==================== design 1
**Design 1: sequential cells coloured by netlist name**

(1 px per µm)
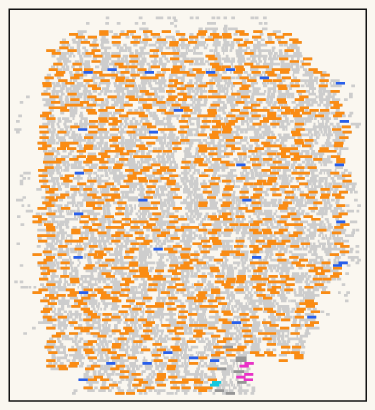

File: src/rtl/registro_banco_if.sv
// Register bank bus: write-back port, two read ports and the debug dump
// stream. master drives requests (pipeline/debug side), slave is the bank.
interface registro_banco_if #(
    parameter int NBITS = 32,
    parameter int RBITS = 5
);
    logic             i_RegWrite;
    logic [RBITS-1:0] i_WriteReg;
    logic [NBITS-1:0] i_WriteData;
    logic [RBITS-1:0] i_rs;
    logic [RBITS-1:0] i_rt;
    logic [NBITS-1:0] o_ReadData1;
    logic [NBITS-1:0] o_ReadData2;
    logic             i_DumpStart;
    logic             i_DumpReady;
    logic             o_DumpValid;
    logic [RBITS-1:0] o_DumpAddr;
    logic [NBITS-1:0] o_DumpData;
    logic             o_DumpBusy;
    logic             o_DumpDone;

    modport master (
        output i_RegWrite, i_WriteReg, i_WriteData, i_rs, i_rt,
        output i_DumpStart, i_DumpReady,
        input  o_ReadData1, o_ReadData2,
        input  o_DumpValid, o_DumpAddr, o_DumpData, o_DumpBusy, o_DumpDone
    );

    modport slave (
        input  i_RegWrite, i_WriteReg, i_WriteData, i_rs, i_rt,
        input  i_DumpStart, i_DumpReady,
        output o_ReadData1, o_ReadData2,
        output o_DumpValid, o_DumpAddr, o_DumpData, o_DumpBusy, o_DumpDone
    );
endinterface

File: src/rtl/registro_banco.sv
// MIPS register file: one write port, two bypassed read ports and a
// handshaked sequential dump of every register for the debug unit.
module registro_banco #(
    parameter int NBITS = 32,
    parameter int RBITS = 5,
    parameter int NREGS = 32
) (
    input  logic               i_clk,
    input  logic               i_reset,
    registro_banco_if.slave    bus
);

    typedef enum logic [1:0] {
        IDLE = 2'd0,
        LOAD = 2'd1,
        SEND = 2'd2,
        DONE = 2'd3
    } dump_state_t;

    logic [NBITS-1:0] regs [NREGS];
    logic             wr_en;
    logic             hit1;
    logic             hit2;
    dump_state_t      state;
    logic [RBITS-1:0] ptr;

    // r0 is never written, so it reads 0 without a special case
    assign wr_en = bus.i_RegWrite && (bus.i_WriteReg != '0);
    assign hit1  = wr_en && (bus.i_WriteReg == bus.i_rs);
    assign hit2  = wr_en && (bus.i_WriteReg == bus.i_rt);

    assign bus.o_ReadData1 = hit1 ? bus.i_WriteData : regs[bus.i_rs];
    assign bus.o_ReadData2 = hit2 ? bus.i_WriteData : regs[bus.i_rt];

    // Register storage with write-back update
    always_ff @(posedge i_clk or posedge i_reset) begin
        if (i_reset) begin
            for (int i = 0; i < NREGS; i++) begin
                regs[i] <= '0;
            end
        end else if (wr_en) begin
            regs[bus.i_WriteReg] <= bus.i_WriteData;
        end
    end

    // Dump sequencer; LOAD samples the stored value, so a write on
    // the same edge is not seen, and SEND holds the word frozen
    always_ff @(posedge i_clk or posedge i_reset) begin
        if (i_reset) begin
            state           <= IDLE;
            ptr             <= '0;
            bus.o_DumpValid <= 1'b0;
            bus.o_DumpAddr  <= '0;
            bus.o_DumpData  <= '0;
            bus.o_DumpBusy  <= 1'b0;
            bus.o_DumpDone  <= 1'b0;
        end else begin
            case (state)
                IDLE: begin
                    bus.o_DumpDone <= 1'b0;
                    if (bus.i_DumpStart) begin
                        ptr            <= '0;
                        bus.o_DumpBusy <= 1'b1;
                        state          <= LOAD;
                    end
                end
                LOAD: begin
                    bus.o_DumpAddr  <= ptr;
                    bus.o_DumpData  <= regs[ptr];
                    bus.o_DumpValid <= 1'b1;
                    state           <= SEND;
                end
                SEND: begin
                    if (bus.i_DumpReady) begin
                        bus.o_DumpValid <= 1'b0;
                        if (ptr == RBITS'(NREGS - 1)) begin
                            bus.o_DumpDone <= 1'b1;
                            state          <= DONE;
                        end else begin
                            ptr   <= ptr + RBITS'(1);
                            state <= LOAD;
                        end
                    end
                end
                DONE: begin
                    bus.o_DumpDone <= 1'b0;
                    bus.o_DumpBusy <= 1'b0;
                    state          <= IDLE;
                end
                default: begin
                    state <= IDLE;
                end
            endcase
        end
    end

endmodule

File: src/flat_wrapper.sv
// flat-port wrapper written by rule: the top's interface ports become plain ports
module registro_banco_flat 
#(
    parameter int NBITS = 32,
    parameter int RBITS = 5,
    parameter int NREGS = 32
)
  (i_clk, i_reset, bus_i_RegWrite, bus_i_WriteReg, bus_i_WriteData, bus_i_rs, bus_i_rt, bus_i_DumpStart, bus_i_DumpReady, bus_o_ReadData1, bus_o_ReadData2, bus_o_DumpValid, bus_o_DumpAddr, bus_o_DumpData, bus_o_DumpBusy, bus_o_DumpDone);
  registro_banco_if #(.NBITS(NBITS), .RBITS(RBITS)) bus_i ();
  input  logic i_clk;
  input  logic i_reset;
  input wire logic [$bits(bus_i.i_RegWrite)-1:0] bus_i_RegWrite;
  input wire logic [$bits(bus_i.i_WriteReg)-1:0] bus_i_WriteReg;
  input wire logic [$bits(bus_i.i_WriteData)-1:0] bus_i_WriteData;
  input wire logic [$bits(bus_i.i_rs)-1:0] bus_i_rs;
  input wire logic [$bits(bus_i.i_rt)-1:0] bus_i_rt;
  input wire logic [$bits(bus_i.i_DumpStart)-1:0] bus_i_DumpStart;
  input wire logic [$bits(bus_i.i_DumpReady)-1:0] bus_i_DumpReady;
  output wire logic [$bits(bus_i.o_ReadData1)-1:0] bus_o_ReadData1;
  output wire logic [$bits(bus_i.o_ReadData2)-1:0] bus_o_ReadData2;
  output wire logic [$bits(bus_i.o_DumpValid)-1:0] bus_o_DumpValid;
  output wire logic [$bits(bus_i.o_DumpAddr)-1:0] bus_o_DumpAddr;
  output wire logic [$bits(bus_i.o_DumpData)-1:0] bus_o_DumpData;
  output wire logic [$bits(bus_i.o_DumpBusy)-1:0] bus_o_DumpBusy;
  output wire logic [$bits(bus_i.o_DumpDone)-1:0] bus_o_DumpDone;
  assign bus_i.i_RegWrite = bus_i_RegWrite;
  assign bus_i.i_WriteReg = bus_i_WriteReg;
  assign bus_i.i_WriteData = bus_i_WriteData;
  assign bus_i.i_rs = bus_i_rs;
  assign bus_i.i_rt = bus_i_rt;
  assign bus_i.i_DumpStart = bus_i_DumpStart;
  assign bus_i.i_DumpReady = bus_i_DumpReady;
  assign bus_o_ReadData1 = bus_i.o_ReadData1;
  assign bus_o_ReadData2 = bus_i.o_ReadData2;
  assign bus_o_DumpValid = bus_i.o_DumpValid;
  assign bus_o_DumpAddr = bus_i.o_DumpAddr;
  assign bus_o_DumpData = bus_i.o_DumpData;
  assign bus_o_DumpBusy = bus_i.o_DumpBusy;
  assign bus_o_DumpDone = bus_i.o_DumpDone;
  registro_banco #(.NBITS(NBITS), .RBITS(RBITS), .NREGS(NREGS)) u_core (.i_clk(i_clk), .i_reset(i_reset), .bus(bus_i));
endmodule
File: config.mk
export PLATFORM = sky130hd
export DESIGN_NAME = registro_banco_flat
export DESIGN_NICKNAME = d
export VERILOG_FILES = /design/src/rtl/registro_banco_if.sv /design/src/rtl/registro_banco.sv /design/src/flat_wrapper.sv
export SDC_FILE = /design/constraint.sdc
export NUM_CORES = 2
export LEC_CHECK = 0
export ABC_CLOCK_PERIOD_IN_PS = 68500
export CAP_MARGIN = 20
export CORE_ASPECT_RATIO = 1.1
export CORE_MARGIN = 4
export CORE_UTILIZATION = 50
export DETAILED_ROUTE_END_ITERATION = 6
export PLACE_DENSITY = 0.71
export SYNTH_ARGS = -nofsm -noshare
export SYNTH_HDL_FRONTEND = slang
export SYNTH_SLANG_ARGS = --single-unit
File: constraint.sdc
create_clock -name i_clk -period 68.5 [get_ports i_clk]
set_input_delay 10.275 -clock i_clk [delete_from_list [all_inputs] [get_ports i_clk]]
set_output_delay 10.275 -clock i_clk [all_outputs]
set_load 0.01 [all_outputs]
==================== design 2
<file path="config.mk">
export PLATFORM = sky130hd
export DESIGN_NAME = spi_reg_bank_flat
export DESIGN_NICKNAME = d
export VERILOG_FILES = /design/src/rtl/spi_pkg.sv /design/src/rtl/spi_reg_bank_if.sv /design/src/rtl/spi_sync_edge.sv /design/src/rtl/spi_reg_bank.sv /design/src/flat_wrapper.sv
export SDC_FILE = /design/constraint.sdc
export NUM_CORES = 1
export LEC_CHECK = 0
export ABC_CLOCK_PERIOD_IN_PS = 4900
export CORE_ASPECT_RATIO = 1.4
export CORE_MARGIN = 3
export CORE_UTILIZATION = 45
export DETAILED_ROUTE_END_ITERATION = 10
export PLACE_DENSITY = 0.81
export SLEW_MARGIN = 10
export SYNTH_ARGS = -nofsm -noshare
export SYNTH_HDL_FRONTEND = slang
export SYNTH_SLANG_ARGS = --single-unit
</file>
<file path="constraint.sdc">
create_clock -name clk -period 4.9 [get_ports clk]
set_clock_uncertainty 0.15 [all_clocks]
set_input_delay 0.49 -clock clk [delete_from_list [all_inputs] [get_ports clk]]
set_output_delay 0.49 -clock clk [all_outputs]
set_load 0.05 [all_outputs]
</file>
<file path="src/rtl/spi_pkg.sv">
// Shared SPI register-bank types and command-field constants.
package spi_pkg;

  typedef enum logic [2:0] {
    StIdle,
    StCmd,
    StRead,
    StWrite,
    StSkip
  } spi_state_e;

  localparam int unsigned RwBit  = 7;  // 1 = write, 0 = read
  localparam int unsigned AdrW   = 7;
  localparam int unsigned CmdLen = 8;

endpackage

</file>
<file path="src/rtl/spi_reg_bank_if.sv">
// SPI serial bus bundle; the external master drives sclk/cs/mosi.
interface spi_reg_bank_if;
  logic sclk;
  logic cs;
  logic mosi;
  logic miso;

  modport master (output sclk, output cs, output mosi, input miso);
  modport slave  (input sclk, input cs, input mosi, output miso);
endinterface

</file>
<file path="src/rtl/spi_sync_edge.sv">
// Three-flop synchroniser with edge detection on the second and third flops.
module spi_sync_edge #(
  parameter logic RstVal = 1'b0
) (
  input  logic clk,
  input  logic rst,
  input  logic din,
  output logic level,
  output logic rise,
  output logic fall
);

  logic [2:0] sync_q;

  // Shift the asynchronous input through the synchroniser chain.
  always_ff @(posedge clk or posedge rst) begin
    if (rst) begin
      sync_q <= {3{RstVal}};
    end else begin
      sync_q <= {sync_q[1:0], din};
    end
  end

  assign level = sync_q[1];
  assign rise  = sync_q[1] & ~sync_q[2];
  assign fall  = ~sync_q[1] & sync_q[2];

endmodule

</file>
<file path="src/rtl/spi_reg_bank.sv">
// SPI mode-0 slave exposing NCH read ports and NCH write registers of NBIT bits.
module spi_reg_bank
  import spi_pkg::*;
#(
  parameter int unsigned NBIT     = 16,
  parameter int unsigned NCH      = 4,
  parameter int unsigned BASE_ADR = 1
) (
  input  logic                clk,
  input  logic                rst,
  spi_reg_bank_if.slave       spi,
  input  logic [NCH*NBIT-1:0] inport,
  output logic [NCH*NBIT-1:0] outport,
  output logic                wr_stb,
  output logic [3:0]          wr_ch
);

  localparam int unsigned CntW = 6;

  logic sclk_lvl, sclk_rise, sclk_fall;
  logic cs_lvl, cs_rise, cs_fall;
  logic mosi_lvl, mosi_rise, mosi_fall;
  logic unused_sync;

  spi_sync_edge #(.RstVal(1'b0)) u_sync_sclk (
    .clk   (clk),
    .rst   (rst),
    .din   (spi.sclk),
    .level (sclk_lvl),
    .rise  (sclk_rise),
    .fall  (sclk_fall)
  );

  // cs resets to "selected" so a frame already in progress when reset
  // releases never looks like a fresh falling edge.
  spi_sync_edge #(.RstVal(1'b0)) u_sync_cs (
    .clk   (clk),
    .rst   (rst),
    .din   (spi.cs),
    .level (cs_lvl),
    .rise  (cs_rise),
    .fall  (cs_fall)
  );

  spi_sync_edge #(.RstVal(1'b0)) u_sync_mosi (
    .clk   (clk),
    .rst   (rst),
    .din   (spi.mosi),
    .level (mosi_lvl),
    .rise  (mosi_rise),
    .fall  (mosi_fall)
  );

  assign unused_sync = ^{sclk_lvl, mosi_rise, mosi_fall};

  spi_state_e            state_q, state_d;
  logic [CntW-1:0]       cnt_q, cnt_d;
  logic [NBIT-1:0]       shift_q, shift_d;
  logic [3:0]            ch_q, ch_d;
  logic                  load_q, load_d;
  logic                  miso_q, miso_d;
  logic [NCH*NBIT-1:0]   outport_q, outport_d;
  logic                  wr_stb_q, wr_stb_d;
  logic [3:0]            wr_ch_q, wr_ch_d;

  logic                  rise_en, fall_en;
  logic [CmdLen-1:0]     cmd;
  logic [AdrW-1:0]       adr;
  logic                  adr_hit;
  logic [3:0]            adr_ch;

  assign rise_en = sclk_rise & ~cs_lvl;
  assign fall_en = sclk_fall & ~cs_lvl;
  assign cmd     = {shift_q[CmdLen-2:0], mosi_lvl};
  assign adr     = cmd[AdrW-1:0];
  assign adr_hit = ({1'b0, adr} >= 8'(BASE_ADR)) && ({1'b0, adr} < 8'(BASE_ADR + NCH));
  assign adr_ch  = 4'(adr - 7'(BASE_ADR));

  // State and datapath registers.
  always_ff @(posedge clk or posedge rst) begin
    if (rst) begin
      state_q   <= StIdle;
      cnt_q     <= '0;
      shift_q   <= '0;
      ch_q      <= '0;
      load_q    <= 1'b0;
      miso_q    <= 1'b1;
      outport_q <= '0;
      wr_stb_q  <= 1'b0;
      wr_ch_q   <= '0;
    end else begin
      state_q   <= state_d;
      cnt_q     <= cnt_d;
      shift_q   <= shift_d;
      ch_q      <= ch_d;
      load_q    <= load_d;
      miso_q    <= miso_d;
      outport_q <= outport_d;
      wr_stb_q  <= wr_stb_d;
      wr_ch_q   <= wr_ch_d;
    end
  end

  // Frame sequencing, shifting and register update.
  always_comb begin
    state_d   = state_q;
    cnt_d     = cnt_q;
    shift_d   = shift_q;
    ch_d      = ch_q;
    load_d    = load_q;
    miso_d    = miso_q;
    outport_d = outport_q;
    wr_stb_d  = 1'b0;
    wr_ch_d   = wr_ch_q;

    unique case (state_q)
      StIdle: begin
        if (cs_fall) begin
          state_d = StCmd;
          cnt_d   = '0;
          shift_d = '0;
        end
      end
      StCmd: begin
        if (rise_en) begin
          shift_d = {shift_q[NBIT-2:0], mosi_lvl};
          cnt_d   = cnt_q + 1'b1;
          if (cnt_q == CntW'(CmdLen - 1)) begin
            cnt_d = '0;
            if (adr_hit) begin
              ch_d = adr_ch;
              if (cmd[RwBit]) begin
                state_d = StWrite;
              end else begin
                state_d = StRead;
                load_d  = 1'b1;
              end
            end else begin
              state_d = StSkip;
            end
          end
        end
      end
      StRead: begin
        if (load_q) begin
          // Snapshot taken once; later inport changes do not affect this frame.
          load_d = 1'b0;
          for (int k = 0; k < NCH; k++) begin
            if (ch_q == 4'(k)) shift_d = inport[k*NBIT +: NBIT];
          end
        end else if (fall_en && cnt_q != CntW'(NBIT)) begin
          miso_d  = shift_q[NBIT-1];
          shift_d = {shift_q[NBIT-2:0], 1'b0};
          cnt_d   = cnt_q + 1'b1;
        end else if (rise_en && cnt_q == CntW'(NBIT)) begin
          // Hold the last bit until the master has sampled it.
          state_d = StSkip;
        end
      end
      StWrite: begin
        if (rise_en) begin
          shift_d = {shift_q[NBIT-2:0], mosi_lvl};
          cnt_d   = cnt_q + 1'b1;
          if (cnt_q == CntW'(NBIT - 1)) begin
            for (int k = 0; k < NCH; k++) begin
              if (ch_q == 4'(k)) outport_d[k*NBIT +: NBIT] = {shift_q[NBIT-2:0], mosi_lvl};
            end
            wr_stb_d = 1'b1;
            wr_ch_d  = ch_q;
            state_d  = StSkip;
          end
        end
      end
      StSkip: begin
      end
      default: state_d = StIdle;
    endcase

    if (cs_rise) begin
      state_d = StIdle;
      load_d  = 1'b0;
    end

    if (state_d != StRead) miso_d = 1'b1;
  end

  assign spi.miso = miso_q;
  assign outport  = outport_q;
  assign wr_stb   = wr_stb_q;
  assign wr_ch    = wr_ch_q;

endmodule

</file>
<file path="src/flat_wrapper.sv">
// flat-port wrapper written by rule: the top's interface ports become plain ports
module spi_reg_bank_flat import spi_pkg::*;
#(
  parameter int unsigned NBIT     = 16,
  parameter int unsigned NCH      = 4,
  parameter int unsigned BASE_ADR = 1
)
  (clk, rst, inport, outport, wr_stb, wr_ch, spi_sclk, spi_cs, spi_mosi, spi_miso);
  spi_reg_bank_if spi_i ();
  input  logic clk;
  input  logic rst;
  input  logic [NCH*NBIT-1:0] inport;
  output logic [NCH*NBIT-1:0] outport;
  output logic wr_stb;
  output logic [3:0] wr_ch;
  input wire logic [$bits(spi_i.sclk)-1:0] spi_sclk;
  input wire logic [$bits(spi_i.cs)-1:0] spi_cs;
  input wire logic [$bits(spi_i.mosi)-1:0] spi_mosi;
  output wire logic [$bits(spi_i.miso)-1:0] spi_miso;
  assign spi_i.sclk = spi_sclk;
  assign spi_i.cs = spi_cs;
  assign spi_i.mosi = spi_mosi;
  assign spi_miso = spi_i.miso;
  spi_reg_bank #(.NBIT(NBIT), .NCH(NCH), .BASE_ADR(BASE_ADR)) u_core (.clk(clk), .rst(rst), .spi(spi_i), .inport(inport), .outport(outport), .wr_stb(wr_stb), .wr_ch(wr_ch));
endmodule
</file>
==================== design 3
**src/rtl/delay_ser_pkg.sv**
```systemverilog
// rtl/delay_ser_pkg.sv - shared types and helpers for the delay-stage state serializer
package delay_ser_pkg;

    typedef enum logic {
        IDLE = 1'b0,
        SEND = 1'b1
    } ser_state_t;

    function automatic int idx_w(input int vector);
        return (vector > 1) ? $clog2(vector) : 1;
    endfunction

endpackage

```
**src/rtl/delay_state_serializer_if.sv**
```systemverilog
// rtl/delay_state_serializer_if.sv - per-lane output beat stream of the state serializer
interface delay_state_serializer_if #(
    parameter int REG_WIDTH = 16,
    parameter int VECTOR    = 4
);
    import delay_ser_pkg::*;

    localparam int IW = idx_w(VECTOR);

    logic                 out_valid;
    logic                 out_ready;
    logic [REG_WIDTH-1:0] out_a;
    logic [REG_WIDTH-1:0] out_b;
    logic [IW-1:0]        out_idx;
    logic                 out_last;

    modport master (
        output out_valid,
        output out_a,
        output out_b,
        output out_idx,
        output out_last,
        input  out_ready
    );

    modport slave (
        input  out_valid,
        input  out_a,
        input  out_b,
        input  out_idx,
        input  out_last,
        output out_ready
    );

endinterface

```
**src/rtl/delay_ser_bank.sv**
```systemverilog
// rtl/delay_ser_bank.sv - snapshot bank for the a/b state vectors with indexed read
module delay_ser_bank
    import delay_ser_pkg::*;
#(
    parameter  int REG_WIDTH = 16,
    parameter  int VECTOR    = 4,
    localparam int IW        = idx_w(VECTOR)
) (
    input  logic                 clk,
    input  logic                 rst,
    input  logic                 load,
    input  logic [REG_WIDTH-1:0] a_in [VECTOR-1:0],
    input  logic [REG_WIDTH-1:0] b_in [VECTOR-1:0],
    input  logic [IW-1:0]        idx,
    output logic [REG_WIDTH-1:0] rd_a,
    output logic [REG_WIDTH-1:0] rd_b
);

    logic [REG_WIDTH-1:0] a_q [VECTOR-1:0];
    logic [REG_WIDTH-1:0] a_d [VECTOR-1:0];
    logic [REG_WIDTH-1:0] b_q [VECTOR-1:0];
    logic [REG_WIDTH-1:0] b_d [VECTOR-1:0];

    always_comb begin
        a_d = a_q;
        b_d = b_q;
        if (load) begin
            a_d = a_in;
            b_d = b_in;
        end
    end

    always_ff @(posedge clk or posedge rst) begin
        if (rst) begin
            for (int i = 0; i < VECTOR; i++) begin
                a_q[i] <= '0;
                b_q[i] <= '0;
            end
        end else begin
            a_q <= a_d;
            b_q <= b_d;
        end
    end

    assign rd_a = a_q[idx];
    assign rd_b = b_q[idx];

endmodule

```
**src/rtl/delay_state_serializer.sv**
```systemverilog
// rtl/delay_state_serializer.sv - snapshot a/b state vectors, drain one lane per beat (DELAY_SER_DROP_EN adds cap_drop)
module delay_state_serializer
    import delay_ser_pkg::*;
#(
    parameter  int REG_WIDTH = 16,
    parameter  int VECTOR    = 4,
    localparam int IW        = idx_w(VECTOR)
) (
    input  logic                 clk,
    input  logic                 rst,
    input  logic                 cap_valid,
    output logic                 cap_ready,
`ifdef DELAY_SER_DROP_EN
    output logic                 cap_drop,
`endif
    input  logic [REG_WIDTH-1:0] a_in [VECTOR-1:0],
    input  logic [REG_WIDTH-1:0] b_in [VECTOR-1:0],
    delay_state_serializer_if.master out_if,
    output logic                 busy
);

    localparam logic [IW-1:0] LAST_IDX = IW'(VECTOR - 1);

    ser_state_t    state_q, state_d;
    logic [IW-1:0] idx_q, idx_d;
    logic          out_valid;
    logic          out_last;
    logic          xfer;
    logic          load;

    assign out_valid = (state_q == SEND);
    assign out_last  = out_valid && (idx_q == LAST_IDX);
    assign xfer      = out_valid && out_if.out_ready;
    // Accepting on the final beat lets back-to-back snapshots stream without a bubble.
    assign cap_ready = (state_q == IDLE) || (xfer && out_last);
    assign load      = cap_valid && cap_ready;

    always_comb begin
        state_d = state_q;
        idx_d   = idx_q;
        unique case (state_q)
            IDLE: begin
                if (cap_valid) begin
                    state_d = SEND;
                    idx_d   = '0;
                end
            end
            SEND: begin
                if (xfer) begin
                    if (out_last) begin
                        idx_d   = '0;
                        state_d = cap_valid ? SEND : IDLE;
                    end else begin
                        idx_d = idx_q + IW'(1);
                    end
                end
            end
            default: begin
                state_d = IDLE;
                idx_d   = '0;
            end
        endcase
    end

    always_ff @(posedge clk or posedge rst) begin
        if (rst) begin
            state_q <= IDLE;
            idx_q   <= '0;
        end else begin
            state_q <= state_d;
            idx_q   <= idx_d;
        end
    end

`ifdef DELAY_SER_DROP_EN
    logic cap_drop_q, cap_drop_d;

    always_comb begin
        cap_drop_d = cap_valid && !cap_ready;
    end

    always_ff @(posedge clk or posedge rst) begin
        if (rst) begin
            cap_drop_q <= 1'b0;
        end else begin
            cap_drop_q <= cap_drop_d;
        end
    end

    assign cap_drop = cap_drop_q;
`endif

    delay_ser_bank #(
        .REG_WIDTH (REG_WIDTH),
        .VECTOR    (VECTOR)
    ) u_bank (
        .clk  (clk),
        .rst  (rst),
        .load (load),
        .a_in (a_in),
        .b_in (b_in),
        .idx  (idx_q),
        .rd_a (out_if.out_a),
        .rd_b (out_if.out_b)
    );

    assign out_if.out_valid = out_valid;
    assign out_if.out_idx   = idx_q;
    assign out_if.out_last  = out_last;
    assign busy             = out_valid;

endmodule
```
**src/flat_wrapper.sv**
```systemverilog
// flat-port wrapper written by rule: the top's interface ports become plain ports
module delay_state_serializer_flat import delay_ser_pkg::*;
#(
    parameter  int REG_WIDTH = 16,
    parameter  int VECTOR    = 4,
    localparam int IW        = idx_w(VECTOR)
)
  (clk, rst, cap_valid, cap_ready, a_in, b_in, busy, out_if_out_valid, out_if_out_a, out_if_out_b, out_if_out_idx, out_if_out_last, out_if_out_ready);
  delay_state_serializer_if #(.REG_WIDTH(REG_WIDTH), .VECTOR(VECTOR)) out_if_i ();
  input  logic clk;
  input  logic rst;
  input  logic cap_valid;
  output logic cap_ready;
  input  logic [REG_WIDTH-1:0] a_in[VECTOR-1:0];
  input  logic [REG_WIDTH-1:0] b_in[VECTOR-1:0];
  output logic busy;
  output wire logic [$bits(out_if_i.out_valid)-1:0] out_if_out_valid;
  output wire logic [$bits(out_if_i.out_a)-1:0] out_if_out_a;
  output wire logic [$bits(out_if_i.out_b)-1:0] out_if_out_b;
  output wire logic [$bits(out_if_i.out_idx)-1:0] out_if_out_idx;
  output wire logic [$bits(out_if_i.out_last)-1:0] out_if_out_last;
  input wire logic [$bits(out_if_i.out_ready)-1:0] out_if_out_ready;
  assign out_if_out_valid = out_if_i.out_valid;
  assign out_if_out_a = out_if_i.out_a;
  assign out_if_out_b = out_if_i.out_b;
  assign out_if_out_idx = out_if_i.out_idx;
  assign out_if_out_last = out_if_i.out_last;
  assign out_if_i.out_ready = out_if_out_ready;
  delay_state_serializer #(.REG_WIDTH(REG_WIDTH), .VECTOR(VECTOR)) u_core (.clk(clk), .rst(rst), .cap_valid(cap_valid), .cap_ready(cap_ready), .a_in(a_in), .b_in(b_in), .out_if(out_if_i), .busy(busy));
endmodule
```
**config.mk**
```make
export PLATFORM = sky130hd
export DESIGN_NAME = delay_state_serializer_flat
export DESIGN_NICKNAME = d
export VERILOG_FILES = /design/src/rtl/delay_ser_pkg.sv /design/src/rtl/delay_state_serializer_if.sv /design/src/rtl/delay_ser_bank.sv /design/src/rtl/delay_state_serializer.sv /design/src/flat_wrapper.sv
export SDC_FILE = /design/constraint.sdc
export NUM_CORES = 1
export LEC_CHECK = 0
export CORE_UTILIZATION = 50
export DETAILED_ROUTE_END_ITERATION = 16
export PLACE_DENSITY = 0.8
export SKIP_LAST_GASP = 1
export SYNTH_ARGS = -nofsm -noshare
export SYNTH_HDL_FRONTEND = slang
export SYNTH_SLANG_ARGS = --single-unit
```
**constraint.sdc**
```tcl
create_clock -name clk -period 15.1 [get_ports clk]
set_clock_uncertainty 0.15 [all_clocks]
set_input_delay 4.53 -clock clk [delete_from_list [all_inputs] [get_ports clk]]
set_output_delay 4.53 -clock clk [all_outputs]
set_load 0.02 [all_outputs]
```
==================== design 4
## src/rtl/mips_pkg.sv

```systemverilog
// Shared constants for the MIPS pipeline: widths and control-bundle bit positions.
package mips_pkg;

   localparam int DATA_W_DEF  = 32;
   localparam int REG_W_DEF   = 5;
   localparam int ALUOP_W_DEF = 4;
   localparam int CNT_W_DEF   = 16;

   // Control bit positions counted from the bit just above the ALUOp field
   localparam int CTRL_ALUOP_LSB = 0;
   localparam int CTRL_BRANCH    = 0;
   localparam int CTRL_REGDST    = 1;
   localparam int CTRL_ALUSRC    = 2;
   localparam int CTRL_MEMTOREG  = 3;
   localparam int CTRL_MEMWRITE  = 4;
   localparam int CTRL_MEMREAD   = 5;
   localparam int CTRL_REGWRITE  = 6;
   localparam int CTRL_EX_BITS   = 7;

   // The ID-side bundle carries UsesRT/UsesRS between ALUOp and Branch
   localparam int CTRL_ID_USESRT = 0;
   localparam int CTRL_ID_USESRS = 1;
   localparam int CTRL_ID_BITS   = 9;

   localparam logic [CTRL_EX_BITS+ALUOP_W_DEF-1:0] NOP_CTRL = '0;

endpackage

```

## src/rtl/id_ex_stage_hazard_detect.sv

```systemverilog
// Load-use hazard detection; drives the PC and IF/ID write enables.
module hazard_detect
   import mips_pkg::*;
#(
   parameter int REG_W = REG_W_DEF
) (
   input  logic             i_ex_memread,
   input  logic [REG_W-1:0] i_ex_rt,
   input  logic [REG_W-1:0] i_if_id_rs,
   input  logic [REG_W-1:0] i_if_id_rt,
   input  logic             i_uses_rs,
   input  logic             i_uses_rt,
   input  logic             i_mem_stall,
   output logic             o_load_use,
   output logic             o_pc_write,
   output logic             o_if_id_write
);

   logic w_rs_hit;
   logic w_rt_hit;

   assign w_rs_hit      = i_uses_rs & (i_if_id_rs == i_ex_rt);
   assign w_rt_hit      = i_uses_rt & (i_if_id_rt == i_ex_rt);
   // A load targeting $0 produces nothing to wait for
   assign o_load_use    = i_ex_memread & (i_ex_rt != '0) & (w_rs_hit | w_rt_hit);
   assign o_pc_write    = ~(o_load_use | i_mem_stall);
   assign o_if_id_write = ~(o_load_use | i_mem_stall);

endmodule

```

## src/rtl/id_ex_stage.sv

```systemverilog
// ID/EX pipeline register with bubble insertion, memory-stall hold and bubble counter.
module id_ex_stage
   import mips_pkg::*;
#(
   parameter int DATA_W  = DATA_W_DEF,
   parameter int REG_W   = REG_W_DEF,
   parameter int ALUOP_W = ALUOP_W_DEF,
   parameter int CNT_W   = CNT_W_DEF
) (
   input  logic                        clk,
   input  logic                        rst_n,
   input  logic [DATA_W-1:0]           IF_ID_PC4,
   input  logic [DATA_W-1:0]           ID_RD1,
   input  logic [DATA_W-1:0]           ID_RD2,
   input  logic [DATA_W-1:0]           ID_Imm,
   input  logic [REG_W-1:0]            IF_ID_RS,
   input  logic [REG_W-1:0]            IF_ID_RT,
   input  logic [REG_W-1:0]            IF_ID_RD,
   input  logic [CTRL_ID_BITS+ALUOP_W-1:0] ID_Ctrl,
   input  logic                        Flush,
   input  logic                        MemStall,
   output logic [DATA_W-1:0]           ID_EX_PC4,
   output logic [DATA_W-1:0]           ID_EX_RD1,
   output logic [DATA_W-1:0]           ID_EX_RD2,
   output logic [DATA_W-1:0]           ID_EX_Imm,
   output logic [REG_W-1:0]            ID_EX_RS,
   output logic [REG_W-1:0]            ID_EX_RT,
   output logic [REG_W-1:0]            ID_EX_RD,
   output logic [CTRL_EX_BITS+ALUOP_W-1:0] ID_EX_Ctrl,
   output logic                        PC_Write,
   output logic                        IF_ID_Write,
   output logic [CNT_W-1:0]            BubbleCount
);

   localparam int IDC_W = CTRL_ID_BITS + ALUOP_W;
   localparam int EXC_W = CTRL_EX_BITS + ALUOP_W;

   logic [DATA_W-1:0] r_pc4, r_rd1, r_rd2, r_imm;
   logic [REG_W-1:0]  r_rs, r_rt, r_rd;
   logic [EXC_W-1:0]  r_ctrl;
   logic [CNT_W-1:0]  r_count;
   logic [EXC_W-1:0]  w_ex_ctrl;
   logic              w_load_use;
   logic              w_bubble;

   // Drop UsesRS/UsesRT: they only matter for hazard detection in ID
   assign w_ex_ctrl = {ID_Ctrl[IDC_W-1:ALUOP_W+2], ID_Ctrl[ALUOP_W-1:CTRL_ALUOP_LSB]};
   assign w_bubble  = Flush | w_load_use;

   hazard_detect #(.REG_W(REG_W)) u_hazard (
      .i_ex_memread (r_ctrl[ALUOP_W+CTRL_MEMREAD]),
      .i_ex_rt      (r_rt),
      .i_if_id_rs   (IF_ID_RS),
      .i_if_id_rt   (IF_ID_RT),
      .i_uses_rs    (ID_Ctrl[ALUOP_W+CTRL_ID_USESRS]),
      .i_uses_rt    (ID_Ctrl[ALUOP_W+CTRL_ID_USESRT]),
      .i_mem_stall  (MemStall),
      .o_load_use   (w_load_use),
      .o_pc_write   (PC_Write),
      .o_if_id_write(IF_ID_Write)
   );

   always_ff @(posedge clk or negedge rst_n) begin
      if (!rst_n) begin
         r_pc4   <= '0;
         r_rd1   <= '0;
         r_rd2   <= '0;
         r_imm   <= '0;
         r_rs    <= '0;
         r_rt    <= '0;
         r_rd    <= '0;
         r_ctrl  <= '0;
         r_count <= '0;
      end else if (!MemStall) begin
         // Data and specifiers load even on a bubble; only control is cleared
         r_pc4  <= IF_ID_PC4;
         r_rd1  <= ID_RD1;
         r_rd2  <= ID_RD2;
         r_imm  <= ID_Imm;
         r_rs   <= IF_ID_RS;
         r_rt   <= IF_ID_RT;
         r_rd   <= IF_ID_RD;
         r_ctrl <= w_bubble ? '0 : w_ex_ctrl;
         if (w_bubble && (r_count != '1)) r_count <= r_count + 1'b1;
      end
   end

   assign ID_EX_PC4   = r_pc4;
   assign ID_EX_RD1   = r_rd1;
   assign ID_EX_RD2   = r_rd2;
   assign ID_EX_Imm   = r_imm;
   assign ID_EX_RS    = r_rs;
   assign ID_EX_RT    = r_rt;
   assign ID_EX_RD    = r_rd;
   assign ID_EX_Ctrl  = r_ctrl;
   assign BubbleCount = r_count;

endmodule
```

## config.mk

```make
export PLATFORM = sky130hd
export DESIGN_NAME = id_ex_stage
export DESIGN_NICKNAME = d
export VERILOG_FILES = /design/src/rtl/mips_pkg.sv /design/src/rtl/id_ex_stage_hazard_detect.sv /design/src/rtl/id_ex_stage.sv
export SDC_FILE = /design/constraint.sdc
export NUM_CORES = 1
export LEC_CHECK = 0
export ABC_AREA = 1
export CELL_PAD_IN_SITES_DETAIL_PLACEMENT = 0
export CELL_PAD_IN_SITES_GLOBAL_PLACEMENT = 2
export CORE_ASPECT_RATIO = 1.2
export CORE_UTILIZATION = 24
export DETAILED_ROUTE_END_ITERATION = 6
export PLACE_DENSITY_LB_ADDON = 0.1
export SKIP_LAST_GASP = 1
export SLEW_MARGIN = 10
export SYNTH_ARGS = -nofsm -noshare
export SYNTH_HDL_FRONTEND = slang
export SYNTH_SLANG_ARGS = --single-unit
```

## constraint.sdc

```tcl
create_clock -name clk -period 2.6 [get_ports clk]
set_input_delay 0.39 -clock clk [delete_from_list [all_inputs] [get_ports clk]]
set_output_delay 0.39 -clock clk [all_outputs]
set_load 0.02 [all_outputs]
```

**Design 3: selected gate families**

(2 px per µm)
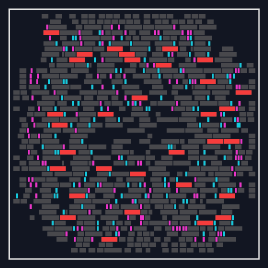
family	colour	cells	most used	where
inv cells	cyan	130	inv_1	widely spread
mux cells	red	32	mux4_2	widely spread
nand cells	magenta	130	nand2_1	widely spread

==> out/metrics.csv, design 3 <==
metric;value;unit
Peak VDD IR;149;µV
crit start category;input pin;
cell count after synthesis;626;
CP endpoint kind;primary output;
M2 GR Usage;0.405;
Reg-to-Reg Start;u_core.out_if.out_idx[1]$_DFFE_PP0P_;
GRT Residual Overflow;0;
Bufs on Longest Clock Path;2;
DPL Wire Length;11300;µm
hold path cells;2;
status;complete, no violations;
area occupied by registers;3280;µm²
final hold vios;0;
Rows;44;
area delta synth->final;27.4;%
CTS buffer count;17;
via-per-instance ratio;5.63;
postcts setup bufs;0;
Synth top cells by count;131 x dfrtp_1, 129 x inv_1, 129 x nand2_1;
Highest Signal Layer;met4;
tool warning count;26;
antenna viol nets, final;0;
Synth warnings;0;
FILL cells;1119;
fraction of layout cells with a size suffix above 1;0.231;
fin crit share;0.741;
most frequent logic cells in the routed design;168 x clkdlybuf4s50_1, 129 x nand2_1, 129 x dfrtp_1, 128 x inv_1, 102 x o32ai_2;
grt peak-use layer;met2;
CP startpoint;out_if_out_ready;
post-route insts no fill;954;
total power;2.02;mW
design 3: cell type report:
| cell class | count | share of cell area |
|---|---|---|
| Clock buffer | 28 | 0.0543 |
| Clock inverter | 4 | 0.00473 |
| Inverter | 130 | 0.0516 |
| Multi-Input combinational cell | 300 | 0.336 |
| Sequential cell | 131 | 0.345 |
| Tap cell | 184 | 0.0242 |
| Timing Repair Buffer | 177 | 0.184 |
design 3: worst max-delay path: stages:
cell and delay [ps]:
clkdlybuf4s50_1 520, a21boi_4 160, buf_4 680, inv_2 40, clkdlybuf4s50_1 560
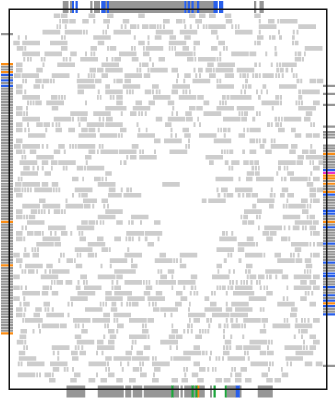
**Above:** design 4 (ports around the boundary).
(2 px per µm) Pins as bars across the die edge, other pins in grey.
port	colour	pins	direction	edge
Flush	magenta	1	input	east
IF_ID_RT	green	5	input	south
ID_Ctrl	orange	13	input	7 east, 5 west, 1 south
ID_EX_PC4	blue	32	output	14 east, 13 north, 3 west, 2 south
all pins by edge	101 west, 82 south, 78 north, 71 east
Die H: 189 µm
input/output buffers: 331
die width: 158 µm

**Design 4: selected gate families**

(1.5 px per µm)
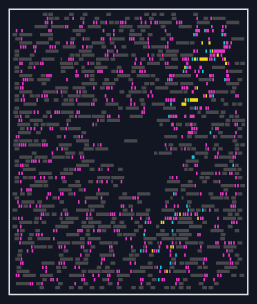
family	colour	cells	most used
nand cells	magenta	547	nand2_1
inv cells	cyan	37	inv_1
nor cells	yellow	22	nor2_1

==> out/metrics.csv, design 4 <==
metric;value;unit
hold endpoint;ID_EX_PC4[8]$_DFFE_PN0N_;
chip area;29900;µm²
Synth warnings;0;
sequential cell area share;0.374;
Post-synth mux share;0;
cell area after synthesis;7010;µm²
design area;11400;µm²
status;complete, no violations;
Combinational Gates;594;
total number of vias;6350;
initial antenna violation count;1;
final hold vios;0;
placer congestion estimate;0.722;
M2 GR Usage;0.278;
diode count;0;
relative slew slack;0.283;
number of logic inverters in the finished layout;37;
yosys stat area;7010;µm²
CP delay by family, top;simple AND/OR/NAND/NOR gates;
## design 4: stage by stage
stage / cells / hold slack, ps / power (mW)
5_1_grt: 1563 / 289 / 7.78
4_1_cts: 1563 / 264 / 7.55
6_report: 1563 / 294 / 7.39
3_3_place_gp: 1531 / 396 / 4.70
3_5_place_dp: 1531 / 393 / 4.70
2_1_floorplan: 842 / 94.4 / 3.73
## design 4: report_power, final
group          switching (mW)  internal (mW)
clock network            1.11           1.66
logic                   0.811          0.760
registers               0.167           2.88
total                    2.09           5.30
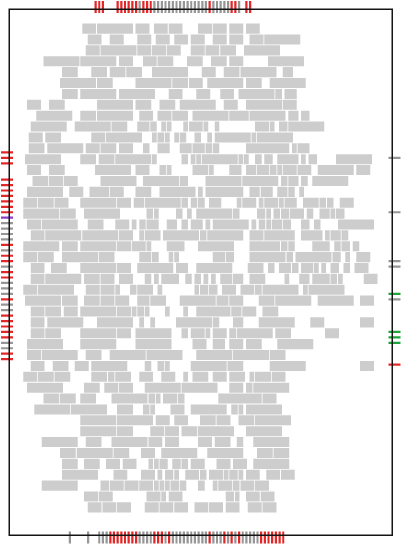
**Above:** design 2 (ports around the boundary).
(4 px per µm) Pins as bars across the die edge, other pins in grey.
port	colour	pins	direction	edge
spi_mosi	purple	1	input	west
outport	red	64	output	23 west, 23 south, 17 north, 1 east
wr_ch	green	4	output	east

**Design 2: close-up of the layout**

Window x 35 to 60, y 27 to 52 µm. Cells in grey, sequential cells in the stronger grey; small squares are vias.
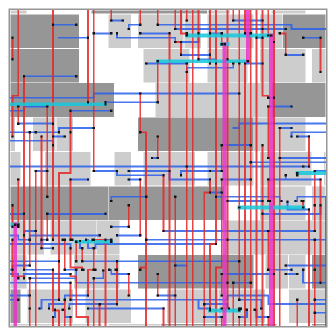
layer	colour
M2	red
M1	blue
M3	cyan
M4	magenta
cells with their middle in the window	40
sequential cells in the window	7
netlist names of flops here include	u_core.shift_q (5), u_core.outport (2)
most frequent	clkdlybuf4s50_1 (7), dfrtp_1 (7), o21ai_0 (6)

==> out/metrics.csv, design 2 <==
metric;value;unit
R2R depth;3;
Plain + repair buffers;140;
clock latency (worst-skew pair);350;ps
Leakage;2.99;nW
Worst-Margin Slew;1130;ps
clock transition at the registers of the reported paths;70;ps
unrepaired setup endpoints after global routing;false;
Fin Setup TNS;0;ps
Peak VDD IR;180;µV
placer congestion estimate;0.839;
cell area after synthesis;5030;µm²
footprint of the multi-input gates;2190;µm²
clock root buffer master;clkbuf_16;
input/output buffers;138;
Total Nets Final;633;
area delta synth->final;35.8;%
CP endpoint kind;flip-flop;
status;complete, no violations;
DPL Wire Length;9950;µm
met1 Use GR;0.272;
fin crit share;0.594;
EDFF count, synth;0;
# Taps;141;
relative slew slack;0.242;
yosys simple share;0.130;
Highest Signal Layer;met4;
pre-CTS setup slack;2030;ps
Finish-stage setup viols;0;
CP startpoint;u_core.ch_q[0]$_DFFE_PP0P_;
fraction of layout cells with a size suffix above 1;0.199;
CTS buffer count;9;
total number of vias;3985;
hold path cells;0;
DR pass1 iterations;5;
critical path type;flip-flop to flip-flop;
final hold vios;0;
Mapped Avg Cell Area;11.4;µm²
total power;1.92;mW
most frequent logic cells in the routed design;138 x clkdlybuf4s50_1, 107 x dfrtp_1, 77 x mux2_2, 58 x nand2_1, 26 x o21ai_0;
CTS tree;built;
Combinational Gates;291;
Avg WL per Cell;19.4;µm
final WL;13600;µm
Synth Area in Adders;0.00994;
fp_density;0.463;
[design 2: power groups by stage]
| stage | Combinational [mW] | Sequential, mW | Clock, mW |
|---|---|---|---|
| 4_1_cts | 0.193 | 0.945 | 0.793 |
| 3_3_place_gp | 0.186 | 0.960 | 0 |
| 5_1_grt | 0.213 | 0.950 | 0.829 |
| 6_report | 0.192 | 0.946 | 0.780 |
| 2_1_floorplan | 0.120 | 0.941 | 0 |
| 3_5_place_dp | 0.192 | 0.962 | 0 |
[design 2: worst max-delay path, stage by stage, from the launching register on]
cell	delay (ps)
dfrtp_1	760
nor4b_4	970
nand2_2	480
mux2_2	410
**Design 1: ports around the boundary**

(1 px per µm) Pins as bars across the die edge, other pins in grey.
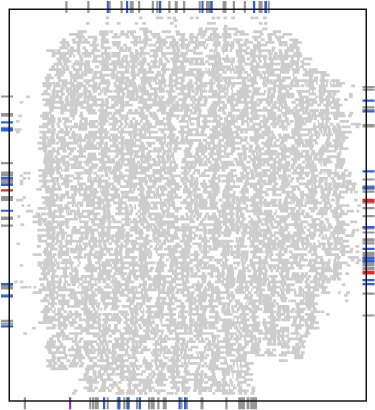
port	colour	pins	direction	edge
bus_i_rs	red	5	input	4 east, 1 west
bus_o_ReadData2	blue	32	output	10 east, 9 west, 7 north, 6 south
i_reset	purple	1	input	south
all pins by edge	44 east, 42 south, 36 north, 34 west
Die H: 390 µm
die width: 355 µm

**Design 1: close-up of the layout**

Window x 165 to 190, y 105 to 130 µm. Cells in grey, sequential cells in the stronger grey; small squares are vias.
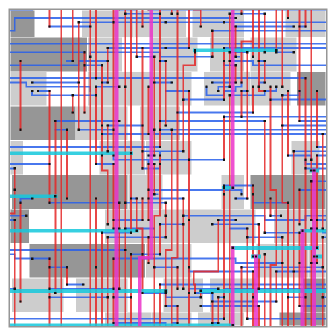
layer	colour
M4	magenta
M3	cyan
M2	red
M1	blue
most frequent	mux2_2 (9), mux2i_1 (9), dfrtp_1 (5)
cells with their middle in the window	34
sequential cells in the window	5
netlist names of flops here include	u_core.regs (5)

## Picture notes: 'sequential cells coloured by netlist name' of design 1
signal	colour	placed flops
u_core.regs	orange	1,024
u_core.bus.o_DumpAddr	magenta	5
u_core.state	cyan	2
u_core.bus.o_DumpData	blue	32

==> out/metrics.csv, design 1 <==
metric;value;unit
Logic pwr share;0.302;
Hold Worst Slack;417;ps
Most common reg cell;dfrtp_1;
chip area;139000;µm²
hold path cells;0;
clock transition at the registers of the reported paths;50;ps
Peak VDD IR;36.6;µV
Psw;725;µW
comb area leader;multiplexers;
Most flops, register;u_core.regs;
Final Util;0.556;
CP endpoint kind;primary output;
syn_nets;5269;
Total Nets Final;5067;
Fmax;37.5;MHz
cell with the most instances after synthesis;mux2i_1;
input/output buffers;155;
crit-path cells;buf_8, buf_4, buf_12, buf_4, buf_4, mux2i_1, a22o_1, a221oi_1, o22ai_1, o41ai_2, clkdlybuf4s50_1;
Plain + repair buffers;271;
clock share of power;0.295;
initial drt markers;5581;
GRT Residual Overflow;0;
worst setup margin;41860;ps
CP startpoint;bus_i_rt[0];
max-slew violations;0;
Synth Area in Adders;0.00113;
XOR/XNOR Fraction of Synth Area;0.00158;
post-route insts no fill;6874;
# hold bufs at CTS;0;
critical path required time;58230;ps
FILL cells;10900;
via-per-instance ratio;7.03;
drt drc;0;
P_int;1.51;mW
fraction of registers with async set/reset;1.00;
status;complete, no violations;
clkbuf count;171;
placer congestion estimate;0.822;
area delta synth->final;9.86;%
Post-synth mux share;0.430;
biggest regs;u_core.regs (1024), u_core.bus.o_DumpData (32);
Rows;139;
number of logic inverters in the finished layout;6;
total number of vias;48300;
CP max FO;115;
## design 1: metal layers
| layer | up-vias | GRT usage | wire length, µm |
|---|---|---|---|
| li1 | 19800 | - | - |
| met3 | 658 | 0.0728 | 21900 |
| met2 | 2694 | 0.483 | 100000 |
| met4 | 8 | 0.159 | 11800 |
| met1 | 25200 | 0.426 | 90400 |
| met5 | - | 0 | 57 |

==================== design 5
**Design 5: routing congestion map**

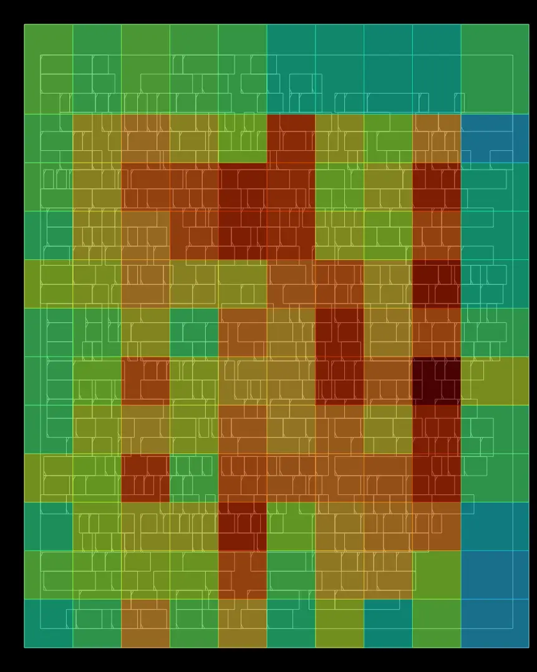

[src/rtl/spi_pkg.sv]
// Shared definitions for the SPI serial-clock engine: operating modes, FSM states
// and the divisor-width helper.
package spi_pkg;

   localparam logic [1:0] SPI_RUN  = 2'b00;
   localparam logic [1:0] SPI_WAIT = 2'b01;
   localparam logic [1:0] SPI_STOP = 2'b10;

   typedef enum logic [1:0] {IDLE, SETUP, RUN, DONE} spi_state_e;

   // Width of (pre+1) << (sel+1) for the largest field values.
   function automatic int brd_width(input int pre_w, input int sel_w);
      return pre_w + 1 + (1 << sel_w);
   endfunction

endpackage

[src/rtl/spi_tick_counter.sv]
// Half-period timer: counts 0..H-1 with H = (sppr+1) << spr and pulses tick on the
// last count. Holds while en is low; clear forces the count back to zero.
module spi_tick_counter
   import spi_pkg::*;
#(
   parameter int PRE_W = 3,
   parameter int SEL_W = 3
) (
   input  logic             clk,
   input  logic             rst_n,
   input  logic             en,
   input  logic             clear,
   input  logic [PRE_W-1:0] sppr,
   input  logic [SEL_W-1:0] spr,
   output logic             tick
);

   localparam int CNT_W = brd_width(PRE_W, SEL_W) - 1;

   logic [CNT_W-1:0] half;
   logic [CNT_W-1:0] cnt;

   assign half = (CNT_W'(sppr) + CNT_W'(1)) << spr;
   assign tick = en && !clear && (cnt == half - CNT_W'(1));

   always_ff @(posedge clk) begin
      if (!rst_n || clear) begin
         cnt <= '0;
      end else if (en) begin
         cnt <= tick ? '0 : cnt + CNT_W'(1);
      end
   end

endmodule

[src/rtl/spi_sclk_engine.sv]
// SPI serial-clock engine: baud divisor, SCLK generation in all CPOL/CPHA modes and
// sequencing of one transfer with setup half-period, freeze/resume and abort.
module spi_sclk_engine
   import spi_pkg::*;
#(
   parameter int PRE_W    = 3,
   parameter int SEL_W    = 3,
   parameter int MAX_BITS = 8,
   parameter int LEN_W    = $clog2(MAX_BITS) + 1,
   parameter int BRD_W    = PRE_W + 1 + 2**SEL_W
) (
   input  logic             pclk,
   input  logic             preset_n,
   input  logic [1:0]       spi_mode_i,
   input  logic             spiswai_i,
   input  logic [PRE_W-1:0] sppr_i,
   input  logic [SEL_W-1:0] spr_i,
   input  logic             cpol_i,
   input  logic             cpha_i,
   input  logic             ss_i,
   input  logic [LEN_W-1:0] len_i,
   input  logic             start_i,
   output logic             sclk_o,
   output logic             sample_o,
   output logic             shift_o,
   output logic             busy_o,
   output logic             done_o,
   output logic [BRD_W-1:0] brd_o
);

   localparam int ECW = $clog2(2 * MAX_BITS) + 1;

   spi_state_e       state;
   logic [PRE_W-1:0] sppr_q;
   logic [SEL_W-1:0] spr_q;
   logic             cpol_q;
   logic             cpha_q;
   logic [LEN_W-1:0] bits_q;
   logic [ECW-1:0]   edge_cnt;
   logic [ECW-1:0]   last_edge;
   logic [LEN_W-1:0] len_eff;
   logic             en;
   logic             active;
   logic             clear;
   logic             tick;
   logic             ev;

   assign en        = (spi_mode_i == SPI_RUN) || (spi_mode_i == SPI_WAIT && !spiswai_i);
   assign active    = (state == SETUP) || (state == RUN);
   assign clear     = !active || ss_i;
   assign len_eff   = (len_i == '0 || len_i > LEN_W'(MAX_BITS)) ? LEN_W'(MAX_BITS) : len_i;
   assign last_edge = ECW'({bits_q, 1'b0}) - ECW'(1);

   spi_tick_counter #(.PRE_W(PRE_W), .SEL_W(SEL_W)) u_tick (
      .clk   (pclk),
      .rst_n (preset_n),
      .en    (en),
      .clear (clear),
      .sppr  (sppr_q),
      .spr   (spr_q),
      .tick  (tick)
   );

   // Strobes mark the cycle before SCLK moves; edge_cnt holds k-1 for the coming edge.
   assign ev       = (state == RUN) && tick;
   assign sample_o = ev && (edge_cnt[0] == cpha_q);
   assign shift_o  = ev && (edge_cnt[0] != cpha_q) && !(!cpha_q && edge_cnt == last_edge);

   always_ff @(posedge pclk) begin
      if (!preset_n) begin
         brd_o <= '0;
      end else begin
         brd_o <= ((BRD_W'(sppr_i) + BRD_W'(1)) << spr_i) << 1;
      end
   end

   // Handshake: start_i is a one-cycle request honoured only in IDLE with ss_i low;
   // busy_o stays high through the single done_o cycle, releasing ss_i aborts silently.
   always_ff @(posedge pclk) begin
      if (!preset_n) begin
         state    <= IDLE;
         sclk_o   <= 1'b0;
         busy_o   <= 1'b0;
         done_o   <= 1'b0;
         edge_cnt <= '0;
         sppr_q   <= '0;
         spr_q    <= '0;
         cpol_q   <= 1'b0;
         cpha_q   <= 1'b0;
         bits_q   <= '0;
      end else begin
         case (state)
            IDLE: begin
               sclk_o   <= cpol_i;
               busy_o   <= 1'b0;
               done_o   <= 1'b0;
               edge_cnt <= '0;
               if (start_i && !ss_i) begin
                  state  <= SETUP;
                  busy_o <= 1'b1;
                  sppr_q <= sppr_i;
                  spr_q  <= spr_i;
                  cpol_q <= cpol_i;
                  cpha_q <= cpha_i;
                  bits_q <= len_eff;
               end
            end
            SETUP, RUN: begin
               if (ss_i) begin
                  state    <= IDLE;
                  busy_o   <= 1'b0;
                  sclk_o   <= cpol_q;
                  edge_cnt <= '0;
               end else if (tick && state == SETUP) begin
                  state <= RUN;
               end else if (tick) begin
                  sclk_o <= ~sclk_o;
                  if (edge_cnt == last_edge) begin
                     state    <= DONE;
                     done_o   <= 1'b1;
                     edge_cnt <= '0;
                  end else begin
                     edge_cnt <= edge_cnt + ECW'(1);
                  end
               end
            end
            DONE: begin
               state  <= IDLE;
               done_o <= 1'b0;
               busy_o <= 1'b0;
               sclk_o <= cpol_i;
            end
            default: state <= IDLE;
         endcase
      end
   end

endmodule

[config.mk]
export PLATFORM = sky130hd
export DESIGN_NAME = spi_sclk_engine
export DESIGN_NICKNAME = d
export VERILOG_FILES = /design/src/rtl/spi_pkg.sv /design/src/rtl/spi_tick_counter.sv /design/src/rtl/spi_sclk_engine.sv
export SDC_FILE = /design/constraint.sdc
export NUM_CORES = 1
export LEC_CHECK = 0
export CORE_ASPECT_RATIO = 1.25
export CORE_MARGIN = 2
export CORE_UTILIZATION = 55
export CTS_BUF_LIST = sky130_fd_sc_hd__clkbuf_4 sky130_fd_sc_hd__clkbuf_8
export CTS_CLUSTER_DIAMETER = 40
export DETAILED_ROUTE_END_ITERATION = 10
export PLACE_DENSITY = 0.78
export SYNTH_ARGS = -nofsm -noshare
export SYNTH_HDL_FRONTEND = slang
export SYNTH_SLANG_ARGS = --single-unit
[constraint.sdc]
create_clock -name pclk -period 4.2 [get_ports pclk]
set_clock_uncertainty 0.15 [all_clocks]
set_input_delay 0.42 -clock pclk [delete_from_list [all_inputs] [get_ports pclk]]
set_output_delay 0.42 -clock pclk [all_outputs]
set_load 0.005 [all_outputs]
==================== design 6
==> src/rtl/cpu_pkg.sv <==
// Shared CPU constants for the writeback/register-file slice.
package cpu_pkg;
    localparam int DATA_W   = 32;
    localparam int ADDR_W   = 5;
    localparam int REG_ZERO = 0;
endpackage

==> src/rtl/wb_regfile_if.sv <==
// Writeback and decode-port bundle between the pipeline (master) and the register file (slave).
interface wb_regfile_if #(
    parameter int DATA_W = cpu_pkg::DATA_W,
    parameter int ADDR_W = cpu_pkg::ADDR_W
);
    logic              MemToReg;
    logic              RegWrite;
    logic [DATA_W-1:0] read_data;
    logic [DATA_W-1:0] alu_result;
    logic [ADDR_W-1:0] write_reg;
    logic [ADDR_W-1:0] rs_addr;
    logic [ADDR_W-1:0] rt_addr;
    logic [DATA_W-1:0] rs_data;
    logic [DATA_W-1:0] rt_data;
    logic [DATA_W-1:0] wb_data;
    logic [31:0]       wb_count;

    modport master (
        output MemToReg, RegWrite, read_data, alu_result, write_reg, rs_addr, rt_addr,
        input  rs_data, rt_data, wb_data, wb_count
    );

    modport slave (
        input  MemToReg, RegWrite, read_data, alu_result, write_reg, rs_addr, rt_addr,
        output rs_data, rt_data, wb_data, wb_count
    );
endinterface

==> src/rtl/wb_regfile_mux.sv <==
// Writeback source select: load data when MemToReg is set, otherwise the ALU result.
module wb_mux #(
    parameter int DATA_W = cpu_pkg::DATA_W
) (
    input  logic              MemToReg,
    input  logic [DATA_W-1:0] read_data,
    input  logic [DATA_W-1:0] alu_result,
    output logic [DATA_W-1:0] wb_data
);
    assign wb_data = MemToReg ? read_data : alu_result;
endmodule

==> src/rtl/wb_regfile.sv <==
// Register file with writeback mux, hard-wired r0 and a commit counter.
// Define WB_BYPASS_EN to let read ports see the value being written in the same cycle.
module wb_regfile #(
    parameter int DATA_W = cpu_pkg::DATA_W,
    parameter int ADDR_W = cpu_pkg::ADDR_W
) (
    input  logic         clk,
    input  logic         reset,
    wb_regfile_if.slave  bus
);
    import cpu_pkg::*;

    localparam int NREGS = 2**ADDR_W;
    localparam logic [ADDR_W-1:0] ZERO_IDX = ADDR_W'(REG_ZERO);

    logic [DATA_W-1:0] regs_q [NREGS];
    logic [31:0]       count_q, count_d;
    logic              armed_q;
    logic [DATA_W-1:0] wbData;
    logic              commitEn;
    logic [DATA_W-1:0] rsData, rtData;

    wb_mux #(.DATA_W(DATA_W)) u_wb_mux (
        .MemToReg   (bus.MemToReg),
        .read_data  (bus.read_data),
        .alu_result (bus.alu_result),
        .wb_data    (wbData)
    );

    // armed_q stays low through the first edge after reset so a write pending
    // as reset releases is dropped rather than racing the release.
    assign commitEn = bus.RegWrite && (bus.write_reg != ZERO_IDX) && armed_q && !reset;

    always_comb begin
        count_d = count_q;
        if (commitEn) begin
            count_d = count_q + 32'd1;
        end
    end

    always_ff @(posedge clk or posedge reset) begin
        if (reset) begin
            for (int i = 0; i < NREGS; i++) begin
                regs_q[i] <= '0;
            end
            count_q <= '0;
            armed_q <= 1'b0;
        end else begin
            armed_q <= 1'b1;
            count_q <= count_d;
            if (commitEn) begin
                regs_q[bus.write_reg] <= wbData;
            end
        end
    end

    always_comb begin
        rsData = '0;
        if (reset || bus.rs_addr == ZERO_IDX) begin
            rsData = '0;
        end
`ifdef WB_BYPASS_EN
        else if (commitEn && bus.rs_addr == bus.write_reg) begin
            rsData = wbData;
        end
`endif
        else begin
            rsData = regs_q[bus.rs_addr];
        end
    end

    always_comb begin
        rtData = '0;
        if (reset || bus.rt_addr == ZERO_IDX) begin
            rtData = '0;
        end
`ifdef WB_BYPASS_EN
        else if (commitEn && bus.rt_addr == bus.write_reg) begin
            rtData = wbData;
        end
`endif
        else begin
            rtData = regs_q[bus.rt_addr];
        end
    end

    assign bus.rs_data  = rsData;
    assign bus.rt_data  = rtData;
    assign bus.wb_data  = wbData;
    assign bus.wb_count = count_q;
endmodule

==> src/flat_wrapper.sv <==
// flat-port wrapper written by rule: the top's interface ports become plain ports
module wb_regfile_flat import cpu_pkg::*;
#(
    parameter int DATA_W = cpu_pkg::DATA_W,
    parameter int ADDR_W = cpu_pkg::ADDR_W
)
  (clk, reset, bus_MemToReg, bus_RegWrite, bus_read_data, bus_alu_result, bus_write_reg, bus_rs_addr, bus_rt_addr, bus_rs_data, bus_rt_data, bus_wb_data, bus_wb_count);
  wb_regfile_if #(.DATA_W(DATA_W), .ADDR_W(ADDR_W)) bus_i ();
  input  logic clk;
  input  logic reset;
  input wire logic [$bits(bus_i.MemToReg)-1:0] bus_MemToReg;
  input wire logic [$bits(bus_i.RegWrite)-1:0] bus_RegWrite;
  input wire logic [$bits(bus_i.read_data)-1:0] bus_read_data;
  input wire logic [$bits(bus_i.alu_result)-1:0] bus_alu_result;
  input wire logic [$bits(bus_i.write_reg)-1:0] bus_write_reg;
  input wire logic [$bits(bus_i.rs_addr)-1:0] bus_rs_addr;
  input wire logic [$bits(bus_i.rt_addr)-1:0] bus_rt_addr;
  output wire logic [$bits(bus_i.rs_data)-1:0] bus_rs_data;
  output wire logic [$bits(bus_i.rt_data)-1:0] bus_rt_data;
  output wire logic [$bits(bus_i.wb_data)-1:0] bus_wb_data;
  output wire logic [$bits(bus_i.wb_count)-1:0] bus_wb_count;
  assign bus_i.MemToReg = bus_MemToReg;
  assign bus_i.RegWrite = bus_RegWrite;
  assign bus_i.read_data = bus_read_data;
  assign bus_i.alu_result = bus_alu_result;
  assign bus_i.write_reg = bus_write_reg;
  assign bus_i.rs_addr = bus_rs_addr;
  assign bus_i.rt_addr = bus_rt_addr;
  assign bus_rs_data = bus_i.rs_data;
  assign bus_rt_data = bus_i.rt_data;
  assign bus_wb_data = bus_i.wb_data;
  assign bus_wb_count = bus_i.wb_count;
  wb_regfile #(.DATA_W(DATA_W), .ADDR_W(ADDR_W)) u_core (.clk(clk), .reset(reset), .bus(bus_i));
endmodule
==> config.mk <==
export PLATFORM = sky130hd
export DESIGN_NAME = wb_regfile_flat
export DESIGN_NICKNAME = d
export VERILOG_FILES = /design/src/rtl/cpu_pkg.sv /design/src/rtl/wb_regfile_if.sv /design/src/rtl/wb_regfile_mux.sv /design/src/rtl/wb_regfile.sv /design/src/flat_wrapper.sv
export SDC_FILE = /design/constraint.sdc
export NUM_CORES = 2
export LEC_CHECK = 0
export ABC_AREA = 1
export ABC_CLOCK_PERIOD_IN_PS = 37800
export CAP_MARGIN = 0
export CORE_AREA = 2 2 410 412
export CTS_BUF_LIST = sky130_fd_sc_hd__clkbuf_16
export CTS_CLUSTER_DIAMETER = 40
export DETAILED_ROUTE_END_ITERATION = 12
export DIE_AREA = 0 0 412 414
export GPL_ROUTABILITY_DRIVEN = 0
export PLACE_DENSITY = 0.52
export SLEW_MARGIN = 5
export SYNTH_ARGS = -nofsm -noshare
export SYNTH_HDL_FRONTEND = slang
export SYNTH_SLANG_ARGS = --single-unit
==> constraint.sdc <==
create_clock -name clk -period 37.8 [get_ports clk]
set_input_delay 5.67 -clock clk [delete_from_list [all_inputs] [get_ports clk]]
set_output_delay 5.67 -clock clk [all_outputs]
set_load 0.02 [all_outputs]
==================== design 7
--- src/rtl/reg_dump_reader_if.sv ---
// Beat stream carrying register-file values out of the dump engine.
// The master side owns valid/data/addr/last; the slave side owns ready.
interface reg_dump_reader_if #(
    parameter int ADDR_W = 5,
    parameter int DATA_W = 32
);
    logic              valid;
    logic              ready;
    logic [DATA_W-1:0] data;
    logic [ADDR_W-1:0] addr;
    logic              last;

    modport master (
        output valid,
        output data,
        output addr,
        output last,
        input  ready
    );

    modport slave (
        input  valid,
        input  data,
        input  addr,
        input  last,
        output ready
    );
endinterface

--- src/rtl/reg_dump_reader.sv ---
// Sequential register-file read-out engine. Walks a wrapping range of
// registers through a spare combinational read port and streams each value
// out as a registered valid/ready beat, one beat per cycle when unstalled.
module reg_dump_reader #(
    parameter int ADDR_W = 5,
    parameter int DATA_W = 32
) (
    input  logic              clk,
    input  logic              rst,
    input  logic              start,
    input  logic [ADDR_W-1:0] start_addr,
    input  logic [ADDR_W:0]   num_regs,
    input  logic              abort,
    output logic [ADDR_W-1:0] rf_ra,
    input  logic [DATA_W-1:0] rf_bus,
    reg_dump_reader_if.master out,
    output logic              busy,
    output logic              done
);

    localparam int CNT_W = ADDR_W + 1;
    // A full dump touches every register once; longer requests are clamped.
    localparam logic [CNT_W-1:0] MAX_COUNT = CNT_W'(1 << ADDR_W);

    typedef enum logic [1:0] {
        IDLE,
        LOAD,
        SEND
    } state_t;

    state_t            state_reg, state_next;
    logic [ADDR_W-1:0] ptr_reg, ptr_next;
    logic [CNT_W-1:0]  remaining_reg, remaining_next;
    logic [DATA_W-1:0] data_reg, data_next;
    logic [ADDR_W-1:0] addr_reg, addr_next;
    logic              valid_reg, valid_next;
    logic              last_reg, last_next;
    logic              done_reg, done_next;
    logic [CNT_W-1:0]  num_clamped;
    logic              capture;

    assign num_clamped = (num_regs > MAX_COUNT) ? MAX_COUNT : num_regs;

    // State and output registers; every out_* is driven straight from a flop.
    always_ff @(posedge clk) begin
        if (rst) begin
            state_reg     <= IDLE;
            ptr_reg       <= '0;
            remaining_reg <= '0;
            data_reg      <= '0;
            addr_reg      <= '0;
            valid_reg     <= 1'b0;
            last_reg      <= 1'b0;
            done_reg      <= 1'b0;
        end else begin
            state_reg     <= state_next;
            ptr_reg       <= ptr_next;
            remaining_reg <= remaining_next;
            data_reg      <= data_next;
            addr_reg      <= addr_next;
            valid_reg     <= valid_next;
            last_reg      <= last_next;
            done_reg      <= done_next;
        end
    end

    // Next-state logic: abort beats a same-cycle handshake, and a capture
    // (from LOAD or from a non-final handshake) samples rf_bus at that edge.
    always_comb begin
        state_next     = state_reg;
        ptr_next       = ptr_reg;
        remaining_next = remaining_reg;
        data_next      = data_reg;
        addr_next      = addr_reg;
        valid_next     = valid_reg;
        last_next      = last_reg;
        done_next      = 1'b0;
        capture        = 1'b0;

        case (state_reg)
            IDLE: begin
                if (start) begin
                    if (num_clamped != '0) begin
                        ptr_next       = start_addr;
                        remaining_next = num_clamped;
                        state_next     = LOAD;
                    end else begin
                        done_next = 1'b1;
                    end
                end
            end
            LOAD: begin
                if (abort) begin
                    valid_next = 1'b0;
                    last_next  = 1'b0;
                    state_next = IDLE;
                end else begin
                    capture    = 1'b1;
                    state_next = SEND;
                end
            end
            SEND: begin
                if (abort) begin
                    valid_next = 1'b0;
                    last_next  = 1'b0;
                    state_next = IDLE;
                end else if (valid_reg && out.ready) begin
                    if (last_reg) begin
                        valid_next = 1'b0;
                        last_next  = 1'b0;
                        done_next  = 1'b1;
                        state_next = IDLE;
                    end else begin
                        capture = 1'b1;
                    end
                end
            end
            default: begin
                state_next = IDLE;
            end
        endcase

        if (capture) begin
            data_next      = rf_bus;
            addr_next      = ptr_reg;
            valid_next     = 1'b1;
            last_next      = (remaining_reg == CNT_W'(1));
            ptr_next       = ptr_reg + ADDR_W'(1);
            remaining_next = remaining_reg - CNT_W'(1);
        end
    end

    assign rf_ra     = ptr_reg;
    assign out.valid = valid_reg;
    assign out.data  = data_reg;
    assign out.addr  = addr_reg;
    assign out.last  = last_reg;
    assign busy      = (state_reg != IDLE);
    assign done      = done_reg;

endmodule

--- src/flat_wrapper.sv ---
// flat-port wrapper written by rule: the top's interface ports become plain ports
module reg_dump_reader_flat 
#(
    parameter int ADDR_W = 5,
    parameter int DATA_W = 32
)
  (clk, rst, start, start_addr, num_regs, abort, rf_ra, rf_bus, busy, done, out_valid, out_data, out_addr, out_last, out_ready);
  reg_dump_reader_if #(.ADDR_W(ADDR_W), .DATA_W(DATA_W)) out_i ();
  input  logic clk;
  input  logic rst;
  input  logic start;
  input  logic [ADDR_W-1:0] start_addr;
  input  logic [ADDR_W:0] num_regs;
  input  logic abort;
  output logic [ADDR_W-1:0] rf_ra;
  input  logic [DATA_W-1:0] rf_bus;
  output logic busy;
  output logic done;
  output wire logic [$bits(out_i.valid)-1:0] out_valid;
  output wire logic [$bits(out_i.data)-1:0] out_data;
  output wire logic [$bits(out_i.addr)-1:0] out_addr;
  output wire logic [$bits(out_i.last)-1:0] out_last;
  input wire logic [$bits(out_i.ready)-1:0] out_ready;
  assign out_valid = out_i.valid;
  assign out_data = out_i.data;
  assign out_addr = out_i.addr;
  assign out_last = out_i.last;
  assign out_i.ready = out_ready;
  reg_dump_reader #(.ADDR_W(ADDR_W), .DATA_W(DATA_W)) u_core (.clk(clk), .rst(rst), .start(start), .start_addr(start_addr), .num_regs(num_regs), .abort(abort), .rf_ra(rf_ra), .rf_bus(rf_bus), .out(out_i), .busy(busy), .done(done));
endmodule
--- config.mk ---
export PLATFORM = sky130hd
export DESIGN_NAME = reg_dump_reader_flat
export DESIGN_NICKNAME = d
export VERILOG_FILES = /design/src/rtl/reg_dump_reader_if.sv /design/src/rtl/reg_dump_reader.sv /design/src/flat_wrapper.sv
export SDC_FILE = /design/constraint.sdc
export NUM_CORES = 1
export LEC_CHECK = 0
export CORE_AREA = 5 5 81 83
export DETAILED_ROUTE_END_ITERATION = 16
export DIE_AREA = 0 0 86 88
export GPL_TIMING_DRIVEN = 0
export PLACE_DENSITY = 0.87
export SETUP_SLACK_MARGIN = 0.02
export SYNTH_ARGS = -nofsm -noshare
export SYNTH_HDL_FRONTEND = slang
export SYNTH_SLANG_ARGS = --single-unit
--- constraint.sdc ---
create_clock -name clk -period 2.28 [get_ports clk]
set_input_delay 0.228 -clock clk [delete_from_list [all_inputs] [get_ports clk]]
set_output_delay 0.228 -clock clk [all_outputs]
set_load 0.01 [all_outputs]
==================== design 8
`config.mk`:
```
export PLATFORM = sky130hd
export DESIGN_NAME = alu_pipe_nbit
export DESIGN_NICKNAME = d
export VERILOG_FILES = /design/src/rtl/alu_pkg.sv /design/src/rtl/alu_slice.sv /design/src/rtl/alu_pipe_nbit.sv
export SDC_FILE = /design/constraint.sdc
export NUM_CORES = 1
export LEC_CHECK = 0
export CORE_MARGIN = 8
export CORE_UTILIZATION = 45
export CTS_CLUSTER_SIZE = 24
export DETAILED_ROUTE_END_ITERATION = 12
export DONT_BUFFER_PORTS = 1
export GPL_TIMING_DRIVEN = 1
export SLEW_MARGIN = 20
export SYNTH_ARGS = -nofsm -noshare
export SYNTH_HDL_FRONTEND = slang
export SYNTH_SLANG_ARGS = --single-unit
```
`constraint.sdc`:
```
create_clock -name clk -period 6.75 [get_ports clk]
set_clock_uncertainty 0.15 [all_clocks]
set_input_delay 0.675 -clock clk [delete_from_list [all_inputs] [get_ports clk]]
set_output_delay 0.675 -clock clk [all_outputs]
set_load 0.005 [all_outputs]
```
`src/rtl/alu_pkg.sv`:
```
// alu_pkg: shared definitions for the pipelined slice ALU.
//   alu_op_t        2-bit operation code carried down the pipeline
//   OP_AND/OP_OR    bitwise operations on a and (optionally inverted) b
//   OP_ADD          a + bb + cin, modulo 2^WIDTH
//   OP_SLT          set-less-than; caller supplies binv=1, cin=1
//   op_uses_adder   true for the operations whose flags come from the adder
package alu_pkg;

  typedef logic [1:0] alu_op_t;

  localparam alu_op_t OP_AND = 2'b00;
  localparam alu_op_t OP_OR  = 2'b01;
  localparam alu_op_t OP_ADD = 2'b10;
  localparam alu_op_t OP_SLT = 2'b11;

  function automatic logic op_uses_adder(input alu_op_t op);
    return (op == OP_ADD) || (op == OP_SLT);
  endfunction

endpackage

```
`src/rtl/alu_slice.sv`:
```
// alu_slice: combinational SLICE-bit ALU slice.
//   a_i, b_i  operand bits of this slice
//   binv_i    invert b_i before any operation
//   cin_i     carry into the slice LSB
//   op_i      operation code (AND / OR / ADD / SLT)
//   res_o     AND, OR or sum bits depending on op_i (SLT passes the sum)
//   cout_o    carry out of the slice MSB
//   cmsb_o    carry into the slice MSB (for signed overflow detection)
module alu_slice
  import alu_pkg::*;
#(
  parameter int SLICE = 8
) (
  input  logic [SLICE-1:0] a_i,
  input  logic [SLICE-1:0] b_i,
  input  logic             binv_i,
  input  logic             cin_i,
  input  alu_op_t          op_i,
  output logic [SLICE-1:0] res_o,
  output logic             cout_o,
  output logic             cmsb_o
);

  logic [SLICE-1:0] bb;
  logic [SLICE:0]   sum;

  always_comb begin
    bb  = b_i ^ {SLICE{binv_i}};
    sum = {1'b0, a_i} + {1'b0, bb} + {{SLICE{1'b0}}, cin_i};
    case (op_i)
      OP_AND:  res_o = a_i & bb;
      OP_OR:   res_o = a_i | bb;
      default: res_o = sum[SLICE-1:0];
    endcase
  end

  assign cout_o = sum[SLICE];
  // The carry into the MSB is recovered from the MSB sum bit and its addends.
  assign cmsb_o = sum[SLICE-1] ^ a_i[SLICE-1] ^ bb[SLICE-1];

endmodule

```
`src/rtl/alu_pipe_nbit.sv`:
```
// alu_pipe_nbit: WIDTH-bit AND/OR/ADD/SLT ALU split into WIDTH/SLICE
// registered slice stages with the carry rippling stage to stage.
//   clk, rst             clock (rising edge), asynchronous active-high reset
//   in_valid / in_ready  operand handshake; in_ready = !out_valid || out_ready
//   a, b, binv, cin, op  operands, invert-b, carry-in, operation code
//   out_valid/out_ready  result handshake; whole pipe stalls when blocked
//   result, zero         ALU result and result == 0
//   cout, ovf            MSB carry out and signed overflow (ADD/SLT only)
module alu_pipe_nbit
  import alu_pkg::*;
#(
  parameter int WIDTH = 32,
  parameter int SLICE = 8
) (
  input  logic             clk,
  input  logic             rst,
  input  logic             in_valid,
  output logic             in_ready,
  input  logic [WIDTH-1:0] a,
  input  logic [WIDTH-1:0] b,
  input  logic             binv,
  input  logic             cin,
  input  logic [1:0]       op,
  output logic             out_valid,
  input  logic             out_ready,
  output logic [WIDTH-1:0] result,
  output logic             zero,
  output logic             cout,
  output logic             ovf
);

  localparam int STAGES = (WIDTH / SLICE < 1) ? 1 : WIDTH / SLICE;
  localparam int L      = STAGES - 1;

  if (WIDTH % SLICE != 0) begin : g_cfg_err
    $error("alu_pipe_nbit: WIDTH must be a multiple of SLICE");
  end

  // Stage registers: entry s holds the state after slice s has been computed.
  logic             vld_q  [STAGES];
  logic [WIDTH-1:0] a_q    [STAGES];
  logic [WIDTH-1:0] b_q    [STAGES];
  logic [WIDTH-1:0] res_q  [STAGES];
  logic [WIDTH-1:0] res_d  [STAGES];
  logic             binv_q [STAGES];
  logic             c_q    [STAGES];
  logic             cmsb_q [STAGES];
  alu_op_t          op_q   [STAGES];

  logic [SLICE-1:0] sl_a    [STAGES];
  logic [SLICE-1:0] sl_b    [STAGES];
  logic [SLICE-1:0] sl_res  [STAGES];
  logic             sl_binv [STAGES];
  logic             sl_cin  [STAGES];
  logic             sl_cout [STAGES];
  logic             sl_cmsb [STAGES];
  alu_op_t          sl_op   [STAGES];

  logic advance;

  assign out_valid = vld_q[L];
  assign advance   = !out_valid || out_ready;
  assign in_ready  = advance;

  // Slice 0 works on the live inputs; slice s works on stage s-1's registers.
  for (genvar s = 0; s < STAGES; s++) begin : g_slice
    if (s == 0) begin : g_head
      assign sl_a[0]    = a[SLICE-1:0];
      assign sl_b[0]    = b[SLICE-1:0];
      assign sl_binv[0] = binv;
      assign sl_cin[0]  = cin;
      assign sl_op[0]   = op;
    end else begin : g_body
      assign sl_a[s]    = a_q[s-1][s*SLICE +: SLICE];
      assign sl_b[s]    = b_q[s-1][s*SLICE +: SLICE];
      assign sl_binv[s] = binv_q[s-1];
      assign sl_cin[s]  = c_q[s-1];
      assign sl_op[s]   = op_q[s-1];
    end

    alu_slice #(.SLICE(SLICE)) u_slice (
      .a_i    (sl_a[s]),
      .b_i    (sl_b[s]),
      .binv_i (sl_binv[s]),
      .cin_i  (sl_cin[s]),
      .op_i   (sl_op[s]),
      .res_o  (sl_res[s]),
      .cout_o (sl_cout[s]),
      .cmsb_o (sl_cmsb[s])
    );
  end

  // Merge each new slice result into the partial result travelling down.
  always_comb begin
    for (int s = 0; s < STAGES; s++) begin
      res_d[s] = (s == 0) ? '0 : res_q[(s == 0) ? 0 : s - 1];
      res_d[s][s*SLICE +: SLICE] = sl_res[s];
    end
  end

  // Stage boundary: every stage register advances together or holds together.
  always_ff @(posedge clk or posedge rst) begin
    if (rst) begin
      for (int s = 0; s < STAGES; s++) begin
        vld_q[s]  <= 1'b0;
        a_q[s]    <= '0;
        b_q[s]    <= '0;
        res_q[s]  <= '0;
        binv_q[s] <= 1'b0;
        c_q[s]    <= 1'b0;
        cmsb_q[s] <= 1'b0;
        op_q[s]   <= OP_AND;
      end
    end else if (advance) begin
      vld_q[0] <= in_valid;
      if (in_valid) begin
        a_q[0]    <= a;
        b_q[0]    <= b;
        binv_q[0] <= binv;
        op_q[0]   <= op;
        c_q[0]    <= sl_cout[0];
        cmsb_q[0] <= sl_cmsb[0];
        res_q[0]  <= res_d[0];
      end
      for (int s = 1; s < STAGES; s++) begin
        vld_q[s] <= vld_q[s-1];
        if (vld_q[s-1]) begin
          a_q[s]    <= a_q[s-1];
          b_q[s]    <= b_q[s-1];
          binv_q[s] <= binv_q[s-1];
          op_q[s]   <= op_q[s-1];
          c_q[s]    <= sl_cout[s];
          cmsb_q[s] <= sl_cmsb[s];
          res_q[s]  <= res_d[s];
        end
      end
    end
  end

  // Output stage: flags and SLT mux from the last register only.
  logic use_add;

  always_comb begin
    use_add = op_uses_adder(op_q[L]);
    ovf     = use_add & (cmsb_q[L] ^ c_q[L]);
    cout    = use_add & c_q[L];
    result  = res_q[L];
    if (op_q[L] == OP_SLT) begin
      result = {{(WIDTH-1){1'b0}}, res_q[L][WIDTH-1] ^ ovf};
    end
    zero = (result == '0);
  end

endmodule

```
**Design 5: close-up of the layout**

Window x 23 to 48, y 14 to 39 µm. Cells in grey, sequential cells in the stronger grey; small squares are vias.
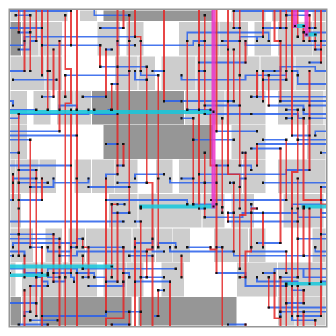
layer	colour
M3	cyan
M4	magenta
M2	red
M1	blue
netlist names of flops here include	sppr_q (2)
cells with their middle in the window	63
sequential cells in the window	4
most frequent	nand2_1 (15), a21oi_1 (8), nor2_1 (5)

## Picture notes: 'routing congestion map' of design 5
grt peak-use layer: met2
Avg WL per Cell: 15.3 µm

==> out/metrics.csv, design 5 <==
metric;value;unit
pre-CTS setup slack;182;ps
Distinct lib cells used;66;
status;complete, no violations;
Finish-stage setup viols;0;
yosys stat area;3160;µm²
Synth Area in Adders;0.0397;
initial drt markers;256;
CP max FO;9;
Synth warnings;0;
area delta synth->final;21.6;%
critical path data arrival time;3510;ps
placer congestion estimate;0.947;
clkbuf count;6;
R2R depth;12;
max-cap viol count;0;
final hold vios;0;
comb pwr;423;µW
Hold Worst Slack;322;ps
die width;71.8;µm
Peak VDD IR;195;µV
fp_density;0.576;
footprint of the multi-input gates;2220;µm²
input/output buffers;34;
drt drc;0;
critical path type;flip-flop to primary output;
sw frac;0.352;
CP endpoint kind;primary output;
total number of H-tree levels;2;
CORE AREA;5480;µm²
tool warning count;29;
Post-DP Area;3590;µm²
[design 5: flip-flops by register name, indices dropped and copies added (netlist names)]
register and cells:
bits_q 4, brd_o 11, busy_o 1, cpha_q 1
cpol_q 1, done_o 1, edge_cnt 5, sclk_o 1
sppr_q 3, spr_q 3, state 2, u_tick.cnt 11
[design 5: routing by layer]
| metal | track usage | up-vias | part of all wire |
|---|---|---|---|
| met4 | 0.113 | 0 | 0.031 |
| li1 | - | 1539 | - |
| met3 | 0.0478 | 26 | 0.036 |
| met5 | 0 | - | 0 |
| met2 | 0.457 | 85 | 0.51 |
| met1 | 0.291 | 1445 | 0.42 |
**Design 6: routing congestion map**

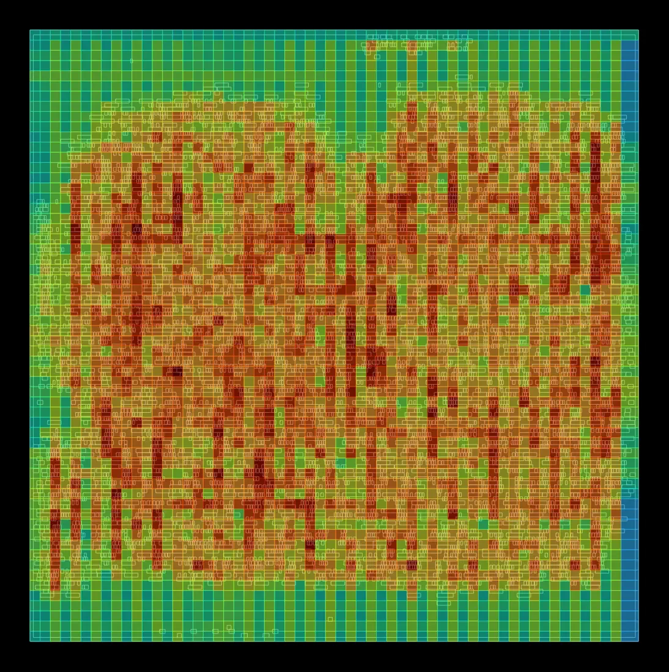
grt peak-use layer: met1
M2 GR Usage: 0.430
Final Util: 0.404
Avg WL per Cell: 24.4 µm
gr usage total: 0.299

==> out/metrics.csv, design 6 <==
metric;value;unit
CP startpoint;bus_rt_addr[0];
most used cell, CP;nand2_1;
clock transition at the registers of the reported paths;50;ps
die width;412;µm
total number of H-tree levels;4;
# hold bufs at CTS;0;
# Cells Yosys;8509;
Bufs on Longest Clock Path;3;
Total Nets Final;8357;
Combinational Gates;6602;
yosys simple share;0.364;
status;complete, no violations;
Psw;1.01;mW
input/output buffers;210;
CTS tree;built;
# Taps;2204;
Peak VDD IR;43.8;µV
relative slew slack;0.127;
GRT Residual Overflow;0;
Seq pwr share;0.382;
drt drc;0;
clock latency (worst-skew pair);820;ps
WL met2;108000;µm
CTS buffer count;177;
AO/OA Area Share;0.119;
FILL cells;17400;
fin crit share;0.439;
final hold vios;0;
reg-to-reg setup timing slack;34670;ps
Synth warnings;0;
# placed instances;10300;
Most common reg cell;dfrtp_1;
signal buffers share of area;0.0450;
Finish-stage setup viols;0;
grt met3 use;0.0553;
Tmin final;16580;ps
initial drt markers;9051;
[design 6: flip-flops by register name (all words and copies together) (netlist names)]
register,cells
u_core.regs_q,1024
u_core.armed_q,1
u_core.bus.wb_count,32
[design 6: power groups by stage]
stage          registers (mW)  clock network, mW  logic [mW]
6_report                 1.28               1.65       0.420
5_1_grt                  1.29               1.73       0.464
4_1_cts                  1.28               1.67       0.415
3_5_place_dp             1.30                  0       0.415
3_3_place_gp             1.30                  0       0.410
2_1_floorplan            1.29                  0       0.265
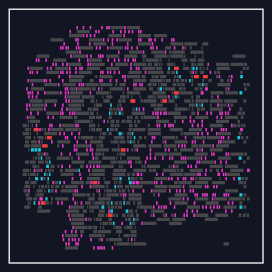
**Above:** design 8 (selected gate families).
(1.5 px per µm)
family	colour	cells	most used
nand cells	magenta	472	nand2_1
mux cells	red	13	mux2i_1
nor cells	cyan	55	nor2_1
Comb area share: 0.442
post-route insts no fill: 1,496

**Design 8: close-up of the layout**

Window x 72 to 97, y 38 to 63 µm. Cells in grey, sequential cells in the stronger grey; small squares are vias.
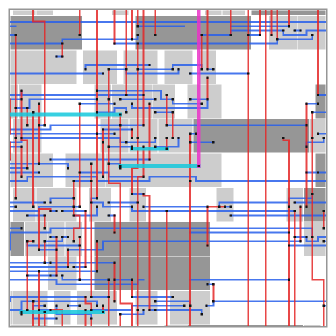
layer	colour
M3	cyan
M2	red
M1	blue
M4	magenta
most frequent	nand2_1 (7), dfrtp_1 (5), o21ai_0 (4)
netlist names of flops here include	res_d (4), c_q (1)
sequential cells in the window	5
cells with their middle in the window	41

==> out/metrics.csv, design 8 <==
metric;value;unit
PwrDens;469;nW/µm²
met3 routed WL;1260;µm
Hold Path Class;input pin to asynchronous set/reset pin;
area occupied by registers;4900;µm²
Mapped Avg Cell Area;8.44;µm²
# Cells Yosys;1234;
signal buffers share of area;0.00470;
# hold bufs at CTS;0;
status;complete, no violations;
largest net degree at the start of global routing;130;
CP endpoint kind;flip-flop;
Peak VDD IR;169;µV
critical path type;flip-flop to flip-flop;
comb pwr;2.23;mW
Logic pwr share;0.425;
CTS buffer count;17;
most frequent logic cells in the routed design;461 x nand2_1, 196 x dfrtp_1, 92 x o21ai_0, 87 x inv_1, 64 x ha_1;
CP max FO;10;
antenna viol nets, final;0;
footprint of the multi-input gates;4940;µm²
# Taps;285;
final hold vios;0;
Psw;2.18;mW
Clk. pwr;1.01;mW
Die H;168;µm
Largest cell class;combinational gates;
WL met2;9020;µm
# IOs;109;
fraction of layout cells with a size suffix above 1;0.0388;
initial drt markers;462;
most numerous logic cell after layout;nand2_1;
DPL Wire Length;15700;µm
vias in the first global route;7155;
reg-to-reg setup timing slack;3790;ps
max-cap viol count;0;
## design 8: metrics by stage
stage               cell area, µm²  power (mW)   util  instances
finish                       11200        5.24  0.492       1496
global route                 11200        5.74  0.492       1496
CTS                          11200        5.29  0.492       1496
detailed placement           10600        4.27  0.466       1464
global placement             10600        4.21  0.466       1464
floorplan                    10400        3.72      -       1234
## design 8: critical path: stages (launching register included)
cell      delay (ps)
dfrtp_1          610
xor2_1           220
inv_1            100
fa_1             420
fa_1             450
nor2b_1          120
o21ai_0          100
a21boi_0         270
nand2_1          100
a41oi_1          190
o21ai_0           90
**Design 7: ports around the boundary**

(6 px per µm) Pins as bars across the die edge, other pins in grey.
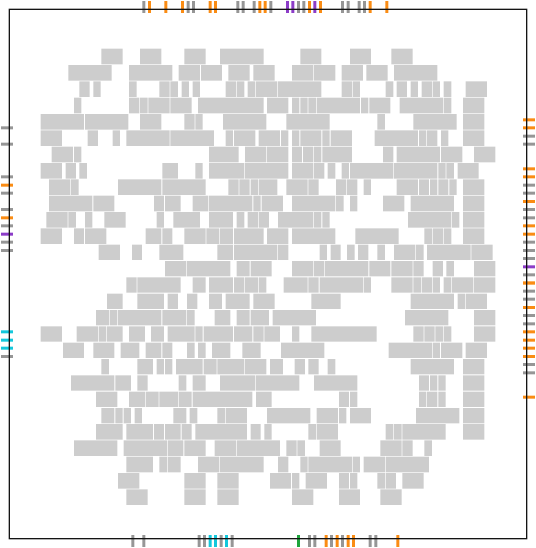
port	colour	pins	direction	edge
done	green	1	output	south
rf_ra	purple	5	output	3 north, 1 west, 1 east
out_data	orange	32	output	14 east, 11 north, 5 south, 2 west
num_regs	cyan	6	input	3 west, 3 south
all pins by edge	31 east, 27 north, 21 south, 15 west

==> out/metrics.csv, design 7 <==
metric;value;unit
Synth warnings;0;
post-route insts no fill;460;
CORE AREA;5780;µm²
Fin Setup TNS;0;ps
Fin Clk Skew;6.68;ps
clock network area share;0.0386;
yosys stat area;2400;µm²
fraction of layout cells with a size suffix above 1;0.0753;
area leader, netlist;dfxtp_1;
AO/OA Area Share;0.197;
Final Util;0.617;
Levels on crit path;8;
clock root buffer master;clkbuf_8;
Post-DP Area;3430;µm²
antenna viol nets, final;0;
placer congestion estimate;0.875;
hold wc startpoint;rf_bus[26];
Fmax;524;MHz
# IOs;94;
Combinational Gates;204;
first-pass GRT wire length;10400;µm
final hold vios;0;
slowest stage delay, CP;380;ps
area delta synth->final;48.4;%
PwrDens;589;nW/µm²
vias in the first global route;2237;
status;complete, no violations;
syn_nets;338;
input/output buffers;93;
max reg flops;32;
unrepaired setup endpoints after global routing;false;
R2R depth;8;
clock share of power;0.363;
CTS tree;built;
## design 7: layer usage
layer	track usage	wire length [µm]
met5	0	0
met4	0.0388	70
met3	0.0442	484
met2	0.285	3190
met1	0.215	2810
## design 7: Yosys cell counts (2+ instances only)
library cell	count
clkbuf_1	6
dfxtp_1	53
nor3_1	5
mux2_2	3
a21o_1	4
nor2b_1	2
nand2b_1	6
ha_1	6
a211oi_1	5
mux2i_1	11
nand2_1	78
nor2_1	7
o22ai_1	3
or3_1	2
and2_1	2
buf_2	7
o32ai_2	2
o21a_1	2
buf_6	2
a21oi_1	41
o21ai_0	3
inv_1	11
nand3_1	3

==================== design 9
--- src/rtl/exec_fwd_pipe.sv ---
// In-flight result tracker and forwarding network for the execute stage.
// Tracks DEPTH writers, collects out-of-order results by tag, retires in order.
module exec_fwd_pipe #(
    parameter int DEPTH = 4,
    parameter int NREAD = 2,
    parameter int DATAW = 32,
    parameter int TAGW  = $clog2(DEPTH) + 1
) (
    input  logic                        clk,
    input  logic                        rst,

    input  logic                        issue_valid,
    output logic                        issue_ready,
    input  logic                        issue_fmode,
    input  logic [4:0]                  issue_rd,
    input  logic                        issue_done,
    input  logic [DATAW-1:0]            issue_data,
    output logic [TAGW-1:0]             issue_tag,

    input  logic                        res_valid,
    input  logic [TAGW-1:0]             res_tag,
    input  logic [DATAW-1:0]            res_data,

    input  logic [NREAD-1:0]            src_fmode,
    input  logic [NREAD-1:0][4:0]       src_no,
    input  logic [NREAD-1:0][DATAW-1:0] src_regval,
    output logic [NREAD-1:0][DATAW-1:0] fwd_data,
    output logic [NREAD-1:0]            fwd_stop,

    output logic                        wb_valid,
    output logic                        wb_fmode,
    output logic [4:0]                  wb_rd,
    output logic [DATAW-1:0]            wb_data,
    output logic                        res_orphan
);

    // Stage 0 is the youngest entry, stage DEPTH-1 the oldest.
    logic             v     [DEPTH];
    logic             fmode [DEPTH];
    logic [4:0]       rd    [DEPTH];
    logic [TAGW-1:0]  tag   [DEPTH];
    logic             rdy   [DEPTH];
    logic [DATAW-1:0] data  [DEPTH];

    logic [TAGW-1:0]  tag_cnt;

    logic [DEPTH-1:0] cap;
    logic             eff_rdy  [DEPTH];
    logic [DATAW-1:0] eff_data [DEPTH];
    logic             hold;

    // A bus result is captured only by a live entry still waiting for it;
    // anything else counts as an orphan.
    always_comb begin
        for (int k = 0; k < DEPTH; k++) begin
            cap[k]      = v[k] & ~rdy[k] & res_valid & (res_tag == tag[k]);
            eff_rdy[k]  = rdy[k] | cap[k];
            eff_data[k] = cap[k] ? res_data : data[k];
        end
    end

    assign hold        = v[DEPTH-1] & ~eff_rdy[DEPTH-1];
    assign issue_ready = ~hold;
    assign issue_tag   = tag_cnt;

    // Youngest producer wins: scan oldest to youngest so stage 0 is written last.
    // NOTE: every variable written here gets a default first, so no latch is inferred.
    always_comb begin
        logic port_ok;
        port_ok = 1'b0;
        for (int i = 0; i < NREAD; i++) begin
            fwd_data[i] = src_regval[i];
            fwd_stop[i] = 1'b0;
            port_ok     = !((src_fmode[i] == 1'b0) && (src_no[i] == 5'd0));
            if (port_ok && wb_valid && (wb_fmode == src_fmode[i]) && (wb_rd == src_no[i])) begin
                fwd_data[i] = wb_data;
            end
            for (int k = DEPTH - 1; k >= 0; k--) begin
                if (port_ok && v[k] && (fmode[k] == src_fmode[i]) && (rd[k] == src_no[i])) begin
                    fwd_data[i] = eff_data[k];
                    fwd_stop[i] = ~eff_rdy[k];
                end
            end
        end
    end

    // NOTE: sequential state uses non-blocking assignments so every stage
    // samples the pre-edge value of its neighbour.
    always_ff @(posedge clk or posedge rst) begin
        if (rst) begin
            // NOTE: payload registers are reset too; the array is tiny and a
            // defined value keeps forwarding outputs free of X after reset.
            for (int k = 0; k < DEPTH; k++) begin
                v[k]     <= 1'b0;
                fmode[k] <= 1'b0;
                rd[k]    <= '0;
                tag[k]   <= '0;
                rdy[k]   <= 1'b0;
                data[k]  <= '0;
            end
            tag_cnt    <= '0;
            wb_valid   <= 1'b0;
            wb_fmode   <= 1'b0;
            wb_rd      <= '0;
            wb_data    <= '0;
            res_orphan <= 1'b0;
        end else begin
            if (res_valid && (cap == '0)) begin
                res_orphan <= 1'b1;
            end

            if (hold) begin
                wb_valid <= 1'b0;
                for (int k = 0; k < DEPTH; k++) begin
                    if (cap[k]) begin
                        rdy[k]  <= 1'b1;
                        data[k] <= res_data;
                    end
                end
            end else begin
                v[0]     <= issue_valid;
                fmode[0] <= issue_fmode;
                rd[0]    <= issue_rd;
                tag[0]   <= tag_cnt;
                rdy[0]   <= issue_valid & issue_done;
                data[0]  <= issue_data;
                for (int k = 1; k < DEPTH; k++) begin
                    v[k]     <= v[k-1];
                    fmode[k] <= fmode[k-1];
                    rd[k]    <= rd[k-1];
                    tag[k]   <= tag[k-1];
                    rdy[k]   <= eff_rdy[k-1];
                    data[k]  <= eff_data[k-1];
                end

                wb_valid <= v[DEPTH-1];
                if (v[DEPTH-1]) begin
                    wb_fmode <= fmode[DEPTH-1];
                    wb_rd    <= rd[DEPTH-1];
                    wb_data  <= eff_data[DEPTH-1];
                end

                if (issue_valid) begin
                    tag_cnt <= tag_cnt + 1'b1;
                end
            end
        end
    end

endmodule

--- config.mk ---
export PLATFORM = sky130hd
export DESIGN_NAME = exec_fwd_pipe
export DESIGN_NICKNAME = d
export VERILOG_FILES = /design/src/rtl/exec_fwd_pipe.sv
export SDC_FILE = /design/constraint.sdc
export NUM_CORES = 1
export LEC_CHECK = 0
export CAP_MARGIN = 20
export CORE_MARGIN = 1
export CORE_UTILIZATION = 25
export DETAILED_ROUTE_END_ITERATION = 6
export PLACE_DENSITY = 0.4
export SLEW_MARGIN = 20
export SYNTH_ARGS = -nofsm -noshare
export SYNTH_HDL_FRONTEND = slang
export SYNTH_SLANG_ARGS = --single-unit
--- constraint.sdc ---
create_clock -name clk -period 8.9 [get_ports clk]
set_clock_uncertainty 0.05 [all_clocks]
set_input_delay 1.78 -clock clk [delete_from_list [all_inputs] [get_ports clk]]
set_output_delay 1.78 -clock clk [all_outputs]
set_load 0.1 [all_outputs]
**Design 9: ports around the boundary**

(2 px per µm) Pins as bars across the die edge, other pins in grey.
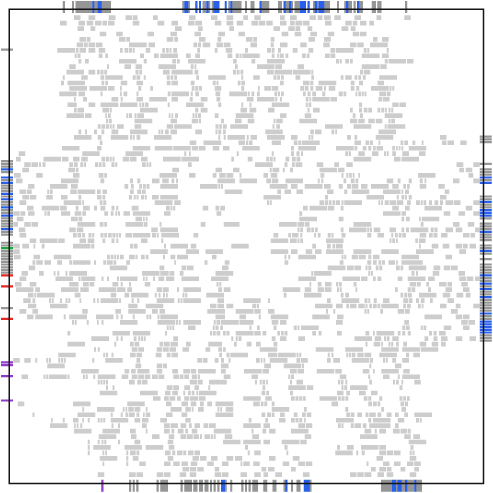
port	colour	pins	direction	edge
src_regval	blue	64	input	26 north, 18 east, 12 south, 8 west
issue_rd	purple	5	input	4 west, 1 south
issue_done	green	1	input	west
res_tag	red	3	input	west
all pins by edge	88 north, 68 south, 60 east, 48 west
die width: 236 µm
Die H: 236 µm
input/output buffers: 263

**Design 9: close-up of the layout**

Window x 106 to 131, y 58 to 83 µm. Cells in grey, sequential cells in the stronger grey; small squares are vias.
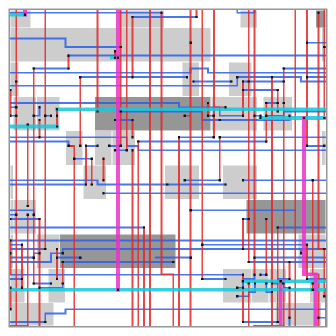
layer	colour
M2	red
M4	magenta
M1	blue
M3	cyan
netlist names of flops here include	data (2), wb_data (1)
most frequent	o21ai_0 (5)
cells with their middle in the window	28
sequential cells in the window	3

==> out/metrics.csv <==
metric;value;unit
status;complete, no violations;
area share, top type;0.392;
CP startpoint;src_no[7];
Most common reg cell;dfrtp_1;
chip area;55900;µm²
clkbuf count;42;
Seq share, synth;0.392;
fraction of registers with async set/reset;1.00;
WL met2;28500;µm
grt peak-use layer;met2;
cell area after synthesis;13700;µm²
area delta synth->final;30.4;%
Combinational Gates;1210;
fp_density;0.254;
met1 wire length;27900;µm
Largest cell class;combinational gates;
critical path type;input pin to primary output;
final WL;60800;µm
ys flops;215;
worst r2r dst;issue_tag[1]$_DFFE_PP0P_;
fin crit share;0.872;
CP max FO;27;
Mapped Avg Cell Area;8.55;µm²
Main area contributors;dfrtp_1 39%, mux2i_1 16%, nand2_1 6.8%;
M2 GR Usage;0.352;
tool warning count;30;
met3 routed WL;3140;µm
# Taps;696;
[sequential cells by signal, indices dropped and copies added, names as in the netlist]
register	cells
data	128
wb_data	32
rd	20
tag	12
wb_rd	5
fmode	4
rdy	4
v	4
issue_tag	3
res_orphan	1
wb_fmode	1
wb_valid	1
[critical path, delay by kind of cell]
| kind | cells | cell delay (ps) |
|---|---|---|
| AND/OR/NAND/NOR | 4 | 1910 |
| buffers and inverters | 3 | 1920 |
| AND-OR/OR-AND | 1 | 310 |
[where the power goes]
part	internal [mW]	switching (mW)	total (mW)
registers	1.48	0.369	1.85
clock network	0.740	0.479	1.22
logic	1.06	2.62	3.68


==> notes/layouts.md <==
Pictures saved along the way, in no particular order.

Sequential cells coloured by netlist name.
(a)
(1.5 px per µm)
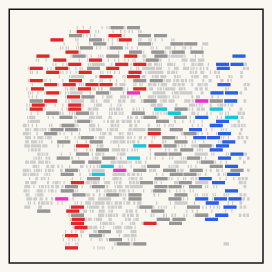
(b)
(2 px per µm)
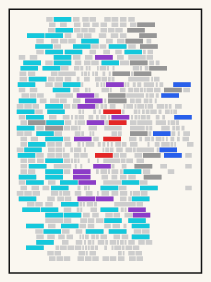
(c)
(3 px per µm)
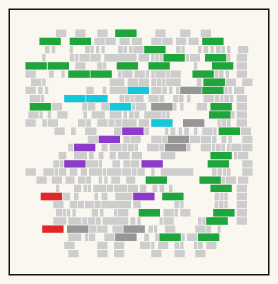
(d)
(3 px per µm)
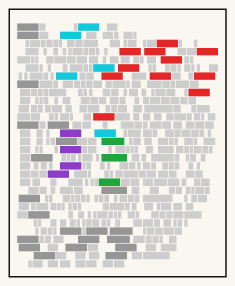
(e)
(2 px per µm)
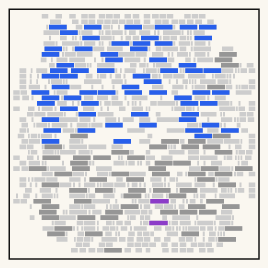
(f)
(1 px per µm)
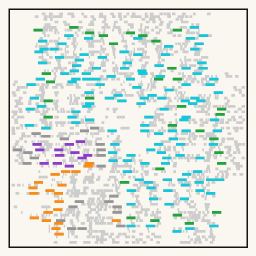
Of these, smallest die: (d)
Of these, most cells: (f)
Design 5 is (d).
Design 2 is (b).
Design 7 is (c).
Design 9 is (f).
Design 8 is (a).
Design 3 is (e).

Key to (c):
signal	colour	placed flops
u_core.state_reg	red	2
u_core.remaining_reg	purple	6
u_core.out.data	green	32
u_core.rf_ra	cyan	5
not coloured	8


==> screenshots <==
Routing congestion map.
image #1
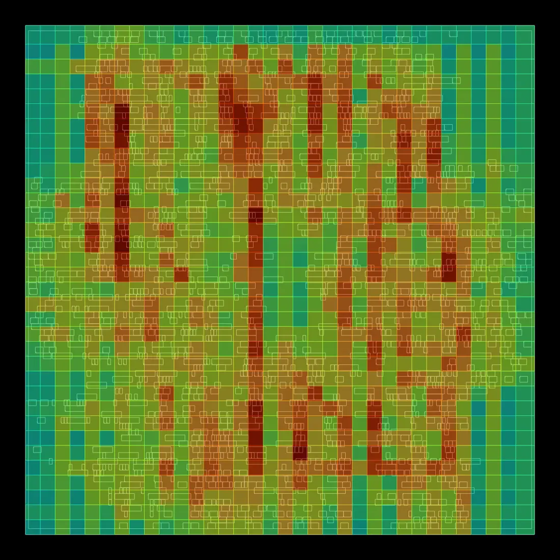
image #2
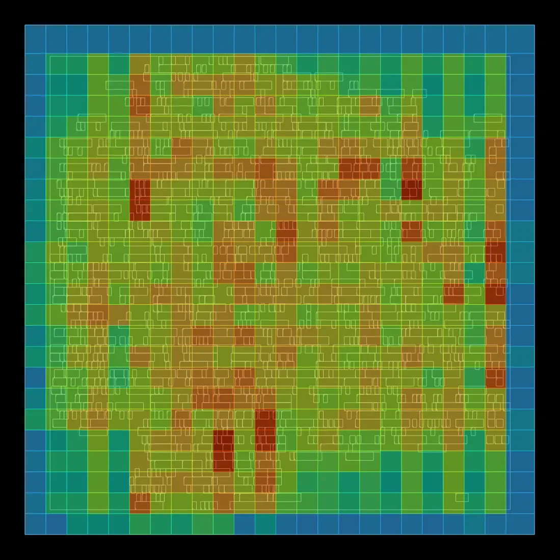
image #3
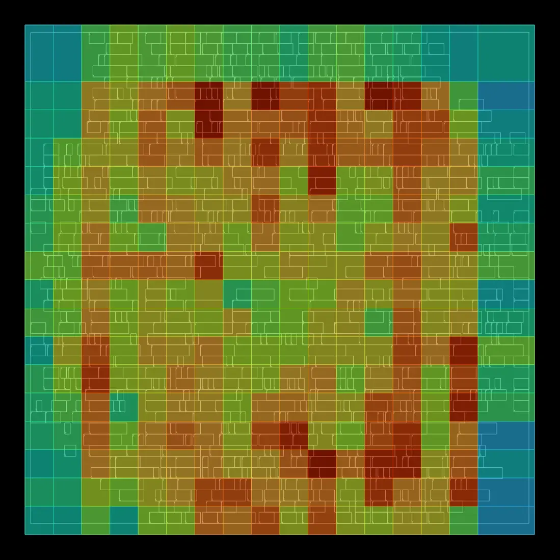
image #4
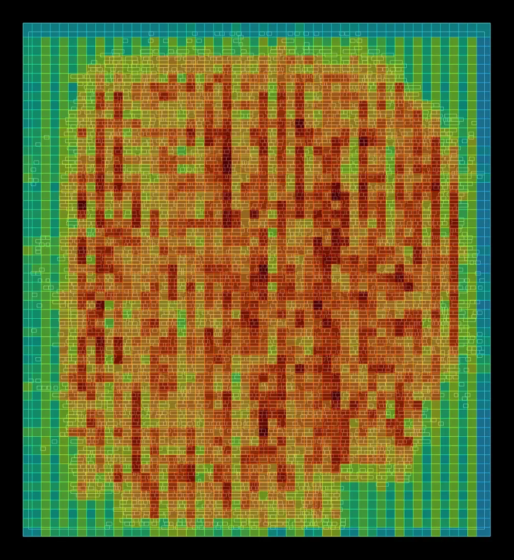
image #5
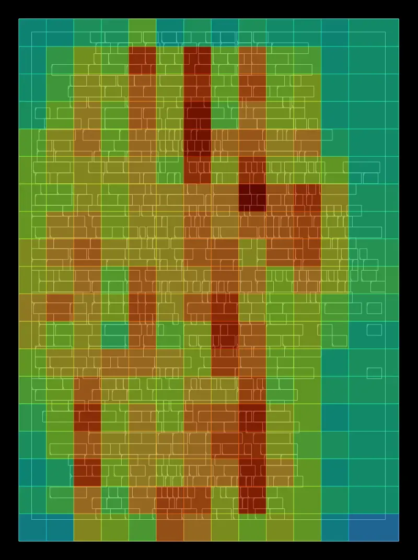
image #6
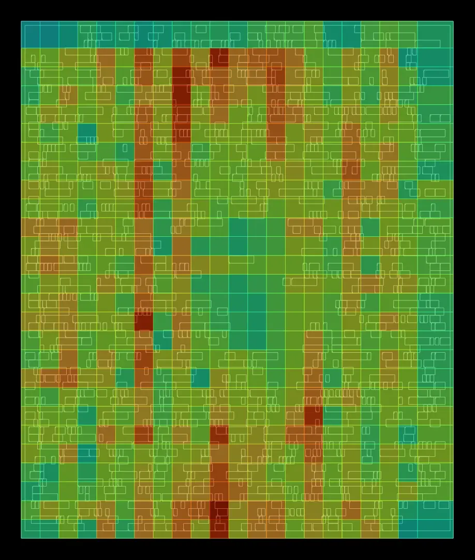
- design 8 = image #2
- design 4 = image #6
- design 9 = image #1
- design 3 = image #3
- design 2 = image #5
- design 1 = image #4

Power figures rest on the tool's default switching activity, not on a simulated workload.
